# output_byte

## src/rtl/des_pkg.sv

```systemverilog
// Shared types and constants for the byte serializer: FSM state encoding,
// block/byte widths and destination select values.
package des_pkg;

  typedef enum logic [1:0] {
    IDLE = 2'd0,
    SEND = 2'd1,
    DONE = 2'd2
  } state_t;

  localparam int BLOCK_W = 64;
  localparam int BYTE_W  = 8;

  localparam logic DIR_I2C  = 1'b0;
  localparam logic DIR_SRAM = 1'b1;

endpackage

```

## src/rtl/output_byte.sv

```systemverilog
// Serializes a 64-bit block MSB byte first to either the I2C or SRAM side,
// one byte per consumer ack. Optional byte_parity port via OUTPUT_BYTE_PARITY_EN.
module output_byte
  import des_pkg::*;
#(
  parameter int NUM_BYTES = 8
) (
  input  logic               clk,
  input  logic               rst,
  input  logic               dir_sel,
  input  logic [BLOCK_W-1:0] input_data,
  input  logic               load,
  input  logic               byte_ack,
  output logic [BYTE_W-1:0]  to_i2c,
  output logic [BYTE_W-1:0]  to_sram,
  output logic               i2c_valid,
  output logic               sram_valid,
  output logic               busy,
  output logic               done
`ifdef OUTPUT_BYTE_PARITY_EN
  ,
  output logic               byte_parity
`endif
);

  localparam logic [2:0] LAST_IDX = 3'(NUM_BYTES - 1);

  state_t             state_q;
  state_t             state_d;
  logic [BLOCK_W-1:0] shift_q;
  logic [2:0]         cnt_q;
  logic               dir_q;
  logic               accept;
  logic               advance;
  logic [BYTE_W-1:0]  cur_byte;
  logic               sending;

  // A new block is only taken from IDLE or DONE; load while sending is dropped.
  always_comb begin
    state_d = state_q;
    accept  = 1'b0;
    advance = 1'b0;
    case (state_q)
      IDLE: begin
        if (load) begin
          accept  = 1'b1;
          state_d = SEND;
        end
      end
      SEND: begin
        if (byte_ack) begin
          advance = 1'b1;
          if (cnt_q == LAST_IDX) begin
            state_d = DONE;
          end
        end
      end
      DONE: begin
        accept  = load;
        state_d = load ? SEND : IDLE;
      end
      default: begin
        state_d = IDLE;
      end
    endcase
  end

  always_ff @(posedge clk or posedge rst) begin
    if (rst) begin
      state_q <= IDLE;
      shift_q <= '0;
      cnt_q   <= 3'd0;
      dir_q   <= DIR_I2C;
    end else begin
      state_q <= state_d;
      if (accept) begin
        shift_q <= input_data;
        dir_q   <= dir_sel;
        cnt_q   <= 3'd0;
      end else if (advance) begin
        shift_q <= {shift_q[BLOCK_W-BYTE_W-1:0], {BYTE_W{1'b0}}};
        cnt_q   <= cnt_q + 3'd1;
      end
    end
  end

  // Outputs decode from registered state only, so reset clears them at once.
  always_comb begin
    cur_byte   = shift_q[BLOCK_W-1 -: BYTE_W];
    sending    = (state_q == SEND);
    i2c_valid  = sending && (dir_q == DIR_I2C);
    sram_valid = sending && (dir_q == DIR_SRAM);
    to_i2c     = i2c_valid  ? cur_byte : '0;
    to_sram    = sram_valid ? cur_byte : '0;
    busy       = sending;
    done       = (state_q == DONE);
  end

`ifdef OUTPUT_BYTE_PARITY_EN
  // Odd parity: the bit makes the total count of ones odd.
  always_comb begin
    byte_parity = sending ? ~(^cur_byte) : 1'b0;
  end
`endif

endmodule

```

## config.mk

```make
export PLATFORM = sky130hd
export DESIGN_NAME = output_byte
export DESIGN_NICKNAME = d
export VERILOG_FILES = /design/src/rtl/des_pkg.sv /design/src/rtl/output_byte.sv
export SDC_FILE = /design/constraint.sdc
export NUM_CORES = 1
export LEC_CHECK = 0
export CAP_MARGIN = 20
export CORE_MARGIN = 2
export CORE_UTILIZATION = 30
export CTS_CLUSTER_SIZE = 14
export DETAILED_ROUTE_END_ITERATION = 8
export PLACE_DENSITY_LB_ADDON = 0.3
export REMOVE_ABC_BUFFERS = 1
export SYNTH_ARGS = -nofsm -noshare
export SYNTH_HDL_FRONTEND = slang
export SYNTH_SLANG_ARGS = --single-unit
```

## constraint.sdc

```tcl
create_clock -name clk -period 2.65 [get_ports clk]
set_clock_uncertainty 0.05 [all_clocks]
set_input_delay 0.3975 -clock clk [delete_from_list [all_inputs] [get_ports clk]]
set_output_delay 0.3975 -clock clk [all_outputs]
set_load 0.02 [all_outputs]
```

Figure 1. Met1 routing (output_byte).
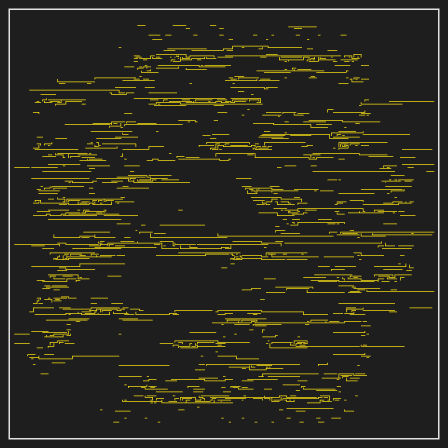
The layer holds 48% of the routed length. The wires run mostly horizontal. The layer carries 3,470 µm of wire. The longest straight run is 28.5 µm.
routed vias: 2,625
met1 Track Usage GR: 18.09%
final wirelength: 7161 µm

==> impl_metrics.yaml <==
# implementation run metrics
placed_design:
  portBuffers: 88
  dp_cells: 535
  post-place-ws_ns: 0.4108
  hpwl_um: 4521
global_routing:
  use_met2_pct: 20.41
  grt_pass1_vias: 2512
final_layout:
  nFillCells: 1031
  regArea_um2: 1752
  largest_class: "flip-flops and latches"
  seq_area_share_pct: 40.21
  nNetsFinal: 481
  signal_buffers: 96
synthesis:
  mux_area_share_pct: 0
  yosysTopAreaCell: "dfrtp_1"
  synth_adder_area_share_pct: 0.8071
power_and_ir_drop:
  power.share.clock_pct: 22.5
  p_clk_mw: 1.06
cts:
  cts_tree: "built"
  clk_pin_slew_ns: 0.08
  root_buffer: "clkbuf_8"
  htreeDepth: 3
  cts-buffers-inserted: 9
critical_path:
  cp_top_family: "simple AND/OR/NAND/NOR gates"
  r2r_end: "shift_q[61]"
  cp.required_ns: 2.20
  crit_arrival_ns: 2.00
  critPathKind: "register to primary output"
  crit_chain: "and2b_1 -> nor2b_2 -> and2_1 -> clkdlybuf4s50_1"
  crit_buf_inv: 1
sta:
  slew_violations: 0
  holdWs_ns: 0.4015
route:
  drt_iter0_drc: 149
  highest_layer: "met4"
  first_pass_iters: 4
  route.met2.wl_um: 3147
floorplanning:
  die_y_um: 105.7
outcome:
  status: "completed"

# viterbi_traceback_flat

Figure 2. I/O nets highlighted (viterbi_traceback_flat).
Bar = 50 µm.
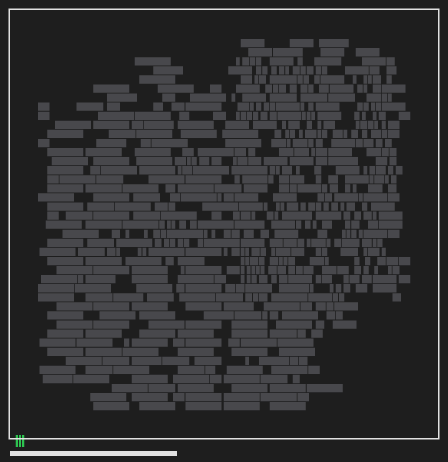
Figure 3. Sequential cells grouped by signal name (viterbi_traceback_flat).
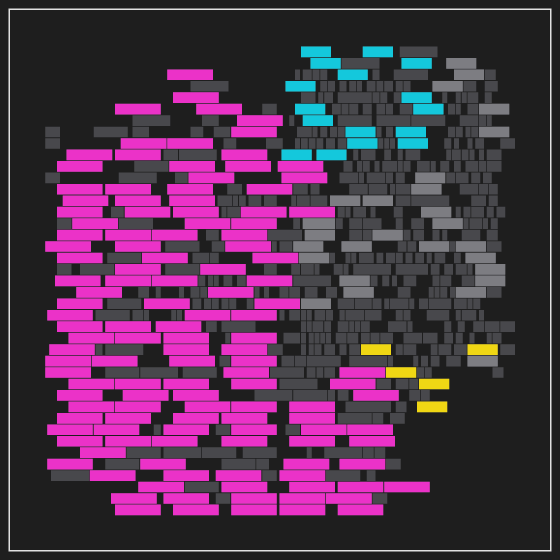
==> src/rtl/viterbi_pkg.sv <==
// Shared constants, FSM state type and trellis helper for the Viterbi traceback slice.
package viterbi_pkg;

  localparam int SW_DEF     = 3;
  localparam int TB_LEN_DEF = 16;
  localparam int MAX_SW     = 8;

  typedef enum logic [1:0] {
    FILL  = 2'd0,
    TRACE = 2'd1,
    EMIT  = 2'd2
  } tb_fsm_e;

  // Predecessor of a state along the survivor with MSB d: {d, state[sw-1:1]}.
  function automatic logic [MAX_SW-1:0] prev_state(input logic [MAX_SW-1:0] state,
                                                   input logic d, input int sw);
    logic [MAX_SW-1:0] r;
    r = state >> 1;
    r[sw-1] = d;
    return r;
  endfunction

endpackage

==> src/rtl/viterbi_traceback_if.sv <==
// Step input / decoded-bit output bundle of the traceback stage.
interface viterbi_traceback_if #(
  parameter int SW = 3
);
  localparam int NS = 1 << SW;

  logic          in_valid;
  logic          in_ready;
  logic [NS-1:0] dec_vec;
  logic [SW-1:0] best_state;
  logic          flush;
  logic          out_valid;
  logic          out_ready;
  logic          out_bit;
  logic          out_last;
  logic          busy;

  modport master (
    output in_valid, dec_vec, best_state, flush, out_ready,
    input  in_ready, out_valid, out_bit, out_last, busy
  );

  modport slave (
    input  in_valid, dec_vec, best_state, flush, out_ready,
    output in_ready, out_valid, out_bit, out_last, busy
  );

endinterface

==> src/rtl/viterbi_survivor_ram.sv <==
// TB_LEN x NS survivor memory: synchronous write, asynchronous column read.
module viterbi_survivor_ram #(
  parameter int SW     = 3,
  parameter int TB_LEN = 16,
  localparam int NS    = 1 << SW,
  localparam int AW    = (TB_LEN > 1) ? $clog2(TB_LEN) : 1
) (
  input  logic          clk,
  input  logic          we,
  input  logic [AW-1:0] waddr,
  input  logic [NS-1:0] wdata,
  input  logic [AW-1:0] raddr,
  output logic [NS-1:0] rdata
);

  logic [NS-1:0] mem_r [TB_LEN];

  // Column write on each accepted trellis step.
  always_ff @(posedge clk) begin
    if (we) begin
      mem_r[waddr] <= wdata;
    end
  end

  assign rdata = mem_r[raddr];

endmodule

==> src/rtl/viterbi_traceback.sv <==
// Survivor storage, traceback FSM and chronological bit output of the Viterbi decoder.
// Option: VITERBI_TB_BEST_START_EN starts traceback from the last latched best_state.
module viterbi_traceback
  import viterbi_pkg::*;
#(
  parameter int SW     = SW_DEF,
  parameter int TB_LEN = TB_LEN_DEF
) (
  input logic               clk,
  input logic               reset,
  viterbi_traceback_if.slave bus
);

  localparam int NS = 1 << SW;
  localparam int AW = (TB_LEN > 1) ? $clog2(TB_LEN) : 1;
  localparam int CW = $clog2(TB_LEN + 1);
  localparam logic [CW-1:0] LEN_FULL = CW'(TB_LEN);
  localparam logic [CW-1:0] CNT_LAST = CW'(TB_LEN - 1);
  localparam logic [AW-1:0] IDX_LAST = AW'(TB_LEN - 1);

  tb_fsm_e           state_r, state_s;
  logic [CW-1:0]     wr_cnt_r, wr_cnt_s, len_r, len_s, fill_cnt_s;
  logic [AW-1:0]     tb_idx_r, tb_idx_s, out_idx_r, out_idx_s, nxt_idx_s;
  logic [SW-1:0]     tb_state_r, tb_state_s, start_sel_s;
  logic [TB_LEN-1:0] lifo_r, lifo_s;
  logic              out_valid_r, out_valid_s;
  logic              out_bit_r, out_bit_s;
  logic              out_last_r, out_last_s;
  logic              busy_r, in_ready_r;
  logic              accept_s, we_s, d_s;
  logic [NS-1:0]     col_s;

  assign accept_s   = bus.in_valid & in_ready_r;
  assign we_s       = accept_s & ~reset;
  assign fill_cnt_s = wr_cnt_r + CW'(accept_s);

  viterbi_survivor_ram #(
    .SW     (SW),
    .TB_LEN (TB_LEN)
  ) u_ram (
    .clk   (clk),
    .we    (we_s),
    .waddr (wr_cnt_r[AW-1:0]),
    .wdata (bus.dec_vec),
    .raddr (tb_idx_r),
    .rdata (col_s)
  );

  assign d_s = col_s[tb_state_r];

`ifdef VITERBI_TB_BEST_START_EN
  logic [SW-1:0] start_state_r;

  // Best state of the most recent accepted column.
  always_ff @(posedge clk) begin
    if (reset) begin
      start_state_r <= {SW{1'b0}};
    end else if (accept_s) begin
      start_state_r <= bus.best_state;
    end
  end

  // A same-cycle accept is the last column, so its best_state wins.
  assign start_sel_s = accept_s ? bus.best_state : start_state_r;
`else
  logic unused_best_s;
  assign unused_best_s = ^bus.best_state;
  assign start_sel_s   = {SW{1'b0}};
`endif

  // Next-state, traceback step and output loading.
  always_comb begin
    state_s     = state_r;
    wr_cnt_s    = wr_cnt_r;
    len_s       = len_r;
    tb_idx_s    = tb_idx_r;
    tb_state_s  = tb_state_r;
    out_idx_s   = out_idx_r;
    nxt_idx_s   = out_idx_r + AW'(1);
    lifo_s      = lifo_r;
    out_valid_s = out_valid_r;
    out_bit_s   = out_bit_r;
    out_last_s  = out_last_r;
    case (state_r)
      FILL: begin
        out_valid_s = 1'b0;
        wr_cnt_s    = fill_cnt_s;
        if (accept_s && (wr_cnt_r == CNT_LAST)) begin
          state_s    = TRACE;
          len_s      = LEN_FULL;
          tb_idx_s   = IDX_LAST;
          tb_state_s = start_sel_s;
        end else if (bus.flush && (fill_cnt_s != {CW{1'b0}})) begin
          state_s    = TRACE;
          len_s      = fill_cnt_s;
          tb_idx_s   = AW'(fill_cnt_s - CW'(1));
          tb_state_s = start_sel_s;
        end else begin
          state_s = FILL;
        end
      end
      TRACE: begin
        lifo_s[tb_idx_r] = tb_state_r[0];
        tb_state_s       = SW'(prev_state(MAX_SW'(tb_state_r), d_s, SW));
        if (tb_idx_r == {AW{1'b0}}) begin
          // lifo[0] is being written now, so the first bit is taken directly.
          state_s     = EMIT;
          out_idx_s   = {AW{1'b0}};
          out_valid_s = 1'b1;
          out_bit_s   = tb_state_r[0];
          out_last_s  = (len_r == CW'(1));
        end else begin
          tb_idx_s = tb_idx_r - AW'(1);
        end
      end
      EMIT: begin
        if (bus.out_ready) begin
          if (out_last_r) begin
            state_s     = FILL;
            wr_cnt_s    = {CW{1'b0}};
            out_valid_s = 1'b0;
            out_bit_s   = 1'b0;
            out_last_s  = 1'b0;
          end else begin
            out_idx_s  = nxt_idx_s;
            out_bit_s  = lifo_r[nxt_idx_s];
            out_last_s = (CW'(nxt_idx_s) == (len_r - CW'(1)));
          end
        end else begin
          out_idx_s = out_idx_r;
        end
      end
      default: begin
        state_s     = FILL;
        wr_cnt_s    = {CW{1'b0}};
        out_valid_s = 1'b0;
      end
    endcase
  end

  // State and datapath registers.
  always_ff @(posedge clk) begin
    if (reset) begin
      state_r     <= FILL;
      wr_cnt_r    <= {CW{1'b0}};
      len_r       <= {CW{1'b0}};
      tb_idx_r    <= {AW{1'b0}};
      tb_state_r  <= {SW{1'b0}};
      out_idx_r   <= {AW{1'b0}};
      lifo_r      <= {TB_LEN{1'b0}};
      out_valid_r <= 1'b0;
      out_bit_r   <= 1'b0;
      out_last_r  <= 1'b0;
      busy_r      <= 1'b0;
      in_ready_r  <= 1'b1;
    end else begin
      state_r     <= state_s;
      wr_cnt_r    <= wr_cnt_s;
      len_r       <= len_s;
      tb_idx_r    <= tb_idx_s;
      tb_state_r  <= tb_state_s;
      out_idx_r   <= out_idx_s;
      lifo_r      <= lifo_s;
      out_valid_r <= out_valid_s;
      out_bit_r   <= out_bit_s;
      out_last_r  <= out_last_s;
      busy_r      <= (state_s != FILL);
      in_ready_r  <= (state_s == FILL);
    end
  end

  assign bus.in_ready  = in_ready_r & ~reset;
  assign bus.out_valid = out_valid_r;
  assign bus.out_bit   = out_bit_r;
  assign bus.out_last  = out_last_r;
  assign bus.busy      = busy_r;

endmodule

==> src/flat_wrapper.sv <==
// flat-port wrapper written by rule: the top's interface ports become plain ports
module viterbi_traceback_flat import viterbi_pkg::*;
#(
  parameter int SW     = SW_DEF,
  parameter int TB_LEN = TB_LEN_DEF
)
  (clk, reset, bus_in_valid, bus_dec_vec, bus_best_state, bus_flush, bus_out_ready, bus_in_ready, bus_out_valid, bus_out_bit, bus_out_last, bus_busy);
  viterbi_traceback_if #(.SW(SW)) bus_i ();
  input logic clk;
  input logic reset;
  input wire logic [$bits(bus_i.in_valid)-1:0] bus_in_valid;
  input wire logic [$bits(bus_i.dec_vec)-1:0] bus_dec_vec;
  input wire logic [$bits(bus_i.best_state)-1:0] bus_best_state;
  input wire logic [$bits(bus_i.flush)-1:0] bus_flush;
  input wire logic [$bits(bus_i.out_ready)-1:0] bus_out_ready;
  output wire logic [$bits(bus_i.in_ready)-1:0] bus_in_ready;
  output wire logic [$bits(bus_i.out_valid)-1:0] bus_out_valid;
  output wire logic [$bits(bus_i.out_bit)-1:0] bus_out_bit;
  output wire logic [$bits(bus_i.out_last)-1:0] bus_out_last;
  output wire logic [$bits(bus_i.busy)-1:0] bus_busy;
  assign bus_i.in_valid = bus_in_valid;
  assign bus_i.dec_vec = bus_dec_vec;
  assign bus_i.best_state = bus_best_state;
  assign bus_i.flush = bus_flush;
  assign bus_i.out_ready = bus_out_ready;
  assign bus_in_ready = bus_i.in_ready;
  assign bus_out_valid = bus_i.out_valid;
  assign bus_out_bit = bus_i.out_bit;
  assign bus_out_last = bus_i.out_last;
  assign bus_busy = bus_i.busy;
  viterbi_traceback #(.SW(SW), .TB_LEN(TB_LEN)) u_core (.clk(clk), .reset(reset), .bus(bus_i));
endmodule
==> config.mk <==
export PLATFORM = sky130hd
export DESIGN_NAME = viterbi_traceback_flat
export DESIGN_NICKNAME = d
export VERILOG_FILES = /design/src/rtl/viterbi_pkg.sv /design/src/rtl/viterbi_traceback_if.sv /design/src/rtl/viterbi_survivor_ram.sv /design/src/rtl/viterbi_traceback.sv /design/src/flat_wrapper.sv
export SDC_FILE = /design/constraint.sdc
export NUM_CORES = 1
export LEC_CHECK = 0
export CORE_MARGIN = 8
export CORE_UTILIZATION = 60
export DETAILED_ROUTE_END_ITERATION = 10
export PLACE_DENSITY = 0.84
export SYNTH_ARGS = -nofsm -noshare
export SYNTH_HDL_FRONTEND = slang
export SYNTH_SLANG_ARGS = --single-unit
==> constraint.sdc <==
create_clock -name clk -period 5.1 [get_ports clk]
set_input_delay 0.765 -clock clk [delete_from_list [all_inputs] [get_ports clk]]
set_output_delay 0.765 -clock clk [all_outputs]
set_load 0.02 [all_outputs]
==> impl_metrics.yaml <==
# implementation run metrics
cts:
  root_buffer: "clkbuf_16"
  clk_path_buf_depth: 2
  insertion_delay_ns: 0.43
  htreeDepth: 4
critical_path:
  endpoint_kind: "register"
  setup.worst_path.start_class: "primary input"
  crit_arrival_ns: 3.63
  cp.depth: 13
  critPathSlowestCell: "clkdlybuf4s50_1"
  cpMostUsedCell: "ha_1"
route:
  m1WireLength_um: 6432
  via_per_inst: 6.365
sta:
  rsz0062_at_grt: "no"
  min_period_ns: 3.315
  fmax_mhz: 301.7
  fin_tns_setup_ns: 0
final_layout:
  comb_area_um2: 2585
  comb_cells: 329
  reg_top3: "u_core.u_ram.mem_r: 128 flops, u_core.lifo_r: 16 flops"
  final_cells: 746
power_and_ir_drop:
  p_switching_mw: 1.159
  power_leader: "sequential cells"
synthesis:
  synth.most_common_cell: "edfxtp_1"
  top_cells_by_count: "128 x edfxtp_1, 48 x dfxtp_1, 43 x nor2_1, 31 x nand2_1, 29 x mux4_2"
  synth_adder_area_share_pct: 1.820
  ys.flop_type: "edfxtp_1"
  logic_family: "multiplexers"
floorplanning:
  fp.dieW_um: 128.3
placed_design:
  placed_cell_area_um2: 7885
outcome:
  status: "completed"
Notes on Figure 2 above:
Key: green = bus_best_state [direction input, edge bottom, end cells 0, buffers 0]
I/O pin count: 21
Buffers on Ports: 17

Notes on Figure 3 above:
Key: cyan = u_core.lifo_r [sequential cells 16]; magenta = u_core.u_ram.mem_r [sequential cells 128]; yellow = u_core.wr_cnt_r [sequential cells 5]
Another 27 sequential cells are not colored.


# ram_fmint_pp

Figure 4. Sequential cells grouped by signal name (ram_fmint_pp).
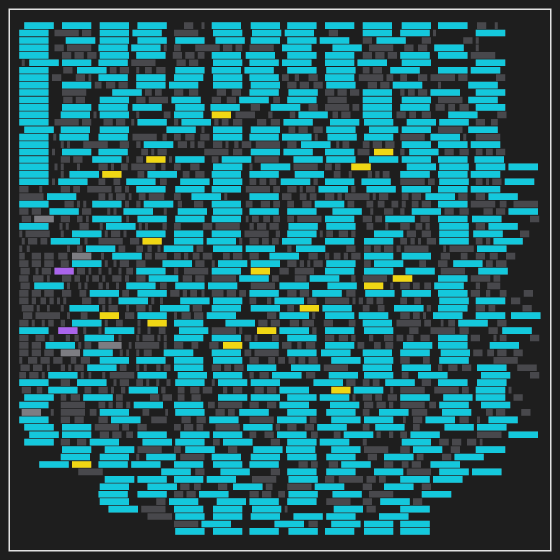
Figure 5. I/O nets highlighted (ram_fmint_pp).
Bar = 50 µm.
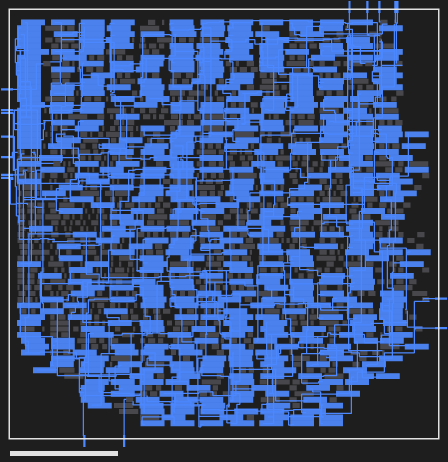
### src/rtl/ram_fmint_pp.sv
// rtl/ram_fmint_pp.sv - two-bank ping-pong tile RAM with done/ready ownership handoff
module ram_fmint_pp #(
    parameter int DATA_W = 16,
    parameter int DEPTH  = 16,
    parameter int AW     = $clog2(DEPTH)
) (
    input  logic              clk,
    input  logic              rst,
    input  logic              wr_en,
    input  logic [AW-1:0]     wr_addr,
    input  logic [DATA_W-1:0] wr_data,
    input  logic              wr_done,
    output logic              wr_ready,
    output logic              wr_bank,
    input  logic              rd_en,
    input  logic [AW-1:0]     rd_addr,
    output logic [DATA_W-1:0] rd_data,
    output logic              rd_valid,
    input  logic              rd_done,
    output logic              rd_ready,
    output logic              rd_bank,
    output logic [1:0]        n_full,
    output logic              err
);
    // One extra bit so DEPTH itself is representable when DEPTH is a power of two.
    localparam logic [AW:0] DEPTH_C = (AW+1)'(DEPTH);

    logic [DATA_W-1:0] mem_q [2][DEPTH];
    logic [1:0]        state_q, state_d;
    logic              wptr_q, wptr_d;
    logic              rptr_q, rptr_d;
    logic [DATA_W-1:0] rd_data_q, rd_data_d;
    logic              rd_valid_q, rd_valid_d;
    logic              err_q, err_d;

    logic wr_addr_ok, rd_addr_ok;
    logic wr_acc, rd_acc, fill, drain, bad;

    assign wr_ready   = ~state_q[wptr_q];
    assign rd_ready   = state_q[rptr_q];
    assign wr_bank    = wptr_q;
    assign rd_bank    = rptr_q;
    assign n_full     = {1'b0, state_q[0]} + {1'b0, state_q[1]};
    assign rd_data    = rd_data_q;
    assign rd_valid   = rd_valid_q;
    assign err        = err_q;

    assign wr_addr_ok = {1'b0, wr_addr} < DEPTH_C;
    assign rd_addr_ok = {1'b0, rd_addr} < DEPTH_C;
    assign wr_acc     = wr_en & wr_ready & wr_addr_ok;
    assign rd_acc     = rd_en & rd_ready & rd_addr_ok;
    assign fill       = wr_done & wr_ready;
    assign drain      = rd_done & rd_ready;
    assign bad        = (wr_en & ~wr_ready) | (wr_done & ~wr_ready)
                      | (rd_en & ~rd_ready) | (rd_done & ~rd_ready)
                      | (wr_en & ~wr_addr_ok) | (rd_en & ~rd_addr_ok);

    // fill and drain can only coincide on different banks (one EMPTY, one FULL).
    always_comb begin
        state_d    = state_q;
        wptr_d     = wptr_q;
        rptr_d     = rptr_q;
        rd_data_d  = rd_data_q;
        rd_valid_d = 1'b0;
        err_d      = err_q;
        if (fill) begin
            state_d[wptr_q] = 1'b1;
            wptr_d          = ~wptr_q;
        end
        if (drain) begin
            state_d[rptr_q] = 1'b0;
            rptr_d          = ~rptr_q;
        end
        if (rd_acc) begin
            rd_data_d  = mem_q[rptr_q][rd_addr];
            rd_valid_d = 1'b1;
        end
        if (bad) begin
            err_d = 1'b1;
        end
    end

    always_ff @(posedge clk) begin
        if (rst) begin
            state_q    <= 2'b00;
            wptr_q     <= 1'b0;
            rptr_q     <= 1'b0;
            rd_data_q  <= '0;
            rd_valid_q <= 1'b0;
            err_q      <= 1'b0;
        end else begin
            state_q    <= state_d;
            wptr_q     <= wptr_d;
            rptr_q     <= rptr_d;
            rd_data_q  <= rd_data_d;
            rd_valid_q <= rd_valid_d;
            err_q      <= err_d;
        end
    end

    // Storage is not reset; a write coinciding with wr_done lands in the bank being closed.
    always_ff @(posedge clk) begin
        if (!rst && wr_acc) begin
            mem_q[wptr_q][wr_addr] <= wr_data;
        end
    end
endmodule

### config.mk
export PLATFORM = sky130hd
export DESIGN_NAME = ram_fmint_pp
export DESIGN_NICKNAME = d
export VERILOG_FILES = /design/src/rtl/ram_fmint_pp.sv
export SDC_FILE = /design/constraint.sdc
export NUM_CORES = 1
export LEC_CHECK = 0
export CAP_MARGIN = 20
export CELL_PAD_IN_SITES_DETAIL_PLACEMENT = 1
export CELL_PAD_IN_SITES_GLOBAL_PLACEMENT = 1
export CORE_MARGIN = 3
export CORE_UTILIZATION = 57
export CTS_CLUSTER_SIZE = 8
export DETAILED_ROUTE_END_ITERATION = 10
export PLACE_DENSITY = 0.92
export RECOVER_POWER = 100
export SYNTH_ARGS = -nofsm -noshare
export SYNTH_HDL_FRONTEND = slang
export SYNTH_SLANG_ARGS = --single-unit
### constraint.sdc
create_clock -name clk -period 4.9 [get_ports clk]
set_input_delay 1.47 -clock clk [delete_from_list [all_inputs] [get_ports clk]]
set_output_delay 1.47 -clock clk [all_outputs]
set_load 0.02 [all_outputs]
==> impl_metrics.yaml <==
# implementation run metrics
critical_path:
  crit_arrival_ns: 4.80
  setup.worst_path.start_class: "primary input"
  worst_r2r_path_depth: 6
final_layout:
  nNetsFinal: 1349
  comb_share_pct: 19.06
  seq_cell_count: 535
  inv_count: 1
  n_antenna_cell: 0
  layout-drive-gt1-share_pct: 8.917
  final_cell_area_um2: 24090
  signal_buffers: 128
  regArea_um2: 15840
  top_register: "mem_q"
power_and_ir_drop:
  pg_seq_mw: 5.10
  internal-power_mw: 8.106
  p_comb_share_pct: 5.9
global_routing:
  grt.total_usage_pct: 36.33
  grt_max_degree: 52
cts:
  htreeDepth: 3
  insertion_delay_ns: 0.61
  cts-buffers-inserted: 76
  clk_path_buf_depth: 3
synthesis:
  yosys.stat.chipArea_um2: 20900
  ys_ff: 535
  top_cells_by_area: "edfxtp_1 74%, mux2i_1 12%, a22oi_1 4.6%, dfxtp_1 2.2%, a21oi_1 1.6%"
floorplanning:
  die_y_um: 197.5
  chip_area_um2: 38990
  fp.dieW_um: 197.5
  core_area_um2: 35830
run:
  cap_violations: 11
route:
  first_pass_iters: 5
  drt_iter0_drc: 2056
worst_hold_path:
  whs_endpoint: "rd_data[13]"
  hold_class: "register to register"
sta:
  fmax_mhz: 225.9
  min_period_ns: 4.426
  slew_violations: 201
placed_design:
  dp_cells: 1690
outcome:
  violations: "capacitance limit, slew limit"
  status: "complete, but fails checks"
## Picture notes: Figure 4
Key: purple = state_q [sequential cells 2]; cyan = mem_q [sequential cells 512, where widely spread]; yellow = rd_data [sequential cells 16]

## Picture notes: Figure 5
Key: blue = wr_data [direction input, edge 7 left, 5 top, 2 bottom, 2 right, end cells 512, buffers 31, wire 9,250 µm]
I/O pin count: 54
Buffers on Ports: 53


# change_dispenser

Figure 6. Clock wires, drivers and flops (change_dispenser).
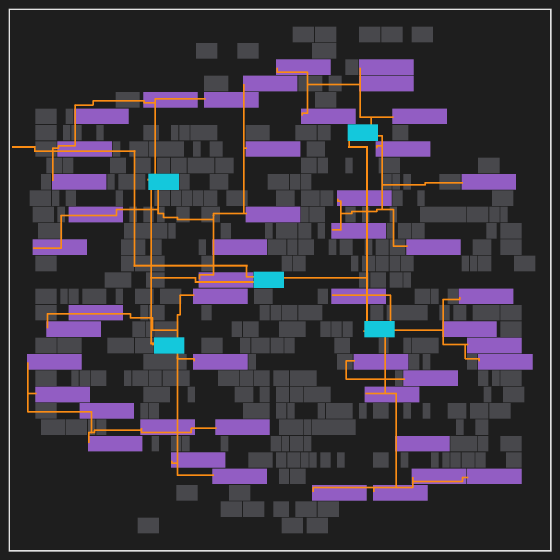
Figure 7. I/O nets highlighted (change_dispenser).
Bar = 20 µm.
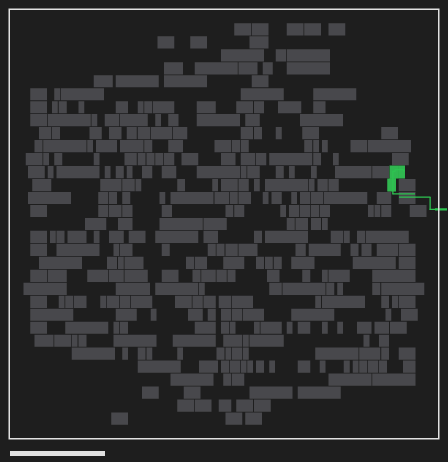
Figure 8. Met1 routing (change_dispenser).
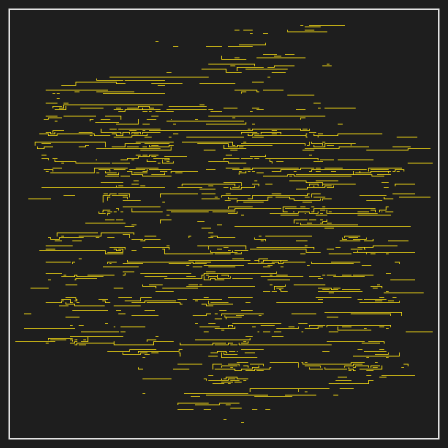
$ cat config.mk
export PLATFORM = sky130hd
export DESIGN_NAME = change_dispenser
export DESIGN_NICKNAME = d
export VERILOG_FILES = /design/src/rtl/change_dispenser.sv
export SDC_FILE = /design/constraint.sdc
export NUM_CORES = 1
export LEC_CHECK = 0
export CORE_MARGIN = 2
export CORE_UTILIZATION = 38
export CTS_CLUSTER_SIZE = 20
export DETAILED_ROUTE_END_ITERATION = 10
export PLACE_DENSITY = 0.62
export REMOVE_ABC_BUFFERS = 1
export SLEW_MARGIN = 20
export SYNTH_ARGS = -nofsm -noshare
export SYNTH_HDL_FRONTEND = slang
export SYNTH_SLANG_ARGS = --single-unit
$ cat constraint.sdc
create_clock -name clk -period 3.9 [get_ports clk]
set_input_delay 0.39 -clock clk [delete_from_list [all_inputs] [get_ports clk]]
set_output_delay 0.39 -clock clk [all_outputs]
set_load 0.05 [all_outputs]
$ cat src/rtl/change_dispenser.sv
// Completion back end: captures a finished transaction, pulses the item vend,
// then pays change greedily in 20/10/5 coins over a req/ack handshake.
module change_dispenser #(
  parameter int unsigned ACK_TIMEOUT = 16
) (
  input  logic       clk,
  input  logic       reset_n,
  input  logic       done,
  input  logic       end_trans,
  input  logic [7:0] sum_money,
  input  logic [7:0] price,
  input  logic [1:0] item_select,
  input  logic       coin_ack,
  output logic       deno_20,
  output logic       deno_10,
  output logic       deno_5,
  output logic       vend_valid,
  output logic [1:0] vend_item,
  output logic       busy,
  output logic       change_done,
  output logic [7:0] remaining,
  output logic [2:0] residual,
  output logic [1:0] err_code
);

  localparam int unsigned CW = $clog2(ACK_TIMEOUT + 1);

  localparam logic [1:0] ERR_NONE     = 2'd0;
  localparam logic [1:0] ERR_UNDERPAY = 2'd1;
  localparam logic [1:0] ERR_RESIDUAL = 2'd2;
  localparam logic [1:0] ERR_TIMEOUT  = 2'd3;

  typedef enum logic [2:0] {
    S_IDLE, S_CALC, S_VEND, S_COIN, S_WAIT_ACK, S_FINISH
  } state_e;

  state_e          state_q, state_d;
  logic [7:0]      sum_q, sum_d;
  logic [7:0]      price_q, price_d;
  logic [1:0]      item_q, item_d;
  logic [7:0]      rem_q, rem_d;
  logic [2:0]      coin_q, coin_d;   // {20, 10, 5} one-hot request
  logic [CW-1:0]   cnt_q, cnt_d;
  logic            vend_valid_q, vend_valid_d;
  logic [1:0]      vend_item_q, vend_item_d;
  logic            busy_q, busy_d;
  logic            change_done_q, change_done_d;
  logic [2:0]      residual_q, residual_d;
  logic [1:0]      err_q, err_d;
  logic [7:0]      coin_val;

  always_comb begin
    coin_val = 8'd0;
    if (coin_q[2])      coin_val = 8'd20;
    else if (coin_q[1]) coin_val = 8'd10;
    else if (coin_q[0]) coin_val = 8'd5;
  end

  // State and output registers
  always_ff @(posedge clk or negedge reset_n) begin
    if (!reset_n) begin
      state_q       <= S_IDLE;
      sum_q         <= 8'd0;
      price_q       <= 8'd0;
      item_q        <= 2'd0;
      rem_q         <= 8'd0;
      coin_q        <= 3'd0;
      cnt_q         <= '0;
      vend_valid_q  <= 1'b0;
      vend_item_q   <= 2'd0;
      busy_q        <= 1'b0;
      change_done_q <= 1'b0;
      residual_q    <= 3'd0;
      err_q         <= ERR_NONE;
    end else begin
      state_q       <= state_d;
      sum_q         <= sum_d;
      price_q       <= price_d;
      item_q        <= item_d;
      rem_q         <= rem_d;
      coin_q        <= coin_d;
      cnt_q         <= cnt_d;
      vend_valid_q  <= vend_valid_d;
      vend_item_q   <= vend_item_d;
      busy_q        <= busy_d;
      change_done_q <= change_done_d;
      residual_q    <= residual_d;
      err_q         <= err_d;
    end
  end

  // Next-state and registered-output decode
  always_comb begin
    state_d       = state_q;
    sum_d         = sum_q;
    price_d       = price_q;
    item_d        = item_q;
    rem_d         = rem_q;
    coin_d        = coin_q;
    cnt_d         = cnt_q;
    vend_valid_d  = 1'b0;
    vend_item_d   = 2'd0;
    change_done_d = 1'b0;
    residual_d    = residual_q;
    err_d         = err_q;

    case (state_q)
      S_IDLE: begin
        if (done && end_trans) begin
          sum_d      = sum_money;
          price_d    = price;
          item_d     = item_select;
          err_d      = ERR_NONE;
          residual_d = 3'd0;
          state_d    = S_CALC;
        end
      end
      S_CALC: begin
        if (price_q == 8'd0) begin
          rem_d   = sum_q;
          state_d = S_COIN;
        end else if (price_q > sum_q) begin
          rem_d   = sum_q;
          err_d   = ERR_UNDERPAY;
          state_d = S_COIN;
        end else begin
          rem_d        = sum_q - price_q;
          vend_valid_d = 1'b1;
          vend_item_d  = item_q;
          state_d      = S_VEND;
        end
      end
      S_VEND: state_d = S_COIN;
      S_COIN: begin
        cnt_d = '0;
        if (rem_q >= 8'd20) begin
          coin_d  = 3'b100;
          state_d = S_WAIT_ACK;
        end else if (rem_q >= 8'd10) begin
          coin_d  = 3'b010;
          state_d = S_WAIT_ACK;
        end else if (rem_q >= 8'd5) begin
          coin_d  = 3'b001;
          state_d = S_WAIT_ACK;
        end else begin
          change_done_d = 1'b1;
          residual_d    = rem_q[2:0];
          if (err_q == ERR_NONE && rem_q[2:0] != 3'd0) err_d = ERR_RESIDUAL;
          state_d = S_FINISH;
        end
      end
      S_WAIT_ACK: begin
        // An ack on the expiry edge still pays the coin
        if (coin_ack) begin
          rem_d   = rem_q - coin_val;
          coin_d  = 3'd0;
          state_d = S_COIN;
        end else if (cnt_q == CW'(ACK_TIMEOUT - 1)) begin
          coin_d        = 3'd0;
          err_d         = ERR_TIMEOUT;
          change_done_d = 1'b1;
          state_d       = S_FINISH;
        end else begin
          cnt_d = CW'(cnt_q + 1'b1);
        end
      end
      S_FINISH: state_d = S_IDLE;
      default:  state_d = S_IDLE;
    endcase

    busy_d = (state_d != S_IDLE);
  end

  assign deno_20     = coin_q[2];
  assign deno_10     = coin_q[1];
  assign deno_5      = coin_q[0];
  assign vend_valid  = vend_valid_q;
  assign vend_item   = vend_item_q;
  assign busy        = busy_q;
  assign change_done = change_done_q;
  assign remaining   = rem_q;
  assign residual    = residual_q;
  assign err_code    = err_q;

endmodule

==> impl_metrics.yaml <==
# implementation run metrics
power_and_ir_drop:
  seqPwrFrac_pct: 27.8
  p_switching_mw: 1.599
  power_mw: 3.321
  p_clk_mw: 0.291
  p_comb_share_pct: 63.4
cts:
  root_buffer: "clkbuf_8"
  clk_pin_slew_ns: 0.08
floorplanning:
  chip_area_um2: 8054
  ioPinCount: 44
  tap_cells: 99
critical_path:
  crit_arrival_ns: 2.73
synthesis:
  yosys.stat.chipArea_um2: 2794
  ys_sh_aoi_pct: 18.23
  logic_family: "simple AND/OR/NAND/NOR gates"
  ys_cells: 291
  syn_inst: 291
global_routing:
  grt_pass1_wl_um: 10700
  use_met2_pct: 27.71
  grt_max_degree: 48
sta:
  skew_ns: 0.008017
final_layout:
  clock_area_share_pct: 2.380
outcome:
  status: "completed"
About Figure 6:
Key: purple = flip-flops [count 47]; cyan = clock drivers [count 5]; orange = clock wires [length 634 µm]
Position of the flops: widely spread. There are 6 routed clock nets.

About Figure 7:
Key: green = end_trans [direction input, edge right, end cells 3, buffers 1, wire 22.6 µm]

About Figure 8:
335 nets have wire on it. The longest straight run is 36.8 µm.
final wirelength: 6149 µm
met1 Track Usage GR: 20.80%
routed vias: 2,296


# mem_arbiter

Figure 9. I/O nets highlighted (mem_arbiter).
Bar = 20 µm.
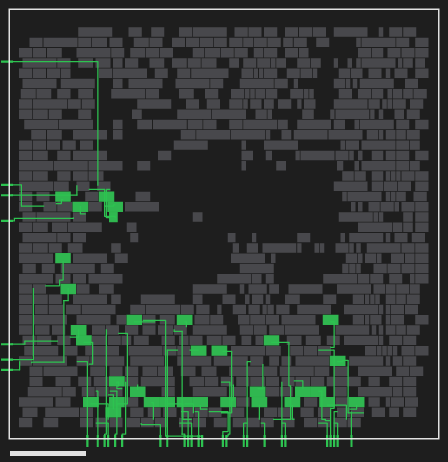
Figure 10. Met1 routing (mem_arbiter).
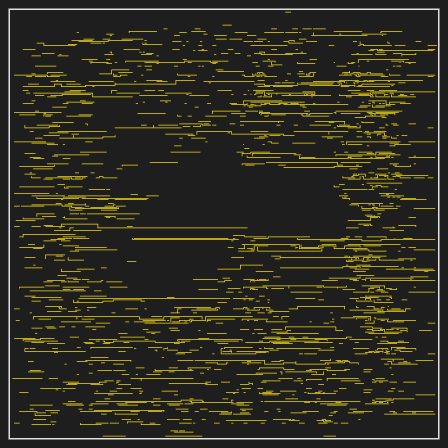
Figure 11. Clock wires, drivers and flops (mem_arbiter).
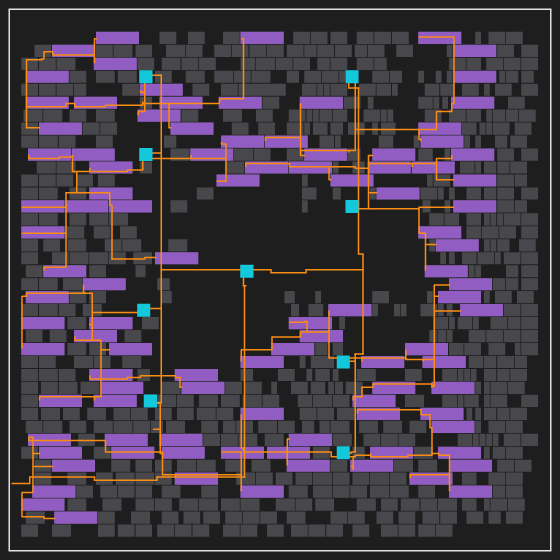
==> src/rtl/mem_arbiter.sv <==
// -----------------------------------------------------------------------------
// mem_arbiter
//   Shares one unified word memory between the instruction-fetch port (i_*)
//   and the load/store port (d_*). One request is taken at a time over a
//   valid/ready handshake. An accepted request owns the memory for a single
//   ACCESS cycle and is answered with a one-cycle rvalid pulse in the
//   following RESP cycle. A new request may be accepted during RESP, so a
//   sustained stream gets one memory access every two cycles.
//
// Ports
//   clk, reset                async active-high reset
//   i_valid/i_addr            fetch request in
//   i_ready                   fetch request accepted this cycle
//   i_rvalid/i_rdata          fetch response (one-cycle pulse)
//   d_valid/d_we/d_addr/d_wdata  load/store request in
//   d_ready                   data request accepted this cycle
//   d_rvalid/d_rdata/d_err    data response; d_err marks a misaligned request
//                             that never reached the memory
//   mem_address/mem_data_in/mem_we  memory port (held stable outside ACCESS)
//   mem_data_out              combinational read data from the memory
// -----------------------------------------------------------------------------
module mem_arbiter #(
  parameter int ADDR_WIDTH = 32,
  parameter int DATA_WIDTH = 32,
  parameter int FAIR       = 1
) (
  input  logic                  clk,
  input  logic                  reset,
  input  logic                  i_valid,
  input  logic [ADDR_WIDTH-1:0] i_addr,
  output logic                  i_ready,
  output logic                  i_rvalid,
  output logic [DATA_WIDTH-1:0] i_rdata,
  input  logic                  d_valid,
  input  logic                  d_we,
  input  logic [ADDR_WIDTH-1:0] d_addr,
  input  logic [DATA_WIDTH-1:0] d_wdata,
  output logic                  d_ready,
  output logic                  d_rvalid,
  output logic [DATA_WIDTH-1:0] d_rdata,
  output logic                  d_err,
  output logic [ADDR_WIDTH-1:0] mem_address,
  output logic [DATA_WIDTH-1:0] mem_data_in,
  output logic                  mem_we,
  input  logic [DATA_WIDTH-1:0] mem_data_out
);

  typedef enum logic [1:0] {IDLE, ACCESS, RESP} state_t;

  state_t state;
  state_t state_nxt;

  logic can_accept;
  logic grant_d;
  logic accept;
  logic misaligned;
  logic last_grant_d;   // 1 = data port won the last grant, 0 = fetch

  logic                  req_port_p1;  // 1 = data port owns the request
  logic                  req_we_p1;
  logic                  req_err_p1;
  logic [ADDR_WIDTH-1:0] req_addr_p1;
  logic [DATA_WIDTH-1:0] req_wdata_p1;
  logic [DATA_WIDTH-1:0] rsp_data_p2;

  // Arbitration: ready is a combinational function of the valids and state.
  // With FAIR set, a contested grant goes to whoever did not win last time;
  // last_grant_d resets to fetch so the first contested grant goes to data.
  always_comb begin
    can_accept = (state == IDLE) || (state == RESP);
    if (i_valid && d_valid) begin
      grant_d = (FAIR == 0) ? 1'b1 : !last_grant_d;
    end else begin
      grant_d = d_valid;
    end
    d_ready    = can_accept && d_valid && grant_d;
    i_ready    = can_accept && i_valid && !grant_d;
    accept     = d_ready || i_ready;
    misaligned = d_ready && (d_addr[1:0] != 2'b00);
  end

  // State register
  always_ff @(posedge clk or posedge reset) begin
    if (reset) begin
      state <= IDLE;
    end else begin
      state <= state_nxt;
    end
  end

  // Next-state logic; a misaligned data request skips the memory cycle.
  always_comb begin
    state_nxt = state;
    case (state)
      IDLE, RESP: begin
        if (misaligned) begin
          state_nxt = RESP;
        end else if (accept) begin
          state_nxt = ACCESS;
        end else begin
          state_nxt = IDLE;
        end
      end
      ACCESS:  state_nxt = RESP;
      default: state_nxt = IDLE;
    endcase
  end

  // Outputs. The memory address/data come straight from the request latch,
  // so they only move when an aligned request is accepted.
  always_comb begin
    mem_we      = (state == ACCESS) && req_we_p1;
    mem_address = req_addr_p1;
    mem_data_in = req_wdata_p1;
    i_rvalid    = (state == RESP) && !req_port_p1;
    d_rvalid    = (state == RESP) && req_port_p1;
    d_err       = (state == RESP) && req_port_p1 && req_err_p1;
    i_rdata     = rsp_data_p2;
    d_rdata     = rsp_data_p2;
  end

  // ---- stage p1: request latch (acceptance edge) ----
  // ---- stage p2: response register (end of ACCESS) ----
  always_ff @(posedge clk or posedge reset) begin
    if (reset) begin
      last_grant_d <= 1'b0;
      req_port_p1  <= 1'b0;
      req_we_p1    <= 1'b0;
      req_err_p1   <= 1'b0;
      req_addr_p1  <= '0;
      req_wdata_p1 <= '0;
      rsp_data_p2  <= '0;
    end else begin
      if (accept) begin
        last_grant_d <= d_ready;
        req_port_p1  <= d_ready;
        req_err_p1   <= misaligned;
        req_we_p1    <= d_ready && d_we && !misaligned;
        if (!misaligned) begin
          req_addr_p1 <= d_ready ? d_addr : i_addr;
        end
        if (d_ready && !misaligned) begin
          req_wdata_p1 <= d_wdata;
        end
      end
      if (state == ACCESS) begin
        rsp_data_p2 <= req_we_p1 ? '0 : mem_data_out;
      end else if (misaligned) begin
        rsp_data_p2 <= '0;
      end
    end
  end

endmodule
==> config.mk <==
export PLATFORM = sky130hd
export DESIGN_NAME = mem_arbiter
export DESIGN_NICKNAME = d
export VERILOG_FILES = /design/src/rtl/mem_arbiter.sv
export SDC_FILE = /design/constraint.sdc
export NUM_CORES = 1
export LEC_CHECK = 0
export CORE_MARGIN = 2
export CORE_UTILIZATION = 39
export CTS_BUF_LIST = sky130_fd_sc_hd__clkbuf_4
export DETAILED_ROUTE_END_ITERATION = 12
export GPL_TIMING_DRIVEN = 0
export HOLD_SLACK_MARGIN = 0.12
export PLACE_DENSITY = 0.93
export SETUP_SLACK_MARGIN = 0.02
export SLEW_MARGIN = 20
export SYNTH_ARGS = -nofsm -noshare
export SYNTH_HDL_FRONTEND = slang
export SYNTH_SLANG_ARGS = --single-unit
export TNS_END_PERCENT = 5
==> constraint.sdc <==
create_clock -name clk -period 3.7 [get_ports clk]
set_clock_uncertainty 0.1 [all_clocks]
set_input_delay 0.74 -clock clk [delete_from_list [all_inputs] [get_ports clk]]
set_output_delay 0.74 -clock clk [all_outputs]
set_load 0.01 [all_outputs]
==> impl_metrics.yaml <==
# implementation run metrics
synthesis:
  avgSynthCellArea_um2: 12.52
  top_cells_by_area: "dfrtp_1 54%, mux2_2 16%, mux2_1 6.8%, o32ai_1 6.2%, buf_4 6.1%"
  synth_nets: 505
power_and_ir_drop:
  power_density_nw_per_um2: 674.4
  p_leak_nw: 3.298
  p_switching_mw: 1.672
  internal-power_mw: 3.489
  pg_seq_mw: 1.89
  ir_drop_mv: 0.4130
sta:
  slew_violations: 0
  finalWorstSetupSlack_ns: 0.5050
  max_slew_margin_pct: 65.90
final_layout:
  inv_count: 37
  clkbuf_count: 15
  comb_area_um2: 1615
  signal_buffers: 322
route:
  drt_iter0_drc: 198
  first_pass_iters: 4
  route.detailed.drc: 0
  wl_met3_um: 1055
critical_path:
  cp_top_family: "buffers and inverters"
  max_stage_delay_ns: 0.52
  crit_buf_inv: 3
  setup.worst_path.start_class: "register"
  r2r_end: "d_rdata[18]"
  critPathKind: "register to primary output"
  worst_r2r_path_depth: 6
global_routing:
  grt_use_met3_pct: 6.427
  grt_remaining_overflow: 0
placed_design:
  gp_congestion: 0.8608
  dp_cells: 782
  post-place-ws_ns: 0.6135
cts:
  cts-buffers-inserted: 9
  cts_num_sinks: 101
outcome:
  status: "completed"
floorplanning:
  core_area_um2: 11520
## Picture notes: Figure 9
Key: green = d_addr [direction input, edge 25 bottom, 7 left, end cells 33, buffers 32, wire 808 µm]
I/O pin count: 267
Buffers on Ports: 266

## Picture notes: Figure 10
The layer carries 4,920 µm of wire. The layer holds 36% of the routed length. The longest straight run is 40.0 µm.
routed vias: 3,888
final wirelength: 13,570 µm
met1 Track Usage GR: 21.67%

## Picture notes: Figure 11
Key: cyan = clock drivers [count 9]; orange = clock wires [length 1,220 µm]; purple = flip-flops [count 101]
There are 10 routed clock nets.
Clock power frac: 10.3%
clock-net power: 0.532 mW


# edu_tpu_wb_array

**config.mk**
```make
export PLATFORM = sky130hd
export DESIGN_NAME = edu_tpu_wb_array
export DESIGN_NICKNAME = d
export VERILOG_FILES = /design/src/rtl/edu_tpu_wb_array.sv
export SDC_FILE = /design/constraint.sdc
export NUM_CORES = 2
export LEC_CHECK = 0
export ABC_AREA = 1
export CAP_MARGIN = 30
export CORE_ASPECT_RATIO = 0.8
export CORE_MARGIN = 5
export CORE_UTILIZATION = 55
export CTS_BUF_LIST = sky130_fd_sc_hd__clkbuf_4 sky130_fd_sc_hd__clkbuf_8
export DETAILED_ROUTE_END_ITERATION = 10
export PLACE_DENSITY_LB_ADDON = 0.1
export SLEW_MARGIN = 20
export SYNTH_ARGS = -nofsm -noshare
export SYNTH_HDL_FRONTEND = slang
export SYNTH_SLANG_ARGS = --single-unit
```
**constraint.sdc**
```tcl
create_clock -name clk -period 7 [get_ports clk]
set_input_delay 1.75 -clock clk [delete_from_list [all_inputs] [get_ports clk]]
set_output_delay 1.75 -clock clk [all_outputs]
set_load 0.005 [all_outputs]
```
**src/rtl/edu_tpu_wb_array.sv**
```systemverilog
// edu_tpu_wb_array: Wishbone-mapped N x N weight-stationary int8 systolic array with input/result FIFOs.
// Optional build macro RELU_EN clamps negative results to zero before they enter the result FIFO.
module edu_tpu_wb_array #(
  parameter logic [31:0] BASE_ADDRESS = 32'h3000_0000,
  parameter int          N            = 3,
  parameter int          DEPTH        = 8,
  parameter int          ACC_W        = 20
) (
  input  logic        clk,
  input  logic        rst,
  input  logic        wb_stb_i,
  input  logic        wb_cyc_i,
  input  logic        wb_we_i,
  input  logic [31:0] wb_adr_i,
  input  logic [31:0] wb_dat_i,
  output logic        wb_ack_o,
  output logic [31:0] wb_dat_o,
  output logic        irq_o
);
  localparam int DATA_W   = 8;
  localparam int COEF_W   = 8;
  localparam int STAGES   = 2 * N;
  localparam int VEC_W    = DATA_W * N;
  localparam int RES_SIZE = DEPTH * N;
  localparam int IPW      = $clog2(DEPTH);
  localparam int RPW      = $clog2(RES_SIZE + 1);
  localparam int RW       = $clog2(N);
  localparam int DW       = $clog2(STAGES);

  typedef enum logic [1:0] {S_IDLE, S_RUN, S_DRAIN, S_DONE} state_t;

  function automatic logic signed [ACC_W-1:0] mac_term(input logic signed [COEF_W-1:0] w,
                                                        input logic signed [DATA_W-1:0] x);
    logic signed [COEF_W+DATA_W-1:0] p;
    p = w * x;
    return ACC_W'(p);
  endfunction

  function automatic logic signed [ACC_W-1:0] post_proc(input logic signed [ACC_W-1:0] y);
`ifdef RELU_EN
    return (y < 0) ? '0 : y;
`else
    return y;
`endif
  endfunction

  function automatic logic [RPW-1:0] rwrap(input int v);
    return RPW'((v >= RES_SIZE) ? v - RES_SIZE : v);
  endfunction

  state_t                   state;
  logic [DW-1:0]            drain_cnt;
  logic [STAGES-1:0]        vld_p;
  logic [RW-1:0]            row;
  logic signed [COEF_W-1:0] w_q [N][N];
  logic [VEC_W-1:0]         in_mem [DEPTH];
  logic [IPW-1:0]           in_wr, in_rd;
  logic [IPW:0]             in_cnt;
  logic signed [ACC_W-1:0]  res_mem [RES_SIZE];
  logic [RPW-1:0]           res_wr, res_rd, res_cnt;
  logic                     overflow, underflow, busy_err;

  logic [31:0] offs, status, rdata;
  logic        hit, acc, wr, rd, busy, clr, start;
  logic        sel_ctrl, sel_stat, sel_wgt, sel_in, sel_res;
  logic        wgt_wr, in_wr_req, in_full, in_push, pop;
  logic        res_rd_req, res_pop, res_fit, res_push;
  logic [VEC_W-1:0] in_head;
  logic        unused_bits;

  assign offs     = wb_adr_i - BASE_ADDRESS;
  assign hit      = wb_stb_i && wb_cyc_i && (offs < 32'd20);
  assign acc      = hit && !wb_ack_o;
  assign wr       = acc && wb_we_i;
  assign rd       = acc && !wb_we_i;
  assign sel_ctrl = (offs == 32'h00);
  assign sel_stat = (offs == 32'h04);
  assign sel_wgt  = (offs == 32'h08);
  assign sel_in   = (offs == 32'h0C);
  assign sel_res  = (offs == 32'h10);
  assign unused_bits = ^wb_dat_i;

  assign busy       = (state == S_RUN) || (state == S_DRAIN);
  assign clr        = wr && sel_ctrl && wb_dat_i[1];
  assign start      = wr && sel_ctrl && wb_dat_i[0] && !clr && (state == S_IDLE || state == S_DONE);
  assign wgt_wr     = wr && sel_wgt && !busy;
  assign in_wr_req  = wr && sel_in && !busy;
  assign in_full    = (in_cnt == (IPW+1)'(DEPTH));
  assign in_push    = in_wr_req && !in_full;
  assign pop        = (state == S_RUN) && (in_cnt != '0);
  assign in_head    = in_mem[in_rd];
  assign res_rd_req = rd && sel_res;
  assign res_pop    = res_rd_req && (res_cnt != '0);
  assign res_fit    = (int'(res_cnt) + N) <= (RES_SIZE + int'(res_pop));
  assign res_push   = vld_p[STAGES-1] && res_fit;
  assign irq_o      = (state == S_DONE);

  assign status = {8'h00, 8'(res_cnt), 8'(in_cnt), 2'b00, busy_err, underflow, overflow,
                   in_full, irq_o, busy};

  always_comb begin
    rdata = '0;
    if (sel_stat) rdata = status;
    else if (sel_res && res_cnt != '0) rdata = 32'(res_mem[res_rd]);
  end

  always_ff @(posedge clk) begin
    if (rst) begin
      wb_ack_o <= 1'b0;
      wb_dat_o <= '0;
    end else begin
      wb_ack_o <= hit && !wb_ack_o;
      wb_dat_o <= rd ? rdata : '0;
    end
  end

  // Weights survive CLEAR; only rst zeroes them.
  always_ff @(posedge clk) begin
    if (rst) begin
      row <= '0;
      for (int i = 0; i < N; i++)
        for (int j = 0; j < N; j++) w_q[i][j] <= '0;
    end else if (clr) begin
      row <= '0;
    end else if (wgt_wr) begin
      for (int j = 0; j < N; j++) w_q[row][j] <= $signed(wb_dat_i[DATA_W*j +: COEF_W]);
      row <= (row == RW'(N - 1)) ? '0 : row + RW'(1);
    end
  end

  always_ff @(posedge clk) begin
    if (in_push) in_mem[in_wr] <= wb_dat_i[VEC_W-1:0];
  end

  always_ff @(posedge clk) begin
    if (rst || clr) begin
      state     <= S_IDLE;
      drain_cnt <= '0;
      vld_p     <= '0;
      in_wr     <= '0;
      in_rd     <= '0;
      in_cnt    <= '0;
      res_wr    <= '0;
      res_rd    <= '0;
      res_cnt   <= '0;
      overflow  <= 1'b0;
      underflow <= 1'b0;
      busy_err  <= 1'b0;
    end else begin
      vld_p <= {vld_p[STAGES-2:0], pop};
      if (in_push) in_wr <= in_wr + IPW'(1);
      if (pop) in_rd <= in_rd + IPW'(1);
      in_cnt <= in_cnt + (IPW+1)'(in_push) - (IPW+1)'(pop);
      if (res_push) res_wr <= rwrap(int'(res_wr) + N);
      if (res_pop) res_rd <= rwrap(int'(res_rd) + 1);
      res_cnt <= res_cnt + (res_push ? RPW'(N) : '0) - RPW'(res_pop);
      if ((in_wr_req && in_full) || (vld_p[STAGES-1] && !res_fit)) overflow <= 1'b1;
      if (res_rd_req && res_cnt == '0) underflow <= 1'b1;
      if (wr && (sel_wgt || sel_in) && busy) busy_err <= 1'b1;
      case (state)
        S_IDLE, S_DONE: if (start) state <= S_RUN;
        S_RUN: begin
          if (in_cnt == '0) begin
            state     <= S_DRAIN;
            drain_cnt <= '0;
          end
        end
        S_DRAIN: begin
          if (drain_cnt == DW'(STAGES - 2)) state <= S_DONE;
          else drain_cnt <= drain_cnt + DW'(1);
        end
        default: state <= S_IDLE;
      endcase
    end
  end

  logic signed [DATA_W-1:0] xsh_p0 [N][N];
  logic signed [DATA_W-1:0] x_p1   [N][N];
  logic signed [ACC_W-1:0]  ps_p1  [N][N];
  logic signed [ACC_W-1:0]  dsk_p2 [N][N-1];
  logic signed [DATA_W-1:0] x_in   [N][N];
  logic signed [ACC_W-1:0]  ps_in  [N][N];
  logic signed [ACC_W-1:0]  y_out  [N];

  always_comb begin
    for (int j = 0; j < N; j++) x_in[0][j] = xsh_p0[j][j];
    for (int i = 1; i < N; i++)
      for (int j = 0; j < N; j++) x_in[i][j] = x_p1[i-1][j];
    for (int i = 0; i < N; i++) ps_in[i][0] = '0;
    for (int i = 0; i < N; i++)
      for (int j = 1; j < N; j++) ps_in[i][j] = ps_p1[i][j-1];
    for (int i = 0; i < N - 1; i++) y_out[i] = dsk_p2[i][N-2-i];
    y_out[N-1] = ps_p1[N-1][N-1];
  end

  // p0: column j sees the popped vector j cycles late
  always_ff @(posedge clk) begin
    for (int j = 0; j < N; j++) xsh_p0[0][j] <= $signed(in_head[DATA_W*j +: DATA_W]);
    for (int d = 1; d < N; d++)
      for (int j = 0; j < N; j++) xsh_p0[d][j] <= xsh_p0[d-1][j];
  end

  // p1: x flows down columns, partial sums flow along rows
  always_ff @(posedge clk) begin
    for (int i = 0; i < N; i++)
      for (int j = 0; j < N; j++) begin
        x_p1[i][j]  <= x_in[i][j];
        ps_p1[i][j] <= ps_in[i][j] + mac_term(w_q[i][j], x_in[i][j]);
      end
  end

  // p2: row i is delayed N-1-i cycles so a whole vector lands together
  always_ff @(posedge clk) begin
    for (int i = 0; i < N; i++) begin
      dsk_p2[i][0] <= ps_p1[i][N-1];
      for (int d = 1; d < N - 1; d++) dsk_p2[i][d] <= dsk_p2[i][d-1];
    end
  end

  always_ff @(posedge clk) begin
    if (res_push)
      for (int i = 0; i < N; i++) res_mem[rwrap(int'(res_wr) + i)] <= post_proc(y_out[i]);
  end
endmodule

```
Figure 12. Clock wires, drivers and flops (edu_tpu_wb_array).
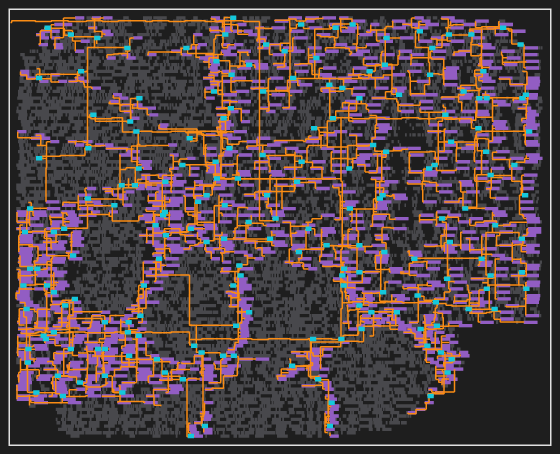
Key: cyan = clock drivers [count 188]; purple = flip-flops [count 1,140]; orange = clock wires [length 16,100 µm]
Position of the flops: widely spread.
Clock Skews: 0.08191 ns
Clock power frac: 17.8%
Late-Pin Clk Latency: 0.97 ns
clock-net power: 6.38 mW

==> impl_metrics.yaml <==
# implementation run metrics
outcome:
  status: "completed"
placed_design:
  dp_cells: 11260
cts:
  cts_tree: "built"
  root_buffer: "clkbuf_8"
  cts_num_sinks: 1140
sta:
  hold_viol: 0
  setup_viol: 0
  holdWs_ns: 0.3028
global_routing:
  grt_pass1_vias: 63730
final_layout:
  seq_area_share_pct: 34.67
  final_cells: 11620
  clkbuf_count: 283
  comb_share_pct: 48.91
  regArea_um2: 30300
  top_register: "res_mem"
synthesis:
  ys_ff: 1140
  synth_adder_area_share_pct: 22.70
  mux_area_share_pct: 0
  synth_nets: 10790
  ys_seq_share_pct: 37.39
  async_reset_ff_share_pct: 0
worst_hold_path:
  hold_class: "register to register"
  hold_depth: 0
  whs_endpoint: "dsk_p2[1][33]"
critical_path:
  crit_arrival_ns: 6.49
  rr_startpoint: "xsh_p0[2][0]"
  cp_max_fo: 12
route:
  highest_layer: "met5"
  via_per_inst: 5.675
power_and_ir_drop:
  p_leak_nw: 41.79
Figure 13. Met1 routing (edu_tpu_wb_array).
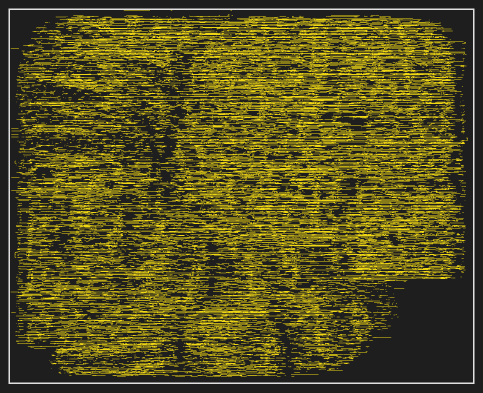
The longest straight run is 129 µm. The layer carries 101 mm of wire.


# xoodyak_op_sequencer

### config.mk
export PLATFORM = sky130hd
export DESIGN_NAME = xoodyak_op_sequencer
export DESIGN_NICKNAME = d
export VERILOG_FILES = /design/src/rtl/xoodyak_op_sequencer.sv
export SDC_FILE = /design/constraint.sdc
export NUM_CORES = 1
export LEC_CHECK = 0
export CELL_PAD_IN_SITES_DETAIL_PLACEMENT = 1
export CELL_PAD_IN_SITES_GLOBAL_PLACEMENT = 1
export CORE_AREA = 2 2 629 631
export CTS_BUF_LIST = sky130_fd_sc_hd__clkbuf_4 sky130_fd_sc_hd__clkbuf_8
export CTS_CLUSTER_DIAMETER = 100
export CTS_CLUSTER_SIZE = 24
export DETAILED_ROUTE_END_ITERATION = 12
export DIE_AREA = 0 0 631 633
export GPL_TIMING_DRIVEN = 0
export PLACE_DENSITY = 0.34
export SYNTH_ARGS = -nofsm -noshare
export SYNTH_HDL_FRONTEND = slang
export SYNTH_SLANG_ARGS = --single-unit
### constraint.sdc
create_clock -name eph1 -period 5.6 [get_ports eph1]
set_clock_uncertainty 0.15 [all_clocks]
set_input_delay 0.56 -clock eph1 [delete_from_list [all_inputs] [get_ports eph1]]
set_output_delay 0.56 -clock eph1 [all_outputs]
set_load 0.005 [all_outputs]
### src/rtl/xoodyak_op_sequencer.sv
// Host-side command sequencer for xoodyak_build: walks init -> nonce -> assoc -> text blocks -> squeeze,
// pacing the core with start/finished and guarding each wait with a timeout.
module xoodyak_op_sequencer #(
   parameter int NBLK_W      = 8,
   parameter int TIMEOUT_CYC = 64
) (
   input  logic              eph1,
   input  logic              reset,
   input  logic              req_valid,
   output logic              req_ready,
   input  logic              req_decrypt,
   input  logic [127:0]      req_key,
   input  logic [127:0]      req_nonce,
   input  logic [351:0]      req_ad,
   input  logic [NBLK_W-1:0] req_nblocks,
   input  logic              blk_valid,
   output logic              blk_ready,
   input  logic [191:0]      blk_data,
   input  logic              abort,
   output logic              core_start,
   output logic [3:0]        core_opmode,
   output logic [191:0]      core_textin,
   output logic [127:0]      core_key,
   output logic [127:0]      core_nonce,
   output logic [351:0]      core_assodata,
   input  logic              core_finished,
   output logic              busy,
   output logic              done,
   output logic              err
);

   localparam int TCNT_W = (TIMEOUT_CYC > 2) ? $clog2(TIMEOUT_CYC) : 1;
   localparam logic [TCNT_W-1:0] TCNT_MAX = TCNT_W'(TIMEOUT_CYC - 1);

   typedef enum logic [3:0] {
      IDLE, INIT_ISS, INIT_WAIT, NON_ISS, NON_WAIT, AD_ISS, AD_WAIT,
      TXT_WAITBLK, TXT_ISS, TXT_WAIT, SQZ_ISS, SQZ_WAIT, DONE
   } state_t;

   state_t            state;
   logic              decrypt;
   logic [NBLK_W-1:0] nblocks;
   logic [NBLK_W-1:0] blk_idx;
   logic [TCNT_W-1:0] tcnt;
   logic [NBLK_W-1:0] blk_next;

   assign blk_next  = blk_idx + NBLK_W'(1);
   assign req_ready = (state == IDLE);
   assign blk_ready = (state == TXT_WAITBLK);

   always_ff @(posedge eph1 or negedge reset) begin
      if (!reset) begin
         state         <= IDLE;
         decrypt       <= 1'b0;
         nblocks       <= '0;
         blk_idx       <= '0;
         tcnt          <= '0;
         core_start    <= 1'b0;
         core_opmode   <= 4'h0;
         core_textin   <= '0;
         core_key      <= '0;
         core_nonce    <= '0;
         core_assodata <= '0;
         busy          <= 1'b0;
         done          <= 1'b0;
         err           <= 1'b0;
      end else begin
         core_start <= 1'b0;
         done       <= 1'b0;
         if (abort && state != IDLE) begin
            state       <= IDLE;
            busy        <= 1'b0;
            core_opmode <= 4'h0;
         end else begin
            case (state)
               IDLE: begin
                  if (req_valid) begin
                     core_key      <= req_key;
                     core_nonce    <= req_nonce;
                     core_assodata <= req_ad;
                     decrypt       <= req_decrypt;
                     nblocks       <= req_nblocks;
                     blk_idx       <= '0;
                     err           <= 1'b0;
                     busy          <= 1'b1;
                     core_start    <= 1'b1;
                     core_opmode   <= 4'h1;
                     state         <= INIT_ISS;
                  end
               end
               // Each issue cycle only restarts the watchdog; finished here belongs to no op yet.
               INIT_ISS: begin tcnt <= '0; state <= INIT_WAIT; end
               NON_ISS:  begin tcnt <= '0; state <= NON_WAIT;  end
               AD_ISS:   begin tcnt <= '0; state <= AD_WAIT;   end
               TXT_ISS:  begin tcnt <= '0; state <= TXT_WAIT;  end
               SQZ_ISS:  begin tcnt <= '0; state <= SQZ_WAIT;  end
               TXT_WAITBLK: begin
                  if (blk_valid) begin
                     core_textin <= blk_data;
                     core_start  <= 1'b1;
                     core_opmode <= {blk_idx != '0, decrypt ? 3'd5 : 3'd4};
                     state       <= TXT_ISS;
                  end
               end
               DONE: begin
                  busy  <= 1'b0;
                  state <= IDLE;
               end
               default: begin
                  if (core_finished) begin
                     case (state)
                        INIT_WAIT: begin
                           core_start  <= 1'b1;
                           core_opmode <= 4'h2;
                           state       <= NON_ISS;
                        end
                        NON_WAIT: begin
                           core_start  <= 1'b1;
                           core_opmode <= 4'h3;
                           state       <= AD_ISS;
                        end
                        AD_WAIT: begin
                           if (nblocks == '0) begin
                              core_start  <= 1'b1;
                              core_opmode <= 4'h6;
                              state       <= SQZ_ISS;
                           end else begin
                              core_opmode <= 4'h0;
                              state       <= TXT_WAITBLK;
                           end
                        end
                        TXT_WAIT: begin
                           blk_idx <= blk_next;
                           if (blk_next == nblocks) begin
                              core_start  <= 1'b1;
                              core_opmode <= 4'h6;
                              state       <= SQZ_ISS;
                           end else begin
                              core_opmode <= 4'h0;
                              state       <= TXT_WAITBLK;
                           end
                        end
                        SQZ_WAIT: begin
                           done        <= 1'b1;
                           core_opmode <= 4'h0;
                           state       <= DONE;
                        end
                        default: begin
                           busy        <= 1'b0;
                           core_opmode <= 4'h0;
                           state       <= IDLE;
                        end
                     endcase
                  end else if (tcnt == TCNT_MAX) begin
                     err         <= 1'b1;
                     busy        <= 1'b0;
                     core_opmode <= 4'h0;
                     state       <= IDLE;
                  end else begin
                     tcnt <= tcnt + TCNT_W'(1);
                  end
               end
            endcase
         end
      end
   end

endmodule
==> impl_metrics.yaml <==
# implementation run metrics
cts:
  root_buffer: "clkbuf_8"
  postCtsSetupBuffers: 0
power_and_ir_drop:
  ir_drop_mv: 0.1904
  power_switching_share_pct: 43.19
  p_switching_mw: 13.46
  seqPwrFrac_pct: 34.2
worst_hold_path:
  holdCritStartpoint: "req_key[61]"
sta:
  setup_viol: 0
  fmax_mhz: 234.6
  hold_viol: 0
  max_slew_margin_pct: 11.35
floorplanning:
  die_y_um: 633
  ioPinCount: 1625
  fp_util_pct: 8.195
  chip_area_um2: 399400
critical_path:
  cp_top_family: "buffers and inverters"
  cp_max_fo: 10
  crit_chain: "buf_2 -> or4_1 -> inv_2 -> nand2_1 -> clkbuf_2 -> clkbuf_1 -> clkbuf_1 -> nand2_1 -> nand2_1"
  cp.required_ns: 6.38
  setup.worst_path.start_class: "register"
  rrSetupSlack_ns: 1.34
synthesis:
  syn_inst: 3268
  ys_seq_share_pct: 65.05
  yosys.stat.chipArea_um2: 32120
final_layout:
  largest_class: "non-clock buffers"
  clock_area_share_pct: 3.152
  top_register: "core_assodata"
  nNetsFinal: 6480
global_routing:
  grt_pass1_vias: 36610
  grt_pass1_wl_um: 390600
  grt_use_met3_pct: 3.266
  use_met2_pct: 27.26
outcome:
  status: "completed"
route:
  route.detailed.drc: 0
  wire_per_inst_um: 27.79
  vias: 33620
  drt_iter0_drc: 1702
  via_per_inst: 3.059
placed_design:
  placed_cell_area_um2: 55160
Figure 14. I/O nets highlighted (xoodyak_op_sequencer).
Bar = 200 µm.
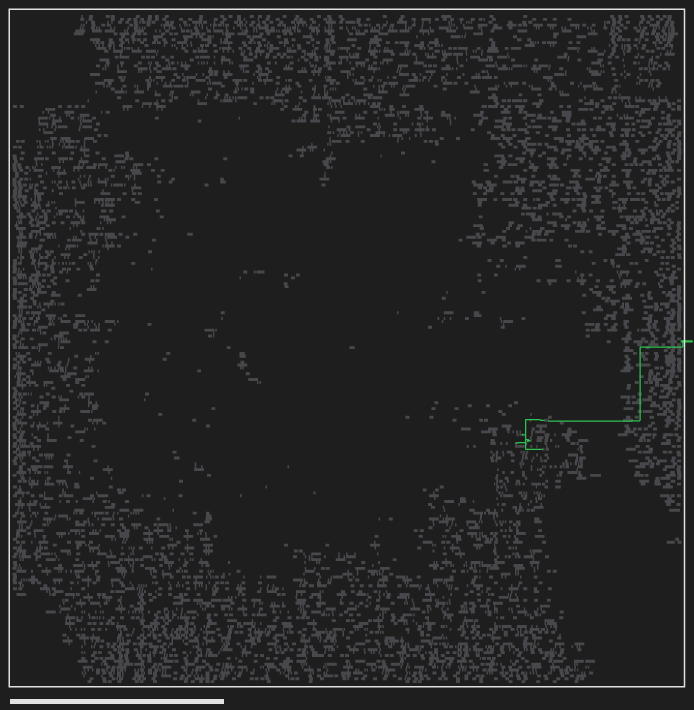
Key: green = blk_ready [direction output, edge right, end cells 1, buffers 1, wire 282 µm]

Figure 15. Congestion heat map (xoodyak_op_sequencer).
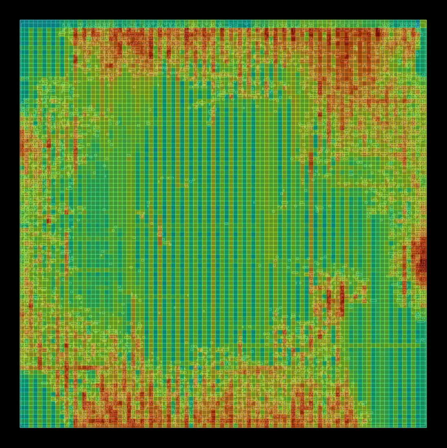
Total GRT Usage: 14.80%
met1 Track Usage GR: 17.07%
busiest grt layer: met2

Figure 16. Clock wires, drivers and flops (xoodyak_op_sequencer).
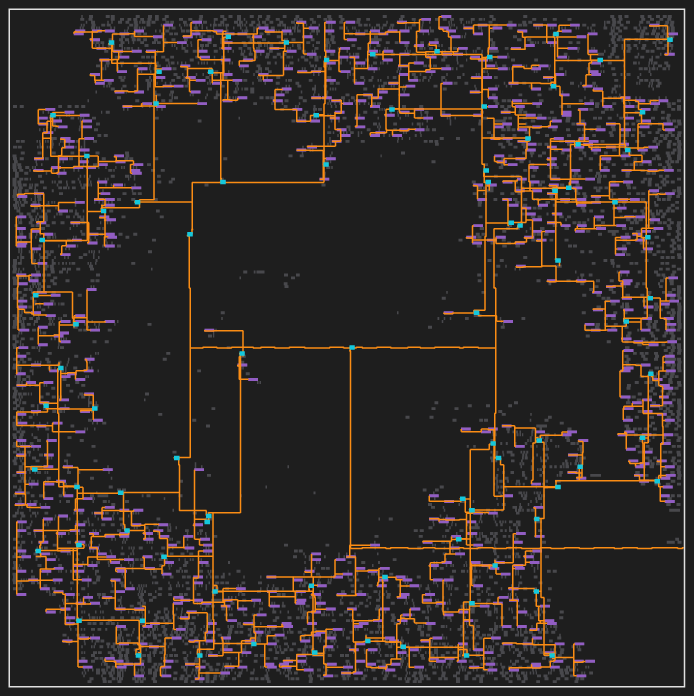
Key: purple = flip-flops [count 835]; orange = clock wires [length 18,200 µm]; cyan = clock drivers [count 86]
There are 87 routed clock nets. Position of the flops: widely spread.
Clock power frac: 16.3%
Late-Pin Clk Latency: 0.91 ns
clock-net power: 5.09 mW


# ascii_operand_parser_flat

--- config.mk ---
export PLATFORM = sky130hd
export DESIGN_NAME = ascii_operand_parser_flat
export DESIGN_NICKNAME = d
export VERILOG_FILES = /design/src/rtl/ascii_operand_parser_if.sv /design/src/rtl/ascii_operand_parser.sv /design/src/flat_wrapper.sv
export SDC_FILE = /design/constraint.sdc
export NUM_CORES = 1
export LEC_CHECK = 0
export CORE_MARGIN = 8
export CORE_UTILIZATION = 53
export CTS_CLUSTER_DIAMETER = 40
export CTS_CLUSTER_SIZE = 30
export DETAILED_ROUTE_END_ITERATION = 16
export GPL_TIMING_DRIVEN = 0
export HOLD_SLACK_MARGIN = 0.12
export PLACE_DENSITY = 0.88
export SLEW_MARGIN = 20
export SYNTH_ARGS = -nofsm -noshare
export SYNTH_HDL_FRONTEND = slang
export SYNTH_SLANG_ARGS = --single-unit
export TNS_END_PERCENT = 5
--- constraint.sdc ---
create_clock -name clk -period 3.9 [get_ports clk]
set_clock_uncertainty 0.05 [all_clocks]
set_input_delay 1.17 -clock clk [delete_from_list [all_inputs] [get_ports clk]]
set_output_delay 1.17 -clock clk [all_outputs]
set_load 0.05 [all_outputs]
--- src/rtl/ascii_operand_parser_if.sv ---
// Handshake bundle between a character source / operation sink (master)
// and the ASCII operand parser (slave).
interface ascii_operand_parser_if #(
    parameter int W = 5
);
    logic         ch_valid;
    logic [7:0]   ch_data;
    logic         ch_ready;
    logic [W-1:0] x;
    logic [W-1:0] y;
    logic         c0;
    logic         op_valid;
    logic         op_ready;
    logic         err;

    // Environment side: supplies characters, consumes operations.
    modport master (
        output ch_valid, ch_data, op_ready,
        input  ch_ready, x, y, c0, op_valid, err
    );

    // Parser side.
    modport slave (
        input  ch_valid, ch_data, op_ready,
        output ch_ready, x, y, c0, op_valid, err
    );
endinterface

--- src/rtl/ascii_operand_parser.sv ---
// Byte-serial ASCII parser: two-digit X, two-digit Y, then '+' or '-'.
// Presents binary operands plus add/sub select with a valid/ready handshake.
// Malformed input produces a one-cycle err pulse and restarts at the X tens digit.
module ascii_operand_parser #(
    parameter int W       = 5,
    parameter int MAX_VAL = 15
) (
    input  logic                  clk,
    input  logic                  rst,
    ascii_operand_parser_if.slave bus
);
    typedef enum logic [2:0] {
        ST_XH   = 3'd0,
        ST_XL   = 3'd1,
        ST_YH   = 3'd2,
        ST_YL   = 3'd3,
        ST_OP   = 3'd4,
        ST_HOLD = 3'd5
    } state_t;

    state_t       r_state;
    logic [3:0]   r_tens;
    logic [W-1:0] r_x;
    logic [W-1:0] r_y;
    logic         r_c0;
    logic         r_op_valid;
    logic         r_err;

    logic         w_take;
    logic         w_is_digit;
    logic         w_is_crlf;
    logic         w_is_plus;
    logic         w_is_minus;
    logic [3:0]   w_digit;
    logic [6:0]   w_value;
    logic         w_in_range;

    // Character classification; the value is formed at 7 bits (max 99).
    assign w_take     = bus.ch_valid & bus.ch_ready;
    assign w_is_digit = (bus.ch_data >= 8'h30) && (bus.ch_data <= 8'h39);
    assign w_is_crlf  = (bus.ch_data == 8'h0D) || (bus.ch_data == 8'h0A);
    assign w_is_plus  = (bus.ch_data == 8'h2B);
    assign w_is_minus = (bus.ch_data == 8'h2D);
    assign w_digit    = bus.ch_data[3:0];
    assign w_value    = ({3'b000, r_tens} * 7'd10) + {3'b000, w_digit};
    assign w_in_range = (w_value <= 7'(MAX_VAL));

    // Outputs: ch_ready is a pure decode of state, everything else is registered.
    assign bus.ch_ready = (r_state != ST_HOLD);
    assign bus.x        = r_x;
    assign bus.y        = r_y;
    assign bus.c0       = r_c0;
    assign bus.op_valid = r_op_valid;
    assign bus.err      = r_err;

    // Parser FSM: digit assembly, operator decode, error recovery and output hold.
    always_ff @(posedge clk or posedge rst) begin
        if (rst) begin
            r_state    <= ST_XH;
            r_tens     <= 4'd0;
            r_x        <= '0;
            r_y        <= '0;
            r_c0       <= 1'b0;
            r_op_valid <= 1'b0;
            r_err      <= 1'b0;
        end else begin
            r_err <= 1'b0;
            case (r_state)
                ST_XH, ST_YH: begin
                    if (w_take) begin
                        if (w_is_digit) begin
                            r_tens  <= w_digit;
                            r_state <= (r_state == ST_XH) ? ST_XL : ST_YL;
                        end else if (!w_is_crlf) begin
                            r_err   <= 1'b1;
                            r_state <= ST_XH;
                        end
                    end
                end
                ST_XL, ST_YL: begin
                    if (w_take) begin
                        if (w_is_digit && w_in_range) begin
                            if (r_state == ST_XL) begin
                                r_x     <= W'(w_value);
                                r_state <= ST_YH;
                            end else begin
                                r_y     <= W'(w_value);
                                r_state <= ST_OP;
                            end
                        end else if (!w_is_crlf) begin
                            // Out-of-range value or non-digit: discard the entry.
                            r_err   <= 1'b1;
                            r_state <= ST_XH;
                        end
                    end
                end
                ST_OP: begin
                    if (w_take) begin
                        if (w_is_plus || w_is_minus) begin
                            r_c0       <= w_is_minus;
                            r_op_valid <= 1'b1;
                            r_state    <= ST_HOLD;
                        end else if (!w_is_crlf) begin
                            r_err   <= 1'b1;
                            r_state <= ST_XH;
                        end
                    end
                end
                ST_HOLD: begin
                    // Operands stay frozen until downstream takes them.
                    if (bus.op_ready) begin
                        r_op_valid <= 1'b0;
                        r_state    <= ST_XH;
                    end
                end
                default: begin
                    r_op_valid <= 1'b0;
                    r_state    <= ST_XH;
                end
            endcase
        end
    end
endmodule

--- src/flat_wrapper.sv ---
// flat-port wrapper written by rule: the top's interface ports become plain ports
module ascii_operand_parser_flat 
#(
    parameter int W       = 5,
    parameter int MAX_VAL = 15
)
  (clk, rst, bus_ch_valid, bus_ch_data, bus_op_ready, bus_ch_ready, bus_x, bus_y, bus_c0, bus_op_valid, bus_err);
  ascii_operand_parser_if #(.W(W)) bus_i ();
  input  logic clk;
  input  logic rst;
  input wire logic [$bits(bus_i.ch_valid)-1:0] bus_ch_valid;
  input wire logic [$bits(bus_i.ch_data)-1:0] bus_ch_data;
  input wire logic [$bits(bus_i.op_ready)-1:0] bus_op_ready;
  output wire logic [$bits(bus_i.ch_ready)-1:0] bus_ch_ready;
  output wire logic [$bits(bus_i.x)-1:0] bus_x;
  output wire logic [$bits(bus_i.y)-1:0] bus_y;
  output wire logic [$bits(bus_i.c0)-1:0] bus_c0;
  output wire logic [$bits(bus_i.op_valid)-1:0] bus_op_valid;
  output wire logic [$bits(bus_i.err)-1:0] bus_err;
  assign bus_i.ch_valid = bus_ch_valid;
  assign bus_i.ch_data = bus_ch_data;
  assign bus_i.op_ready = bus_op_ready;
  assign bus_ch_ready = bus_i.ch_ready;
  assign bus_x = bus_i.x;
  assign bus_y = bus_i.y;
  assign bus_c0 = bus_i.c0;
  assign bus_op_valid = bus_i.op_valid;
  assign bus_err = bus_i.err;
  ascii_operand_parser #(.W(W), .MAX_VAL(MAX_VAL)) u_core (.clk(clk), .rst(rst), .bus(bus_i));
endmodule
Figure 17. Congestion heat map (ascii_operand_parser_flat).
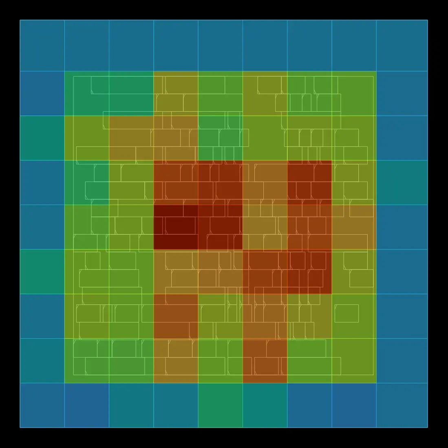
busiest grt layer: met2
Total GRT Usage: 14.12%
Final Util: 70.53%
met2 GRT Util: 25.74%

Figure 18. Sequential cells grouped by signal name (ascii_operand_parser_flat).
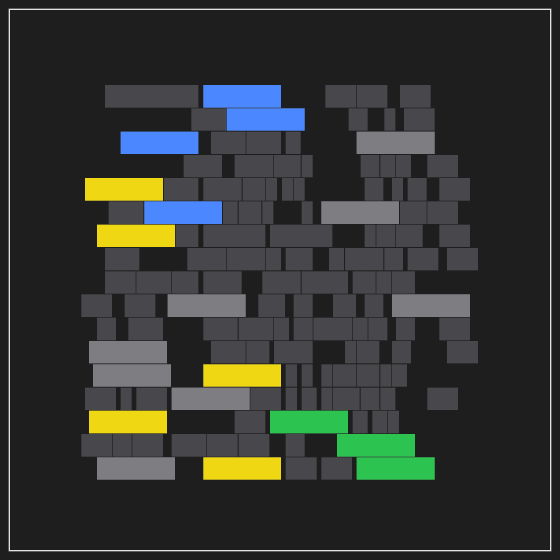
Key: green = u_core.r_state [sequential cells 3]; blue = u_core.r_tens [sequential cells 4]; yellow = u_core.bus.y [sequential cells 5]
Another 8 sequential cells are not colored.
Seq area share: 33.03%
Register Area: 500.5 µm²
seq pwr: 0.231 mW

==> impl_metrics.yaml <==
# implementation run metrics
outcome:
  status: "completed"
cts:
  cts-buffers-inserted: 3
  htreeDepth: 1
  cts_num_sinks: 20
final_layout:
  clkbuf_count: 3
  layout_top_cell: "clkdlybuf4s50_1"
  area_growth_pct: 28.69
  final_cell_area_um2: 1515
  inv_count: 6
synthesis:
  mux_area_share_pct: 12.33
  synth_cell_types: 34
  synth.most_common_cell: "dfrtp_1"
  top_cell_area_share_pct: 42.51
  ys_cells: 108
  syn_inst: 108
  ys_ff: 20
  top_cells_by_count: "20 x dfrtp_1, 9 x mux2_2, 8 x o21ai_0, 7 x ha_1, 7 x nand2_1"
  top_cells_by_area: "dfrtp_1 43%, mux2_2 8.6%, ha_1 7.4%, fa_1 3.4%, o21ai_0 3.4%"
critical_path:
  crit_buf_inv: 1
sta:
  slew_violations: 0
  finalWorstSetupSlack_ns: 0.2301
floorplanning:
  fp.dieW_um: 63.13
global_routing:
  grt_remaining_overflow: 0
run:
  cap_violations: 0
placed_design:
  dp_cells: 161
route:
  wl_met3_um: 219

# led_line_encoder

<file path="src/rtl/led_line_encoder.sv">
// Debounces the four decoded LED lines and re-encodes them into the 2-bit switch code.
// Build option: LED_ENC_STICKY_ERR_EN makes err sticky until reset or an all-zero accept.
module led_line_encoder #(
   parameter int unsigned STABLE_CYCLES = 4,
   parameter int unsigned CNT_W         = 8
) (
   input  logic       clk,
   input  logic       rst_n,
   input  logic       led0,
   input  logic       led1,
   input  logic       led2,
   input  logic       led3,
   output logic       sw0,
   output logic       sw1,
   output logic       valid,
   output logic       err,
   output logic       strobe,
   output logic [1:0] dbg_state
);

   // Encoding of dbg_state: 0 = IDLE, 1 = ACTIVE, 2 = FAULT.
   typedef enum logic [1:0] {
      IDLE   = 2'd0,
      ACTIVE = 2'd1,
      FAULT  = 2'd2
   } state_t;

   localparam logic [CNT_W-1:0] CNT_MAX = CNT_W'(STABLE_CYCLES - 1);
   localparam logic [CNT_W-1:0] CNT_ONE = CNT_W'(1);

   logic [3:0]       led_in;
   logic [3:0]       sync1_q;
   logic [3:0]       s_q;
   logic [3:0]       p_q;
   logic [3:0]       acc_q;
   logic [CNT_W-1:0] cnt_q;
   logic [CNT_W-1:0] cnt_d;
   logic             accept;
   logic             multi_hot;
   logic             one_hot;
   logic [1:0]       hi_idx;
   state_t           state_q;
   state_t           state_d;
   logic [1:0]       sw_q;
   logic             valid_q;
   logic             err_q;
   logic             strobe_q;

   assign led_in = {led3, led2, led1, led0};

   always_comb begin
      cnt_d = cnt_q;
      if (s_q != p_q) begin
         cnt_d = '0;
      end else if (cnt_q < CNT_MAX) begin
         cnt_d = cnt_q + CNT_ONE;
      end
      accept = (s_q == p_q) && (cnt_q == CNT_MAX);

      // Clearing the lowest set bit leaves something only if two or more were set.
      multi_hot = |(s_q & (s_q - 4'd1));
      one_hot   = (s_q != 4'd0) && !multi_hot;

      hi_idx = 2'd0;
      if (s_q[3]) begin
         hi_idx = 2'd3;
      end else if (s_q[2]) begin
         hi_idx = 2'd2;
      end else if (s_q[1]) begin
         hi_idx = 2'd1;
      end

      state_d = IDLE;
      if (multi_hot) begin
         state_d = FAULT;
      end else if (one_hot) begin
         state_d = ACTIVE;
      end
   end

   always_ff @(posedge clk or negedge rst_n) begin
      if (!rst_n) begin
         sync1_q <= '0;
         s_q     <= '0;
         p_q     <= '0;
         cnt_q   <= '0;
      end else begin
         sync1_q <= led_in;
         s_q     <= sync1_q;
         p_q     <= s_q;
         cnt_q   <= cnt_d;
      end
   end

   // Accepted-pattern FSM; all outputs are registered on the accept edge.
   always_ff @(posedge clk or negedge rst_n) begin
      if (!rst_n) begin
         acc_q    <= '0;
         state_q  <= IDLE;
         sw_q     <= '0;
         valid_q  <= 1'b0;
         err_q    <= 1'b0;
         strobe_q <= 1'b0;
      end else begin
         strobe_q <= 1'b0;
         if (accept) begin
            acc_q    <= s_q;
            strobe_q <= (s_q != acc_q);
            state_q  <= state_d;
            case (state_d)
               ACTIVE: begin
                  valid_q <= 1'b1;
                  sw_q    <= hi_idx;
`ifdef LED_ENC_STICKY_ERR_EN
                  err_q   <= err_q;
`else
                  err_q   <= 1'b0;
`endif
               end
               FAULT: begin
                  valid_q <= 1'b0;
                  err_q   <= 1'b1;
                  sw_q    <= hi_idx;
               end
               default: begin
                  valid_q <= 1'b0;
                  err_q   <= 1'b0;
               end
            endcase
         end
      end
   end

   assign sw0       = sw_q[0];
   assign sw1       = sw_q[1];
   assign valid     = valid_q;
   assign err       = err_q;
   assign strobe    = strobe_q;
   assign dbg_state = state_q;

endmodule

</file>
<file path="config.mk">
export PLATFORM = sky130hd
export DESIGN_NAME = led_line_encoder
export DESIGN_NICKNAME = d
export VERILOG_FILES = /design/src/rtl/led_line_encoder.sv
export SDC_FILE = /design/constraint.sdc
export NUM_CORES = 1
export LEC_CHECK = 0
export ABC_CLOCK_PERIOD_IN_PS = 2800
export CORE_ASPECT_RATIO = 0.75
export CORE_MARGIN = 5
export CORE_UTILIZATION = 25
export CTS_CLUSTER_SIZE = 20
export DETAILED_ROUTE_END_ITERATION = 8
export GPL_TIMING_DRIVEN = 0
export SYNTH_ARGS = -nofsm -noshare
export SYNTH_HDL_FRONTEND = slang
export SYNTH_SLANG_ARGS = --single-unit
</file>
<file path="constraint.sdc">
create_clock -name clk -period 2.8 [get_ports clk]
set_input_delay 0.28 -clock clk [delete_from_list [all_inputs] [get_ports clk]]
set_output_delay 0.28 -clock clk [all_outputs]
set_load 0.01 [all_outputs]
</file>
Figure 19. Met1 routing (led_line_encoder).
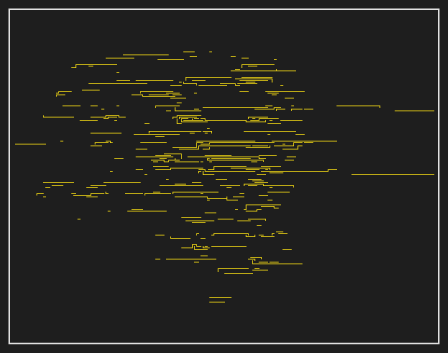
The layer carries 971 µm of wire. The longest straight run is 17.5 µm. 105 nets have wire on it.
final wirelength: 2104 µm
routed vias: 741

Figure 20. Sequential cells grouped by signal name (led_line_encoder).
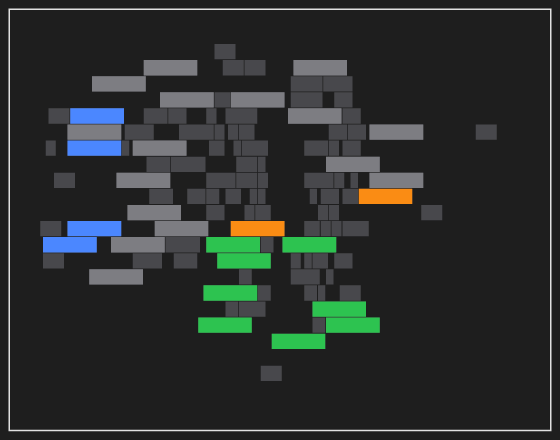
Key: green = cnt_q [sequential cells 8]; blue = sync1_q [sequential cells 4, where left middle]; orange = sw_q [sequential cells 2]

==> impl_metrics.yaml <==
# implementation run metrics
synthesis:
  synth.most_common_cell: "dfrtp_1"
  synthSimpleGateAreaFrac_pct: 12.02
  mux_area_share_pct: 4.444
  ys_sh_aoi_pct: 7.071
  synth_nets: 98
  syn_inst: 91
  avgSynthCellArea_um2: 13.61
  top_cells_by_area: "dfrtp_1 61%, xnor2_2 3.9%, buf_6 3.6%, mux2_4 3.6%, xnor2_1 3.5%"
  top_cell_area_share_pct: 60.61
final_layout:
  comb_share_pct: 27.90
  seq_area_share_pct: 49.38
  final_cells: 171
  top_register: "cnt_q"
power_and_ir_drop:
  power_mw: 0.8941
  seqPwrFrac_pct: 51.6
  power_density_nw_per_um2: 588.2
critical_path:
  worst_r2r_path_depth: 5
  startpoint: "s_q[1]"
  setup.worst_path.start_class: "register"
run:
  cap_violations: 0
cts:
  cts_tree: "built"
  cts-resized-gates: 0
  cts-buffers-inserted: 5
placed_design:
  placed_cell_area_um2: 1434
  dp_cells: 163
global_routing:
  grt_use_met3_pct: 2.869
  grt_pass1_vias: 791
  grt.total_usage_pct: 7.314
  antenna_found_initial: 0
  use_met2_pct: 10.96
  globalRouteMet1Util_pct: 8.882
sta:
  hold_viol: 0
  setup_viol: 0
  tightest_slew_ns: 0.6477
outcome:
  status: "completed"
route:
  first_pass_iters: 4

# frame_reader_flat

Figure 21. Met1 routing (frame_reader_flat).
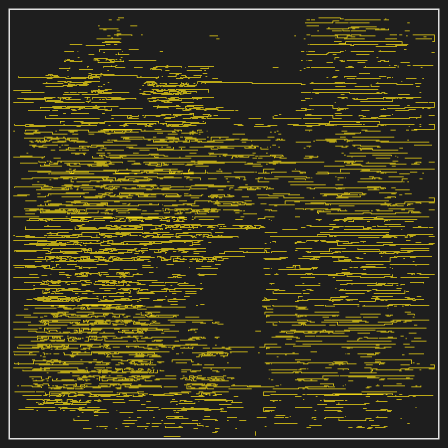
Figure 22. Clock wires, drivers and flops (frame_reader_flat).
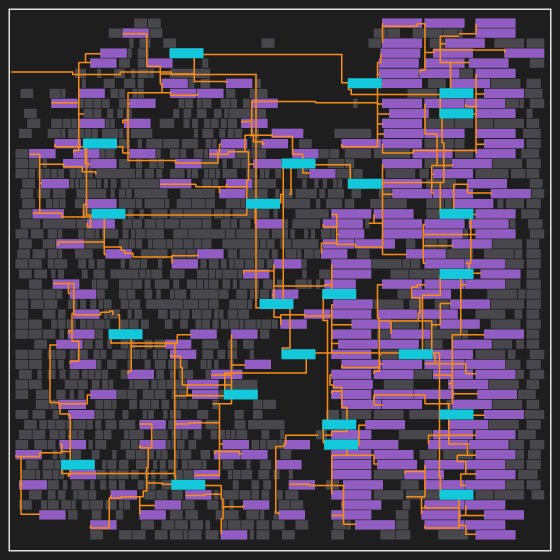
### src/rtl/frame_reader_if.sv
// frame_reader_if: bundles the control, SDRAM read and pixel stream signals of
// frame_reader. The master modport is the reader side; slave is the
// environment (SDRAM slave, pixel consumer, control source).
interface frame_reader_if #(
   parameter int unsigned PIXELBITS = 4
);
   // control
   logic                 start;
   logic [31:0]          offset;
   logic [PIXELBITS-1:0] pixel_size;
   logic                 busy;
   logic                 done;
   // SDRAM read port
   logic [31:0]          rd_addr;
   logic                 rd_req;
   logic                 rd_wait;
   logic [31:0]          rd_data;
   logic                 rd_valid;
   // pixel stream
   logic [31:0]          px_data;
   logic [9:0]           px_x;
   logic [9:0]           px_y;
   logic                 px_valid;
   logic                 px_ready;

   modport master (
      input  start, offset, pixel_size, rd_wait, rd_data, rd_valid, px_ready,
      output busy, done, rd_addr, rd_req, px_data, px_x, px_y, px_valid
   );

   modport slave (
      output start, offset, pixel_size, rd_wait, rd_data, rd_valid, px_ready,
      input  busy, done, rd_addr, rd_req, px_data, px_x, px_y, px_valid
   );
endinterface

### src/rtl/frame_reader.sv
// frame_reader: walks a frame in raster order, issues one SDRAM read per
// pixel, buffers the returned words in a small FIFO and presents them with
// their (x, y) coordinates on a ready/valid pixel stream.
// Credit rule: reads in flight plus buffered words never exceed FIFO_DEPTH,
// so the FIFO cannot overflow.
// Optional feature macro: FRAME_READER_WRAP_EN (continuous frame refresh).
module frame_reader #(
   parameter int unsigned PIXELBITS  = 4,
   parameter int unsigned MAX_X      = 640,
   parameter int unsigned MAX_Y      = 480,
   parameter int unsigned FIFO_DEPTH = 4
) (
   input  logic           clk,
   input  logic           rst,
   frame_reader_if.master bus
);

   localparam int unsigned PW = (FIFO_DEPTH > 1) ? $clog2(FIFO_DEPTH) : 1;
   localparam int unsigned CW = PW + 1;

   typedef enum logic [1:0] {
      S_IDLE,
      S_RUN,
      S_DRAIN
   } state_t;

   state_t          state_q, state_d;
   logic [31:0]     offset_q, offset_d;
   logic [31:0]     step_q, step_d;
   logic [31:0]     addr_q, addr_d;
   logic [9:0]      rx_q, rx_d;
   logic [9:0]      ry_q, ry_d;
   logic [9:0]      ox_q, ox_d;
   logic [9:0]      oy_q, oy_d;
   logic            done_q, done_d;
   logic [CW-1:0]   inflight_q, inflight_d;
   logic [CW-1:0]   count_q, count_d;
   logic [PW-1:0]   wptr_q, wptr_d;
   logic [PW-1:0]   rptr_q, rptr_d;
   logic [31:0]     mem_q [FIFO_DEPTH];

   logic [PIXELBITS-1:0] psize;
   logic            credit_ok;
   logic            req;
   logic            accept;
   logic            push;
   logic            pop;
   logic            fifo_nonempty;
   logic            last_req;
   logic            last_px;

   assign psize         = bus.pixel_size;
   assign fifo_nonempty = (count_q != '0);
   assign credit_ok     = ((inflight_q + count_q) < CW'(FIFO_DEPTH));
   assign req           = (state_q == S_RUN) && credit_ok;
   assign accept        = req && !bus.rd_wait;
   // returns with nothing outstanding are dropped
   assign push          = bus.rd_valid && (inflight_q != '0);
   assign pop           = fifo_nonempty && bus.px_ready;
   assign last_req      = (rx_q == 10'(MAX_X)) && (ry_q == 10'(MAX_Y));
   assign last_px       = (ox_q == 10'(MAX_X)) && (oy_q == 10'(MAX_Y));

   // Next-state logic: frame FSM, request address/coordinates, output coordinates
   always_comb begin
      state_d  = state_q;
      offset_d = offset_q;
      step_d   = step_q;
      addr_d   = addr_q;
      rx_d     = rx_q;
      ry_d     = ry_q;
      ox_d     = ox_q;
      oy_d     = oy_q;
      done_d   = 1'b0;

      case (state_q)
         S_IDLE: begin
            if (bus.start) begin
               state_d  = S_RUN;
               offset_d = bus.offset;
               step_d   = (psize == '0) ? 32'd1 : 32'(psize);
               addr_d   = bus.offset;
               rx_d     = '0;
               ry_d     = '0;
               ox_d     = '0;
               oy_d     = '0;
            end
         end

         S_RUN, S_DRAIN: begin
            // request side; accept is only possible in RUN
            if (accept) begin
               addr_d = addr_q + step_q;
               if (rx_q == 10'(MAX_X)) begin
                  rx_d = '0;
                  ry_d = ry_q + 10'd1;
               end else begin
                  rx_d = rx_q + 10'd1;
               end
               if (last_req) begin
`ifdef FRAME_READER_WRAP_EN
                  addr_d = offset_q;
                  rx_d   = '0;
                  ry_d   = '0;
`else
                  state_d = S_DRAIN;
`endif
               end
            end

            // output side
            if (pop) begin
               if (ox_q == 10'(MAX_X)) begin
                  ox_d = '0;
                  oy_d = oy_q + 10'd1;
               end else begin
                  ox_d = ox_q + 10'd1;
               end
               if (last_px) begin
                  done_d = 1'b1;
                  ox_d   = '0;
                  oy_d   = '0;
`ifndef FRAME_READER_WRAP_EN
                  state_d = S_IDLE;
`endif
               end
            end
         end

         default: state_d = S_IDLE;
      endcase
   end

   // Next-state logic: in-flight credit counter and FIFO pointers/count
   always_comb begin
      inflight_d = inflight_q;
      count_d    = count_q;
      wptr_d     = wptr_q;
      rptr_d     = rptr_q;

      case ({accept, push})
         2'b10:   inflight_d = inflight_q + CW'(1);
         2'b01:   inflight_d = inflight_q - CW'(1);
         default: inflight_d = inflight_q;
      endcase

      case ({push, pop})
         2'b10:   count_d = count_q + CW'(1);
         2'b01:   count_d = count_q - CW'(1);
         default: count_d = count_q;
      endcase

      if (push) wptr_d = wptr_q + PW'(1);
      if (pop)  rptr_d = rptr_q + PW'(1);
   end

   // State and counter registers with synchronous reset
   always_ff @(posedge clk) begin
      if (rst) begin
         state_q    <= S_IDLE;
         offset_q   <= '0;
         step_q     <= 32'd1;
         addr_q     <= '0;
         rx_q       <= '0;
         ry_q       <= '0;
         ox_q       <= '0;
         oy_q       <= '0;
         done_q     <= 1'b0;
         inflight_q <= '0;
         count_q    <= '0;
         wptr_q     <= '0;
         rptr_q     <= '0;
      end else begin
         state_q    <= state_d;
         offset_q   <= offset_d;
         step_q     <= step_d;
         addr_q     <= addr_d;
         rx_q       <= rx_d;
         ry_q       <= ry_d;
         ox_q       <= ox_d;
         oy_q       <= oy_d;
         done_q     <= done_d;
         inflight_q <= inflight_d;
         count_q    <= count_d;
         wptr_q     <= wptr_d;
         rptr_q     <= rptr_d;
      end
   end

   // Return-data storage; contents need no reset since px_data is gated by count
   always_ff @(posedge clk) begin
      if (push) mem_q[wptr_q] <= bus.rd_data;
   end

   assign bus.rd_addr  = addr_q;
   assign bus.rd_req   = req;
   assign bus.px_valid = fifo_nonempty;
   assign bus.px_data  = fifo_nonempty ? mem_q[rptr_q] : '0;
   assign bus.px_x     = ox_q;
   assign bus.px_y     = oy_q;
   assign bus.busy     = (state_q != S_IDLE);
   assign bus.done     = done_q;

endmodule

### src/flat_wrapper.sv
// flat-port wrapper written by rule: the top's interface ports become plain ports
module frame_reader_flat 
#(
   parameter int unsigned PIXELBITS  = 4,
   parameter int unsigned MAX_X      = 640,
   parameter int unsigned MAX_Y      = 480,
   parameter int unsigned FIFO_DEPTH = 4
)
  (clk, rst, bus_start, bus_offset, bus_pixel_size, bus_rd_wait, bus_rd_data, bus_rd_valid, bus_px_ready, bus_busy, bus_done, bus_rd_addr, bus_rd_req, bus_px_data, bus_px_x, bus_px_y, bus_px_valid);
  frame_reader_if #(.PIXELBITS(PIXELBITS)) bus_i ();
  input  logic clk;
  input  logic rst;
  input wire logic [$bits(bus_i.start)-1:0] bus_start;
  input wire logic [$bits(bus_i.offset)-1:0] bus_offset;
  input wire logic [$bits(bus_i.pixel_size)-1:0] bus_pixel_size;
  input wire logic [$bits(bus_i.rd_wait)-1:0] bus_rd_wait;
  input wire logic [$bits(bus_i.rd_data)-1:0] bus_rd_data;
  input wire logic [$bits(bus_i.rd_valid)-1:0] bus_rd_valid;
  input wire logic [$bits(bus_i.px_ready)-1:0] bus_px_ready;
  output wire logic [$bits(bus_i.busy)-1:0] bus_busy;
  output wire logic [$bits(bus_i.done)-1:0] bus_done;
  output wire logic [$bits(bus_i.rd_addr)-1:0] bus_rd_addr;
  output wire logic [$bits(bus_i.rd_req)-1:0] bus_rd_req;
  output wire logic [$bits(bus_i.px_data)-1:0] bus_px_data;
  output wire logic [$bits(bus_i.px_x)-1:0] bus_px_x;
  output wire logic [$bits(bus_i.px_y)-1:0] bus_px_y;
  output wire logic [$bits(bus_i.px_valid)-1:0] bus_px_valid;
  assign bus_i.start = bus_start;
  assign bus_i.offset = bus_offset;
  assign bus_i.pixel_size = bus_pixel_size;
  assign bus_i.rd_wait = bus_rd_wait;
  assign bus_i.rd_data = bus_rd_data;
  assign bus_i.rd_valid = bus_rd_valid;
  assign bus_i.px_ready = bus_px_ready;
  assign bus_busy = bus_i.busy;
  assign bus_done = bus_i.done;
  assign bus_rd_addr = bus_i.rd_addr;
  assign bus_rd_req = bus_i.rd_req;
  assign bus_px_data = bus_i.px_data;
  assign bus_px_x = bus_i.px_x;
  assign bus_px_y = bus_i.px_y;
  assign bus_px_valid = bus_i.px_valid;
  frame_reader #(.PIXELBITS(PIXELBITS), .MAX_X(MAX_X), .MAX_Y(MAX_Y), .FIFO_DEPTH(FIFO_DEPTH)) u_core (.clk(clk), .rst(rst), .bus(bus_i));
endmodule
### config.mk
export PLATFORM = sky130hd
export DESIGN_NAME = frame_reader_flat
export DESIGN_NICKNAME = d
export VERILOG_FILES = /design/src/rtl/frame_reader_if.sv /design/src/rtl/frame_reader.sv /design/src/flat_wrapper.sv
export SDC_FILE = /design/constraint.sdc
export NUM_CORES = 1
export LEC_CHECK = 0
export CAP_MARGIN = 0
export CORE_UTILIZATION = 49
export DETAILED_ROUTE_END_ITERATION = 6
export GPL_TIMING_DRIVEN = 0
export PLACE_DENSITY = 0.77
export SLEW_MARGIN = 20
export SYNTH_ARGS = -nofsm -noshare
export SYNTH_HDL_FRONTEND = slang
export SYNTH_SLANG_ARGS = --single-unit
### constraint.sdc
create_clock -name clk -period 2.4 [get_ports clk]
set_clock_uncertainty 0.15 [all_clocks]
set_input_delay 0.24 -clock clk [delete_from_list [all_inputs] [get_ports clk]]
set_output_delay 0.24 -clock clk [all_outputs]
set_load 0.05 [all_outputs]
==> impl_metrics.yaml <==
# implementation run metrics
sta:
  finalWorstSetupSlack_ns: -0.04565
  hold_viol: 0
  fmax_mhz: 408.9
  setup_viol: 5
final_layout:
  inv_count: 41
  seq_area_share_pct: 40.25
  comb_area_um2: 4717
  final_cell_area_um2: 14170
  mostFrequentLayoutCells: "128 x edfxtp_1, 124 x clkdlybuf4s50_1, 75 x dfxtp_1"
route:
  wl_met3_um: 2256
  route.met2.wl_um: 13380
  route.detailed.drc: 0
  m1WireLength_um: 10990
  first_pass_iters: 5
outcome:
  status: "complete, but fails checks"
  violations: "setup timing"
critical_path:
  setup.worst_path.start_class: "register"
  startpoint: "u_core.count_q[1]"
  crit_arrival_ns: 2.72
floorplanning:
  chip_area_um2: 21420
  fp_util_pct: 50.30
  rows: 52
  ioPinCount: 162
synthesis:
  yosysTopAreaCell: "edfxtp_1"
  logic_family: "simple AND/OR/NAND/NOR gates"
  yosys.area_share.xor_xnor_pct: 2.647
  ys_sh_aoi_pct: 12.78
  ys_seq_share_pct: 55.49
  syn_inst: 863
cts:
  root_buffer: "clkbuf_16"
power_and_ir_drop:
  ir_drop_mv: 0.4579
  power_leader: "combinational logic"
About Figure 21:
The layer carries 11,000 µm of wire. The layer holds 40% of the routed length.
routed vias: 8,260
met1 Track Usage GR: 32.08%
final wirelength: 27,510 µm

About Figure 22:
Key: cyan = clock drivers [count 23]; purple = flip-flops [count 219]; orange = clock wires [length 2,560 µm]
Position of the flops: widely spread.
clock-net power: 3.55 mW
Late-Pin Clk Latency: 0.51 ns
Clock power frac: 27.8%


# axil_decoder_rd

<file path="config.mk">
export PLATFORM = sky130hd
export DESIGN_NAME = axil_decoder_rd
export DESIGN_NICKNAME = d
export VERILOG_FILES = /design/src/rtl/axil_pkg.sv /design/src/rtl/axil_addr_decode.sv /design/src/rtl/axil_decoder_rd.sv
export SDC_FILE = /design/constraint.sdc
export NUM_CORES = 1
export LEC_CHECK = 0
export ABC_AREA = 1
export CORE_AREA = 2 2 163 165
export CTS_CLUSTER_SIZE = 10
export DETAILED_ROUTE_END_ITERATION = 10
export DIE_AREA = 0 0 165 167
export PLACE_DENSITY = 0.69
export SLEW_MARGIN = 20
export SYNTH_ARGS = -nofsm -noshare
export SYNTH_HDL_FRONTEND = slang
export SYNTH_SLANG_ARGS = --single-unit
</file>
<file path="constraint.sdc">
create_clock -name aclk -period 2.5 [get_ports aclk]
set_clock_uncertainty 0.1 [all_clocks]
set_input_delay 0.375 -clock aclk [delete_from_list [all_inputs] [get_ports aclk]]
set_output_delay 0.375 -clock aclk [all_outputs]
set_load 0.1 [all_outputs]
</file>
<file path="src/rtl/axil_pkg.sv">
// Shared AXI-Lite definitions: bus widths, default address map
// and decoder FSM state type.
package axil_pkg;

    localparam int AXI_ADDR_WIDTH = 32;
    localparam int AXI_DATA_WIDTH = 32;

    localparam int DEF_SLAVE_NUM = 4;
    localparam int ERR_IDX       = DEF_SLAVE_NUM;

    // Index 0 is the rightmost element of each concatenation.
    localparam logic [DEF_SLAVE_NUM-1:0][AXI_ADDR_WIDTH-1:0] DEF_SLAVE_BASE = {
        32'h3000_0000,
        32'h2000_0000,
        32'h1000_0000,
        32'h0000_0000
    };

    localparam logic [DEF_SLAVE_NUM-1:0][AXI_ADDR_WIDTH-1:0] DEF_SLAVE_MASK = {
        32'hF000_0000,
        32'hF000_0000,
        32'hF000_0000,
        32'hF000_0000
    };

    typedef enum logic [1:0] {
        IDLE,
        ACCEPT,
        FWD,
        DATA
    } state_type_dec;

endpackage

</file>
<file path="src/rtl/axil_addr_decode.sv">
// Address-to-port decoder shared by the read and write routers.
// Lowest matching slave wins; no match selects the error port.
module axil_addr_decode
    import axil_pkg::*;
#(
    parameter int SLAVE_NUM = DEF_SLAVE_NUM,
    parameter logic [SLAVE_NUM-1:0][AXI_ADDR_WIDTH-1:0] SLAVE_BASE = DEF_SLAVE_BASE,
    parameter logic [SLAVE_NUM-1:0][AXI_ADDR_WIDTH-1:0] SLAVE_MASK = DEF_SLAVE_MASK
) (
    input  logic [AXI_ADDR_WIDTH-1:0]          addr,
    output logic [$clog2(SLAVE_NUM+1)-1:0]     sel
);

    localparam int SW = $clog2(SLAVE_NUM + 1);

    // Scan from the top so the lowest index is written last.
    always_comb begin
        sel = SW'(SLAVE_NUM);
        for (int i = SLAVE_NUM - 1; i >= 0; i--) begin
            if ((addr & SLAVE_MASK[i]) == SLAVE_BASE[i]) begin
                sel = SW'(i);
            end
        end
    end

endmodule

</file>
<file path="src/rtl/axil_decoder_rd.sv">
// AXI-Lite read router: one master, SLAVE_NUM slaves plus an
// error port, one outstanding transaction at a time.
module axil_decoder_rd
    import axil_pkg::*;
#(
    parameter int SLAVE_NUM = DEF_SLAVE_NUM,
    parameter logic [SLAVE_NUM-1:0][AXI_ADDR_WIDTH-1:0] SLAVE_BASE = DEF_SLAVE_BASE,
    parameter logic [SLAVE_NUM-1:0][AXI_ADDR_WIDTH-1:0] SLAVE_MASK = DEF_SLAVE_MASK
) (
    input  logic                                     aclk,
    input  logic                                     aresetn,

    input  logic [AXI_ADDR_WIDTH-1:0]                s_axil_araddr,
    input  logic                                     s_axil_arvalid,
    output logic                                     s_axil_arready,
    output logic [AXI_DATA_WIDTH-1:0]                s_axil_rdata,
    output logic [1:0]                               s_axil_rresp,
    output logic                                     s_axil_rvalid,
    input  logic                                     s_axil_rready,

    output logic [SLAVE_NUM-1:0][AXI_ADDR_WIDTH-1:0] m_axil_araddr,
    output logic [SLAVE_NUM-1:0]                     m_axil_arvalid,
    input  logic [SLAVE_NUM-1:0]                     m_axil_arready,
    input  logic [SLAVE_NUM-1:0][AXI_DATA_WIDTH-1:0] m_axil_rdata,
    input  logic [SLAVE_NUM-1:0][1:0]                m_axil_rresp,
    input  logic [SLAVE_NUM-1:0]                     m_axil_rvalid,
    output logic [SLAVE_NUM-1:0]                     m_axil_rready,

    output logic [AXI_ADDR_WIDTH-1:0]                e_axil_araddr,
    output logic                                     e_axil_arvalid,
    input  logic                                     e_axil_arready,
    input  logic [AXI_DATA_WIDTH-1:0]                e_axil_rdata,
    input  logic [1:0]                               e_axil_rresp,
    input  logic                                     e_axil_rvalid,
    output logic                                     e_axil_rready
);

    localparam int NP = SLAVE_NUM + 1;
    localparam int SW = $clog2(SLAVE_NUM + 1);

    state_type_dec state_q, state_d;

    logic [AXI_ADDR_WIDTH-1:0]          addr_q, addr_d;
    logic [SW-1:0]                      sel_q, sel_d;
    logic [SW-1:0]                      dec_sel;
    logic                               arready_q, arready_d;
    logic [NP-1:0]                      arvalid_q, arvalid_d;
    logic [NP-1:0][AXI_ADDR_WIDTH-1:0]  araddr_q, araddr_d;

    // Error port is folded in as the highest index.
    logic [NP-1:0]                      arready_all;
    logic [NP-1:0]                      rvalid_all;
    logic [NP-1:0]                      rready_all;
    logic [NP-1:0][AXI_DATA_WIDTH-1:0]  rdata_all;
    logic [NP-1:0][1:0]                 rresp_all;

    assign arready_all = {e_axil_arready, m_axil_arready};
    assign rvalid_all  = {e_axil_rvalid,  m_axil_rvalid};
    assign rdata_all   = {e_axil_rdata,   m_axil_rdata};
    assign rresp_all   = {e_axil_rresp,   m_axil_rresp};

    axil_addr_decode #(
        .SLAVE_NUM  (SLAVE_NUM),
        .SLAVE_BASE (SLAVE_BASE),
        .SLAVE_MASK (SLAVE_MASK)
    ) u_dec (
        .addr (s_axil_araddr),
        .sel  (dec_sel)
    );

    always_ff @(posedge aclk) begin
        if (!aresetn) begin
            state_q   <= IDLE;
            addr_q    <= '0;
            sel_q     <= '0;
            arready_q <= 1'b0;
            arvalid_q <= '0;
            araddr_q  <= '0;
        end else begin
            state_q   <= state_d;
            addr_q    <= addr_d;
            sel_q     <= sel_d;
            arready_q <= arready_d;
            arvalid_q <= arvalid_d;
            araddr_q  <= araddr_d;
        end
    end

    always_comb begin
        state_d   = state_q;
        addr_d    = addr_q;
        sel_d     = sel_q;
        arready_d = arready_q;
        arvalid_d = arvalid_q;
        araddr_d  = araddr_q;
        unique case (state_q)
            IDLE: begin
                if (s_axil_arvalid) begin
                    addr_d    = s_axil_araddr;
                    sel_d     = dec_sel;
                    arready_d = 1'b1;
                    state_d   = ACCEPT;
                end
            end
            ACCEPT: begin
                arready_d        = 1'b0;
                arvalid_d[sel_q] = 1'b1;
                araddr_d[sel_q]  = addr_q;
                state_d          = FWD;
            end
            FWD: begin
                if (arready_all[sel_q]) begin
                    arvalid_d[sel_q] = 1'b0;
                    state_d          = DATA;
                end
            end
            DATA: begin
                if (rvalid_all[sel_q] && s_axil_rready) begin
                    state_d = IDLE;
                end
            end
            default: state_d = IDLE;
        endcase
    end

    // R path is live only in DATA so stray slave responses are dropped.
    always_comb begin
        s_axil_rvalid = 1'b0;
        s_axil_rdata  = '0;
        s_axil_rresp  = 2'b00;
        rready_all    = '0;
        if (state_q == DATA) begin
            s_axil_rvalid     = rvalid_all[sel_q];
            s_axil_rdata      = rdata_all[sel_q];
            s_axil_rresp      = rresp_all[sel_q];
            rready_all[sel_q] = s_axil_rready;
        end
    end

    assign s_axil_arready = arready_q;
    assign m_axil_arvalid = arvalid_q[SLAVE_NUM-1:0];
    assign m_axil_araddr  = araddr_q[SLAVE_NUM-1:0];
    assign m_axil_rready  = rready_all[SLAVE_NUM-1:0];
    assign e_axil_arvalid = arvalid_q[SLAVE_NUM];
    assign e_axil_araddr  = araddr_q[SLAVE_NUM];
    assign e_axil_rready  = rready_all[SLAVE_NUM];

endmodule

</file>
==> impl_metrics.yaml <==
# implementation run metrics
outcome:
  violations: "setup timing"
  status: "complete, but fails checks"
cts:
  root_buffer: "clkbuf_16"
  htreeDepth: 1
final_layout:
  fin_util_pct: 58.48
  largest_class: "non-clock buffers"
synthesis:
  yosys.area_share.xor_xnor_pct: 0
  avgSynthCellArea_um2: 7.407
critical_path:
  endpoint_kind: "primary output"
  cp_top_family: "buffers and inverters"
  max_stage_delay_ns: 0.36
  crit_chain: "buf_8 -> nor3_4 -> buf_6 -> clkbuf_16 -> nand2_4 -> a41oi_2 -> buf_12"
sta:
  setup_viol: 33
  slew_violations: 0
  finalWorstSetupSlack_ns: -0.1351
  fin_crit_sh_pct: 105.4
placed_design:
  post-place-ws_ns: 0.1037
global_routing:
  antenna_found_initial: 8
  grt_max_degree: 74
power_and_ir_drop:
  power_switching_share_pct: 41.81
Figure 23. Met1 routing (axil_decoder_rd).
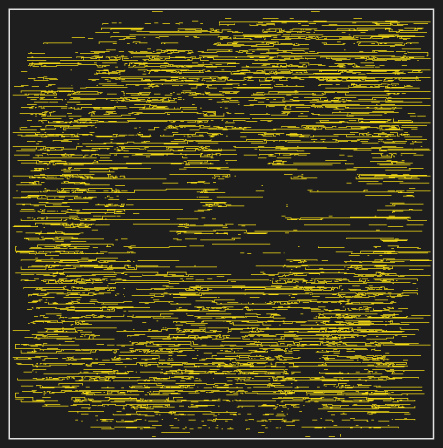
The layer carries 16,600 µm of wire. The layer holds 36% of the routed length. The wires run mostly horizontal. 1,564 nets have wire on it.
met1 Track Usage GR: 36.11%
final wirelength: 45,560 µm
routed vias: 10,540


# f_sweep_ctrl

Figure 24. Met1 routing (f_sweep_ctrl).
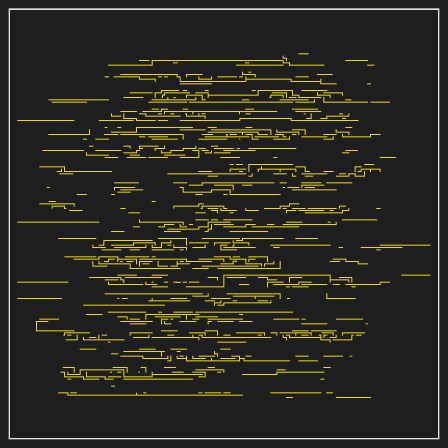
[src/rtl/f_pkg.sv]
// Shared types and constants for the f self-check sequencer.
package f_pkg;

  typedef enum logic [1:0] {
    IDLE  = 2'd0,
    SWEEP = 2'd1,
    ONE   = 2'd2,
    DONE  = 2'd3
  } state_e;

  localparam int NVEC  = 8;
  localparam int VEC_W = 3;
  localparam int CNT_W = 4;

  localparam logic [NVEC-1:0]  F_GOLDEN = 8'hAC;
  localparam logic [VEC_W-1:0] LAST_IDX = VEC_W'(NVEC - 1);

endpackage

[src/rtl/f.sv]
// The 3-input function under self-check: S = (~A|C) & (A|B) & (B|C).
module f (
  output logic S,
  input  logic A,
  input  logic B,
  input  logic C
);

  assign S = (~A | C) & (A | B) & (B | C);

endmodule

[src/rtl/f_sweep_ctrl.sv]
// Shares one f instance between an 8-vector truth-table sweep and a
// single-vector evaluate request; all outputs are registered.
module f_sweep_ctrl
  import f_pkg::*;
#(
  parameter int unsigned     SETTLE   = 1,
  parameter logic [NVEC-1:0] EXPECTED = F_GOLDEN
) (
  input  logic             clk_i,
  input  logic             reset_i,
  input  logic             start_i,
  input  logic             abort_i,
  input  logic             req_i,
  input  logic [VEC_W-1:0] req_vec_i,
  output logic [VEC_W-1:0] vec_o,
  output logic             busy_o,
  output logic             ack_o,
  output logic             rsp_s_o,
  output logic [NVEC-1:0]  table_o,
  output logic             done_o,
  output logic             pass_o
);

  localparam logic [CNT_W-1:0] SETTLE_C = CNT_W'(SETTLE);

  state_e            state_q, state_d;
  logic [VEC_W-1:0]  idx_q, idx_d;
  logic [CNT_W-1:0]  cnt_q, cnt_d;
  logic [VEC_W-1:0]  vec_q, vec_d;
  logic [NVEC-1:0]   table_q, table_d;
  logic              rsp_s_q, rsp_s_d;
  logic              ack_q, ack_d;
  logic              done_q, done_d;
  logic              pass_q, pass_d;
  logic              busy_q, busy_d;
  logic              s;

  f u_f (
    .S (s),
    .A (vec_q[2]),
    .B (vec_q[1]),
    .C (vec_q[0])
  );

  always_comb begin
    // NOTE: every next-state signal gets a default first so no path through
    // the case statement can infer a latch.
    state_d = state_q;
    idx_d   = idx_q;
    cnt_d   = cnt_q;
    vec_d   = vec_q;
    table_d = table_q;
    rsp_s_d = rsp_s_q;
    pass_d  = pass_q;
    ack_d   = 1'b0;
    done_d  = 1'b0;

    unique case (state_q)
      IDLE: begin
        vec_d = '0;
        if (start_i) begin
          state_d = SWEEP;
          idx_d   = '0;
          cnt_d   = '0;
          table_d = '0;
          pass_d  = 1'b0;
        end else if (req_i) begin
          state_d = ONE;
          vec_d   = req_vec_i;
          cnt_d   = '0;
        end
      end

      SWEEP: begin
        // Abort wins over a same-cycle sample, so that bit is never written.
        if (abort_i) begin
          state_d = IDLE;
          pass_d  = 1'b0;
          vec_d   = '0;
          idx_d   = '0;
          cnt_d   = '0;
        end else if (cnt_q == SETTLE_C) begin
          table_d[idx_q] = s;
          cnt_d          = '0;
          if (idx_q == LAST_IDX) begin
            state_d = DONE;
          end else begin
            idx_d = idx_q + VEC_W'(1);
            vec_d = idx_q + VEC_W'(1);
          end
        end else begin
          cnt_d = cnt_q + CNT_W'(1);
        end
      end

      ONE: begin
        if (cnt_q == SETTLE_C) begin
          rsp_s_d = s;
          ack_d   = 1'b1;
          state_d = IDLE;
          vec_d   = '0;
          cnt_d   = '0;
        end else begin
          cnt_d = cnt_q + CNT_W'(1);
        end
      end

      DONE: begin
        done_d  = 1'b1;
        pass_d  = (table_q == EXPECTED);
        state_d = IDLE;
        vec_d   = '0;
      end

      default: state_d = IDLE;
    endcase

    busy_d = (state_d != IDLE);
  end

  // NOTE: sequential state uses non-blocking assignments only, so every
  // register samples the pre-edge value of every other register.
  always_ff @(posedge clk_i) begin
    if (reset_i) begin
      state_q <= IDLE;
      idx_q   <= '0;
      cnt_q   <= '0;
      vec_q   <= '0;
      table_q <= '0;
      rsp_s_q <= 1'b0;
      ack_q   <= 1'b0;
      done_q  <= 1'b0;
      pass_q  <= 1'b0;
      busy_q  <= 1'b0;
    end else begin
      state_q <= state_d;
      idx_q   <= idx_d;
      cnt_q   <= cnt_d;
      vec_q   <= vec_d;
      table_q <= table_d;
      rsp_s_q <= rsp_s_d;
      ack_q   <= ack_d;
      done_q  <= done_d;
      pass_q  <= pass_d;
      busy_q  <= busy_d;
    end
  end

  assign vec_o   = vec_q;
  assign busy_o  = busy_q;
  assign ack_o   = ack_q;
  assign rsp_s_o = rsp_s_q;
  assign table_o = table_q;
  assign done_o  = done_q;
  assign pass_o  = pass_q;

endmodule

[config.mk]
export PLATFORM = sky130hd
export DESIGN_NAME = f_sweep_ctrl
export DESIGN_NICKNAME = d
export VERILOG_FILES = /design/src/rtl/f_pkg.sv /design/src/rtl/f.sv /design/src/rtl/f_sweep_ctrl.sv
export SDC_FILE = /design/constraint.sdc
export NUM_CORES = 1
export LEC_CHECK = 0
export ABC_AREA = 1
export CORE_MARGIN = 4
export CORE_UTILIZATION = 50
export CTS_CLUSTER_SIZE = 28
export DETAILED_ROUTE_END_ITERATION = 8
export GPL_TIMING_DRIVEN = 1
export HOLD_SLACK_MARGIN = 0.05
export PLACE_DENSITY = 0.75
export REMOVE_ABC_BUFFERS = 1
export SLEW_MARGIN = 20
export SYNTH_ARGS = -nofsm -noshare
export SYNTH_HDL_FRONTEND = slang
export SYNTH_SLANG_ARGS = --single-unit
export TNS_END_PERCENT = 20
[constraint.sdc]
create_clock -name clk_i -period 2.3 [get_ports clk_i]
set_clock_uncertainty 0.05 [all_clocks]
set_input_delay 0.23 -clock clk_i [delete_from_list [all_inputs] [get_ports clk_i]]
set_output_delay 0.23 -clock clk_i [all_outputs]
set_load 0.02 [all_outputs]
==> impl_metrics.yaml <==
# implementation run metrics
synthesis:
  yosys.area_share.xor_xnor_pct: 1.156
  edf_count: 0
  ys_sh_aoi_pct: 10.57
  ys_cells: 222
  ys_ff: 25
  syn-cell-area_um2: 1515
critical_path:
  endpoint_kind: "register"
  r2r_end: "vec_o[1]"
  crit_buf_inv: 2
  cp.required_ns: 2.51
  cp_top_family: "simple AND/OR/NAND/NOR gates"
power_and_ir_drop:
  power_switching_share_pct: 36.65
  p_leak_nw: 0.8006
final_layout:
  final_cell_area_um2: 1759
  largest_reg_flops: 8
  buf_share_pct: 13.94
  n_antenna_cell: 0
  nNetsFinal: 260
  final_cells: 274
  layout-drive-gt1-share_pct: 8.230
cts:
  clk_path_buf_depth: 2
  cts_num_sinks: 25
  hold_buffers: 0
  cts-buffers-inserted: 3
  htreeDepth: 1
sta:
  fin_crit_sh_pct: 83.05
  fin_tns_setup_ns: 0
  slew_violations: 0
  fmax_mhz: 523.5
  max_slew_margin_pct: 72.90
route:
  drt_iter0_drc: 67
  postRouteAntennaNets: 0
  m1WireLength_um: 1586
  via_per_inst: 5.113
  first_pass_iters: 4
global_routing:
  grt_remaining_overflow: 0
outcome:
  status: "completed"
floorplanning:
  core_area_um2: 2829
## Picture notes: Figure 24
The layer carries 1,590 µm of wire. The layer holds 49% of the routed length. The wires run mostly horizontal.
routed vias: 1,401
met1 Track Usage GR: 21.93%
final wirelength: 3210 µm



## Gallery

Clock wires, drivers and flops.
shot_01.png
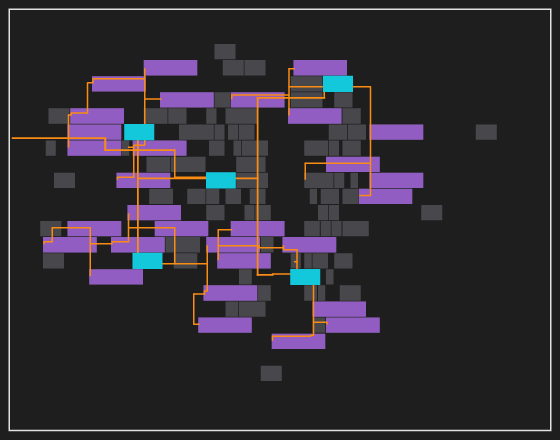
shot_02.png
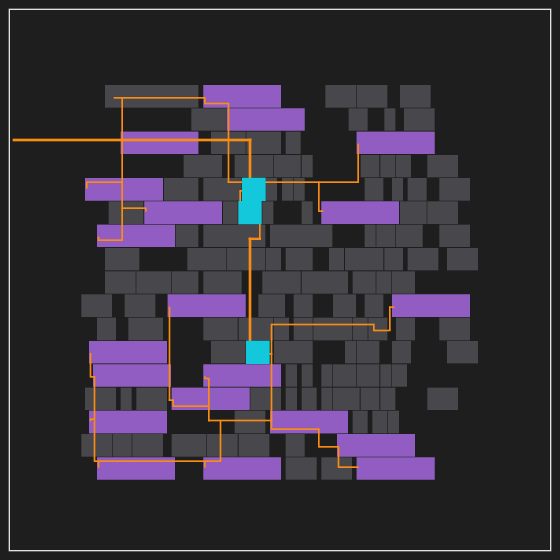
shot_03.png
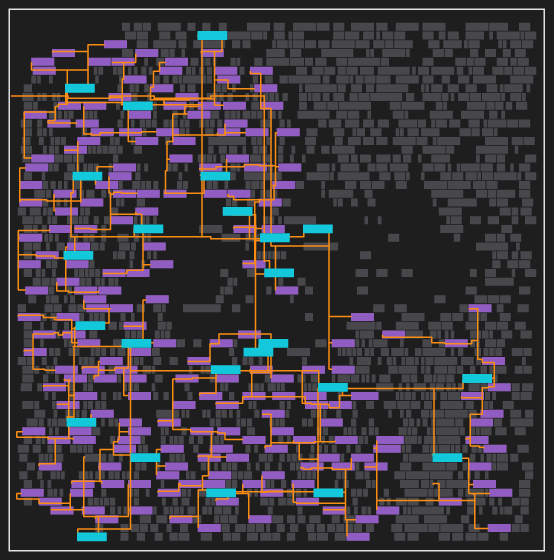
shot_04.png
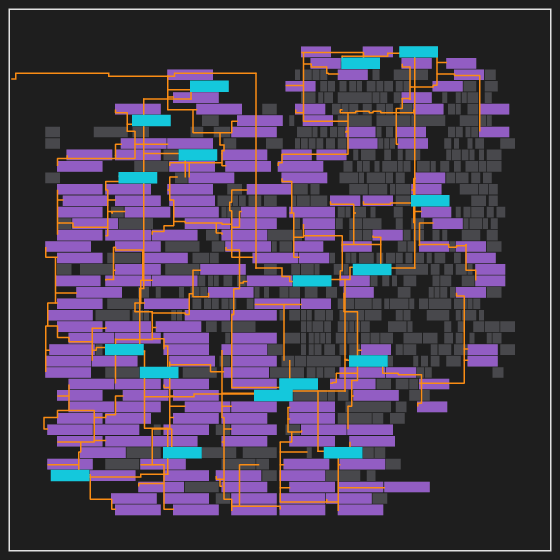
shot_05.png
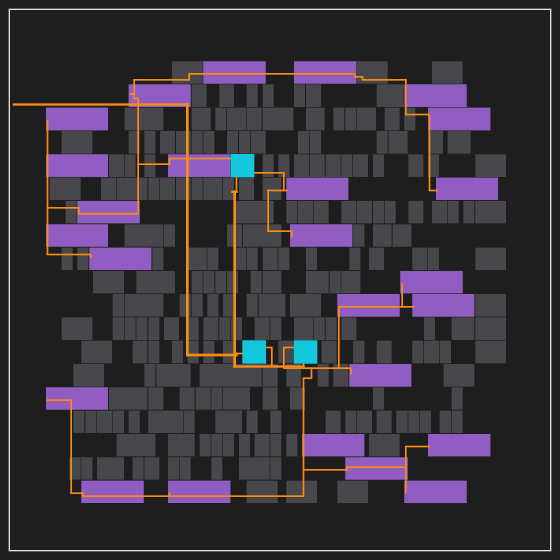
shot_06.png
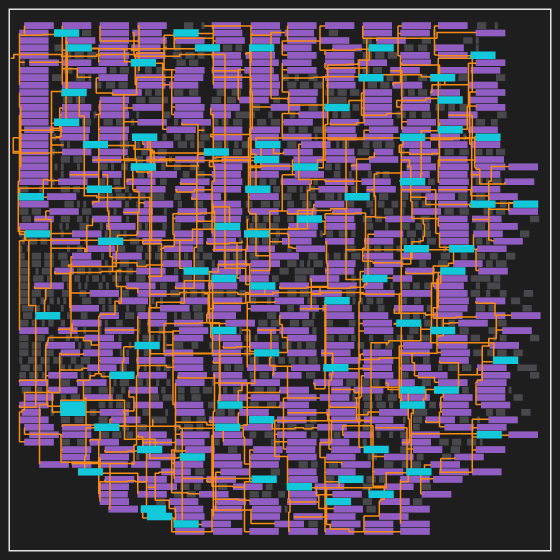
axil_decoder_rd: shot_03.png
f_sweep_ctrl: shot_05.png
viterbi_traceback_flat: shot_04.png
led_line_encoder: shot_01.png
ram_fmint_pp: shot_06.png
ascii_operand_parser_flat: shot_02.png


==> gallery <==
Sequential cells grouped by signal name.
picture 1
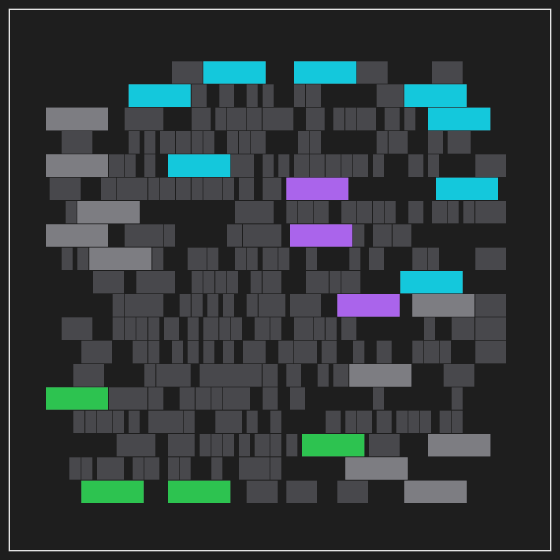
picture 2
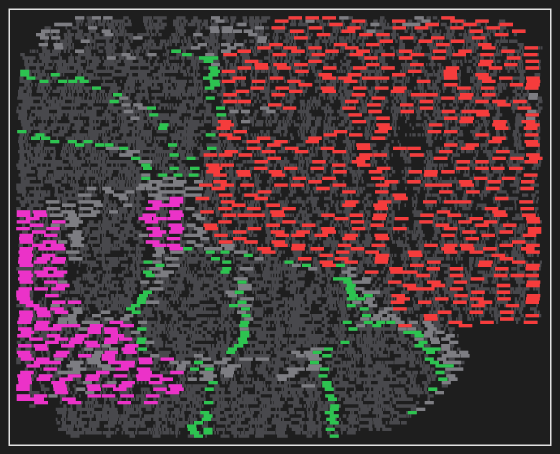
picture 3
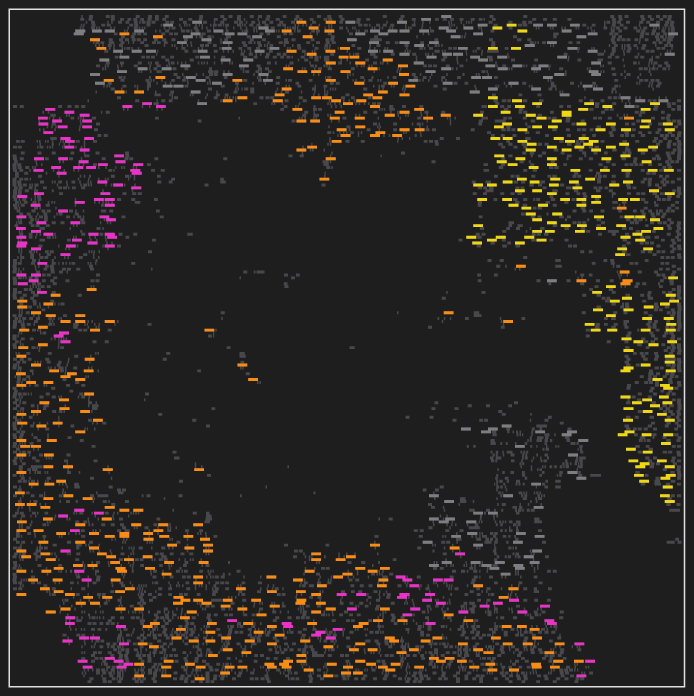
picture 4
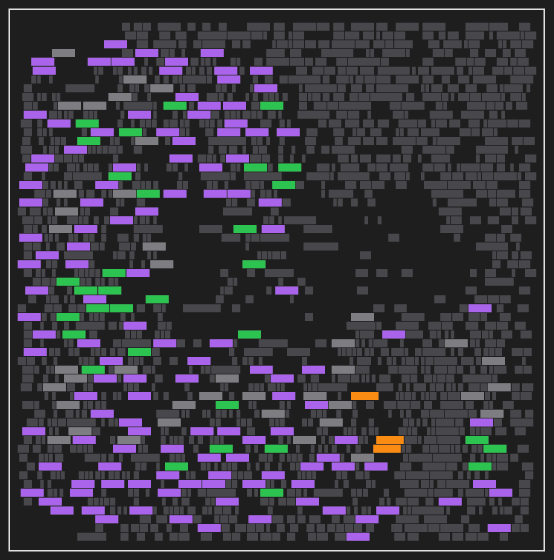
picture 5
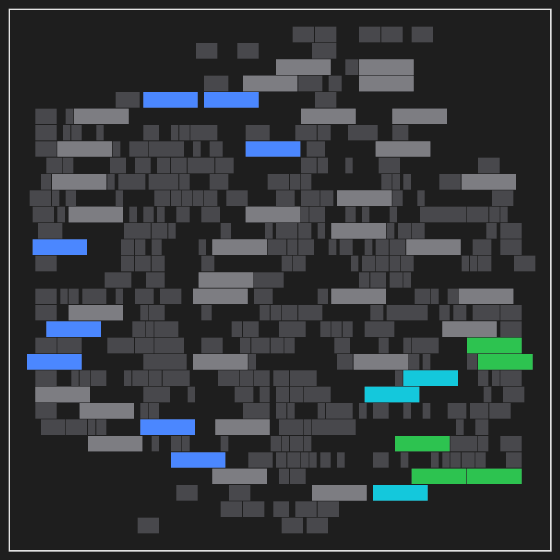
picture 6
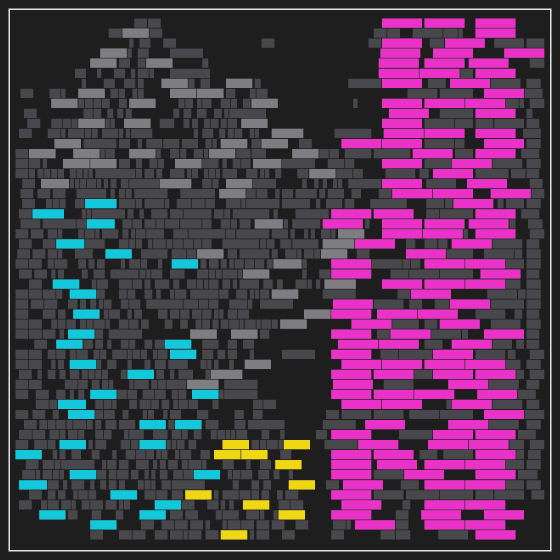
- most sequential cells: picture 2
- fewest sequential cells: picture 1
| from | picture |
|---|---|
| axil_decoder_rd | picture 4 |
| edu_tpu_wb_array | picture 2 |
| frame_reader_flat | picture 6 |
| change_dispenser | picture 5 |
| f_sweep_ctrl | picture 1 |
| xoodyak_op_sequencer | picture 3 |

Power is estimated from default activity; no workload was simulated.
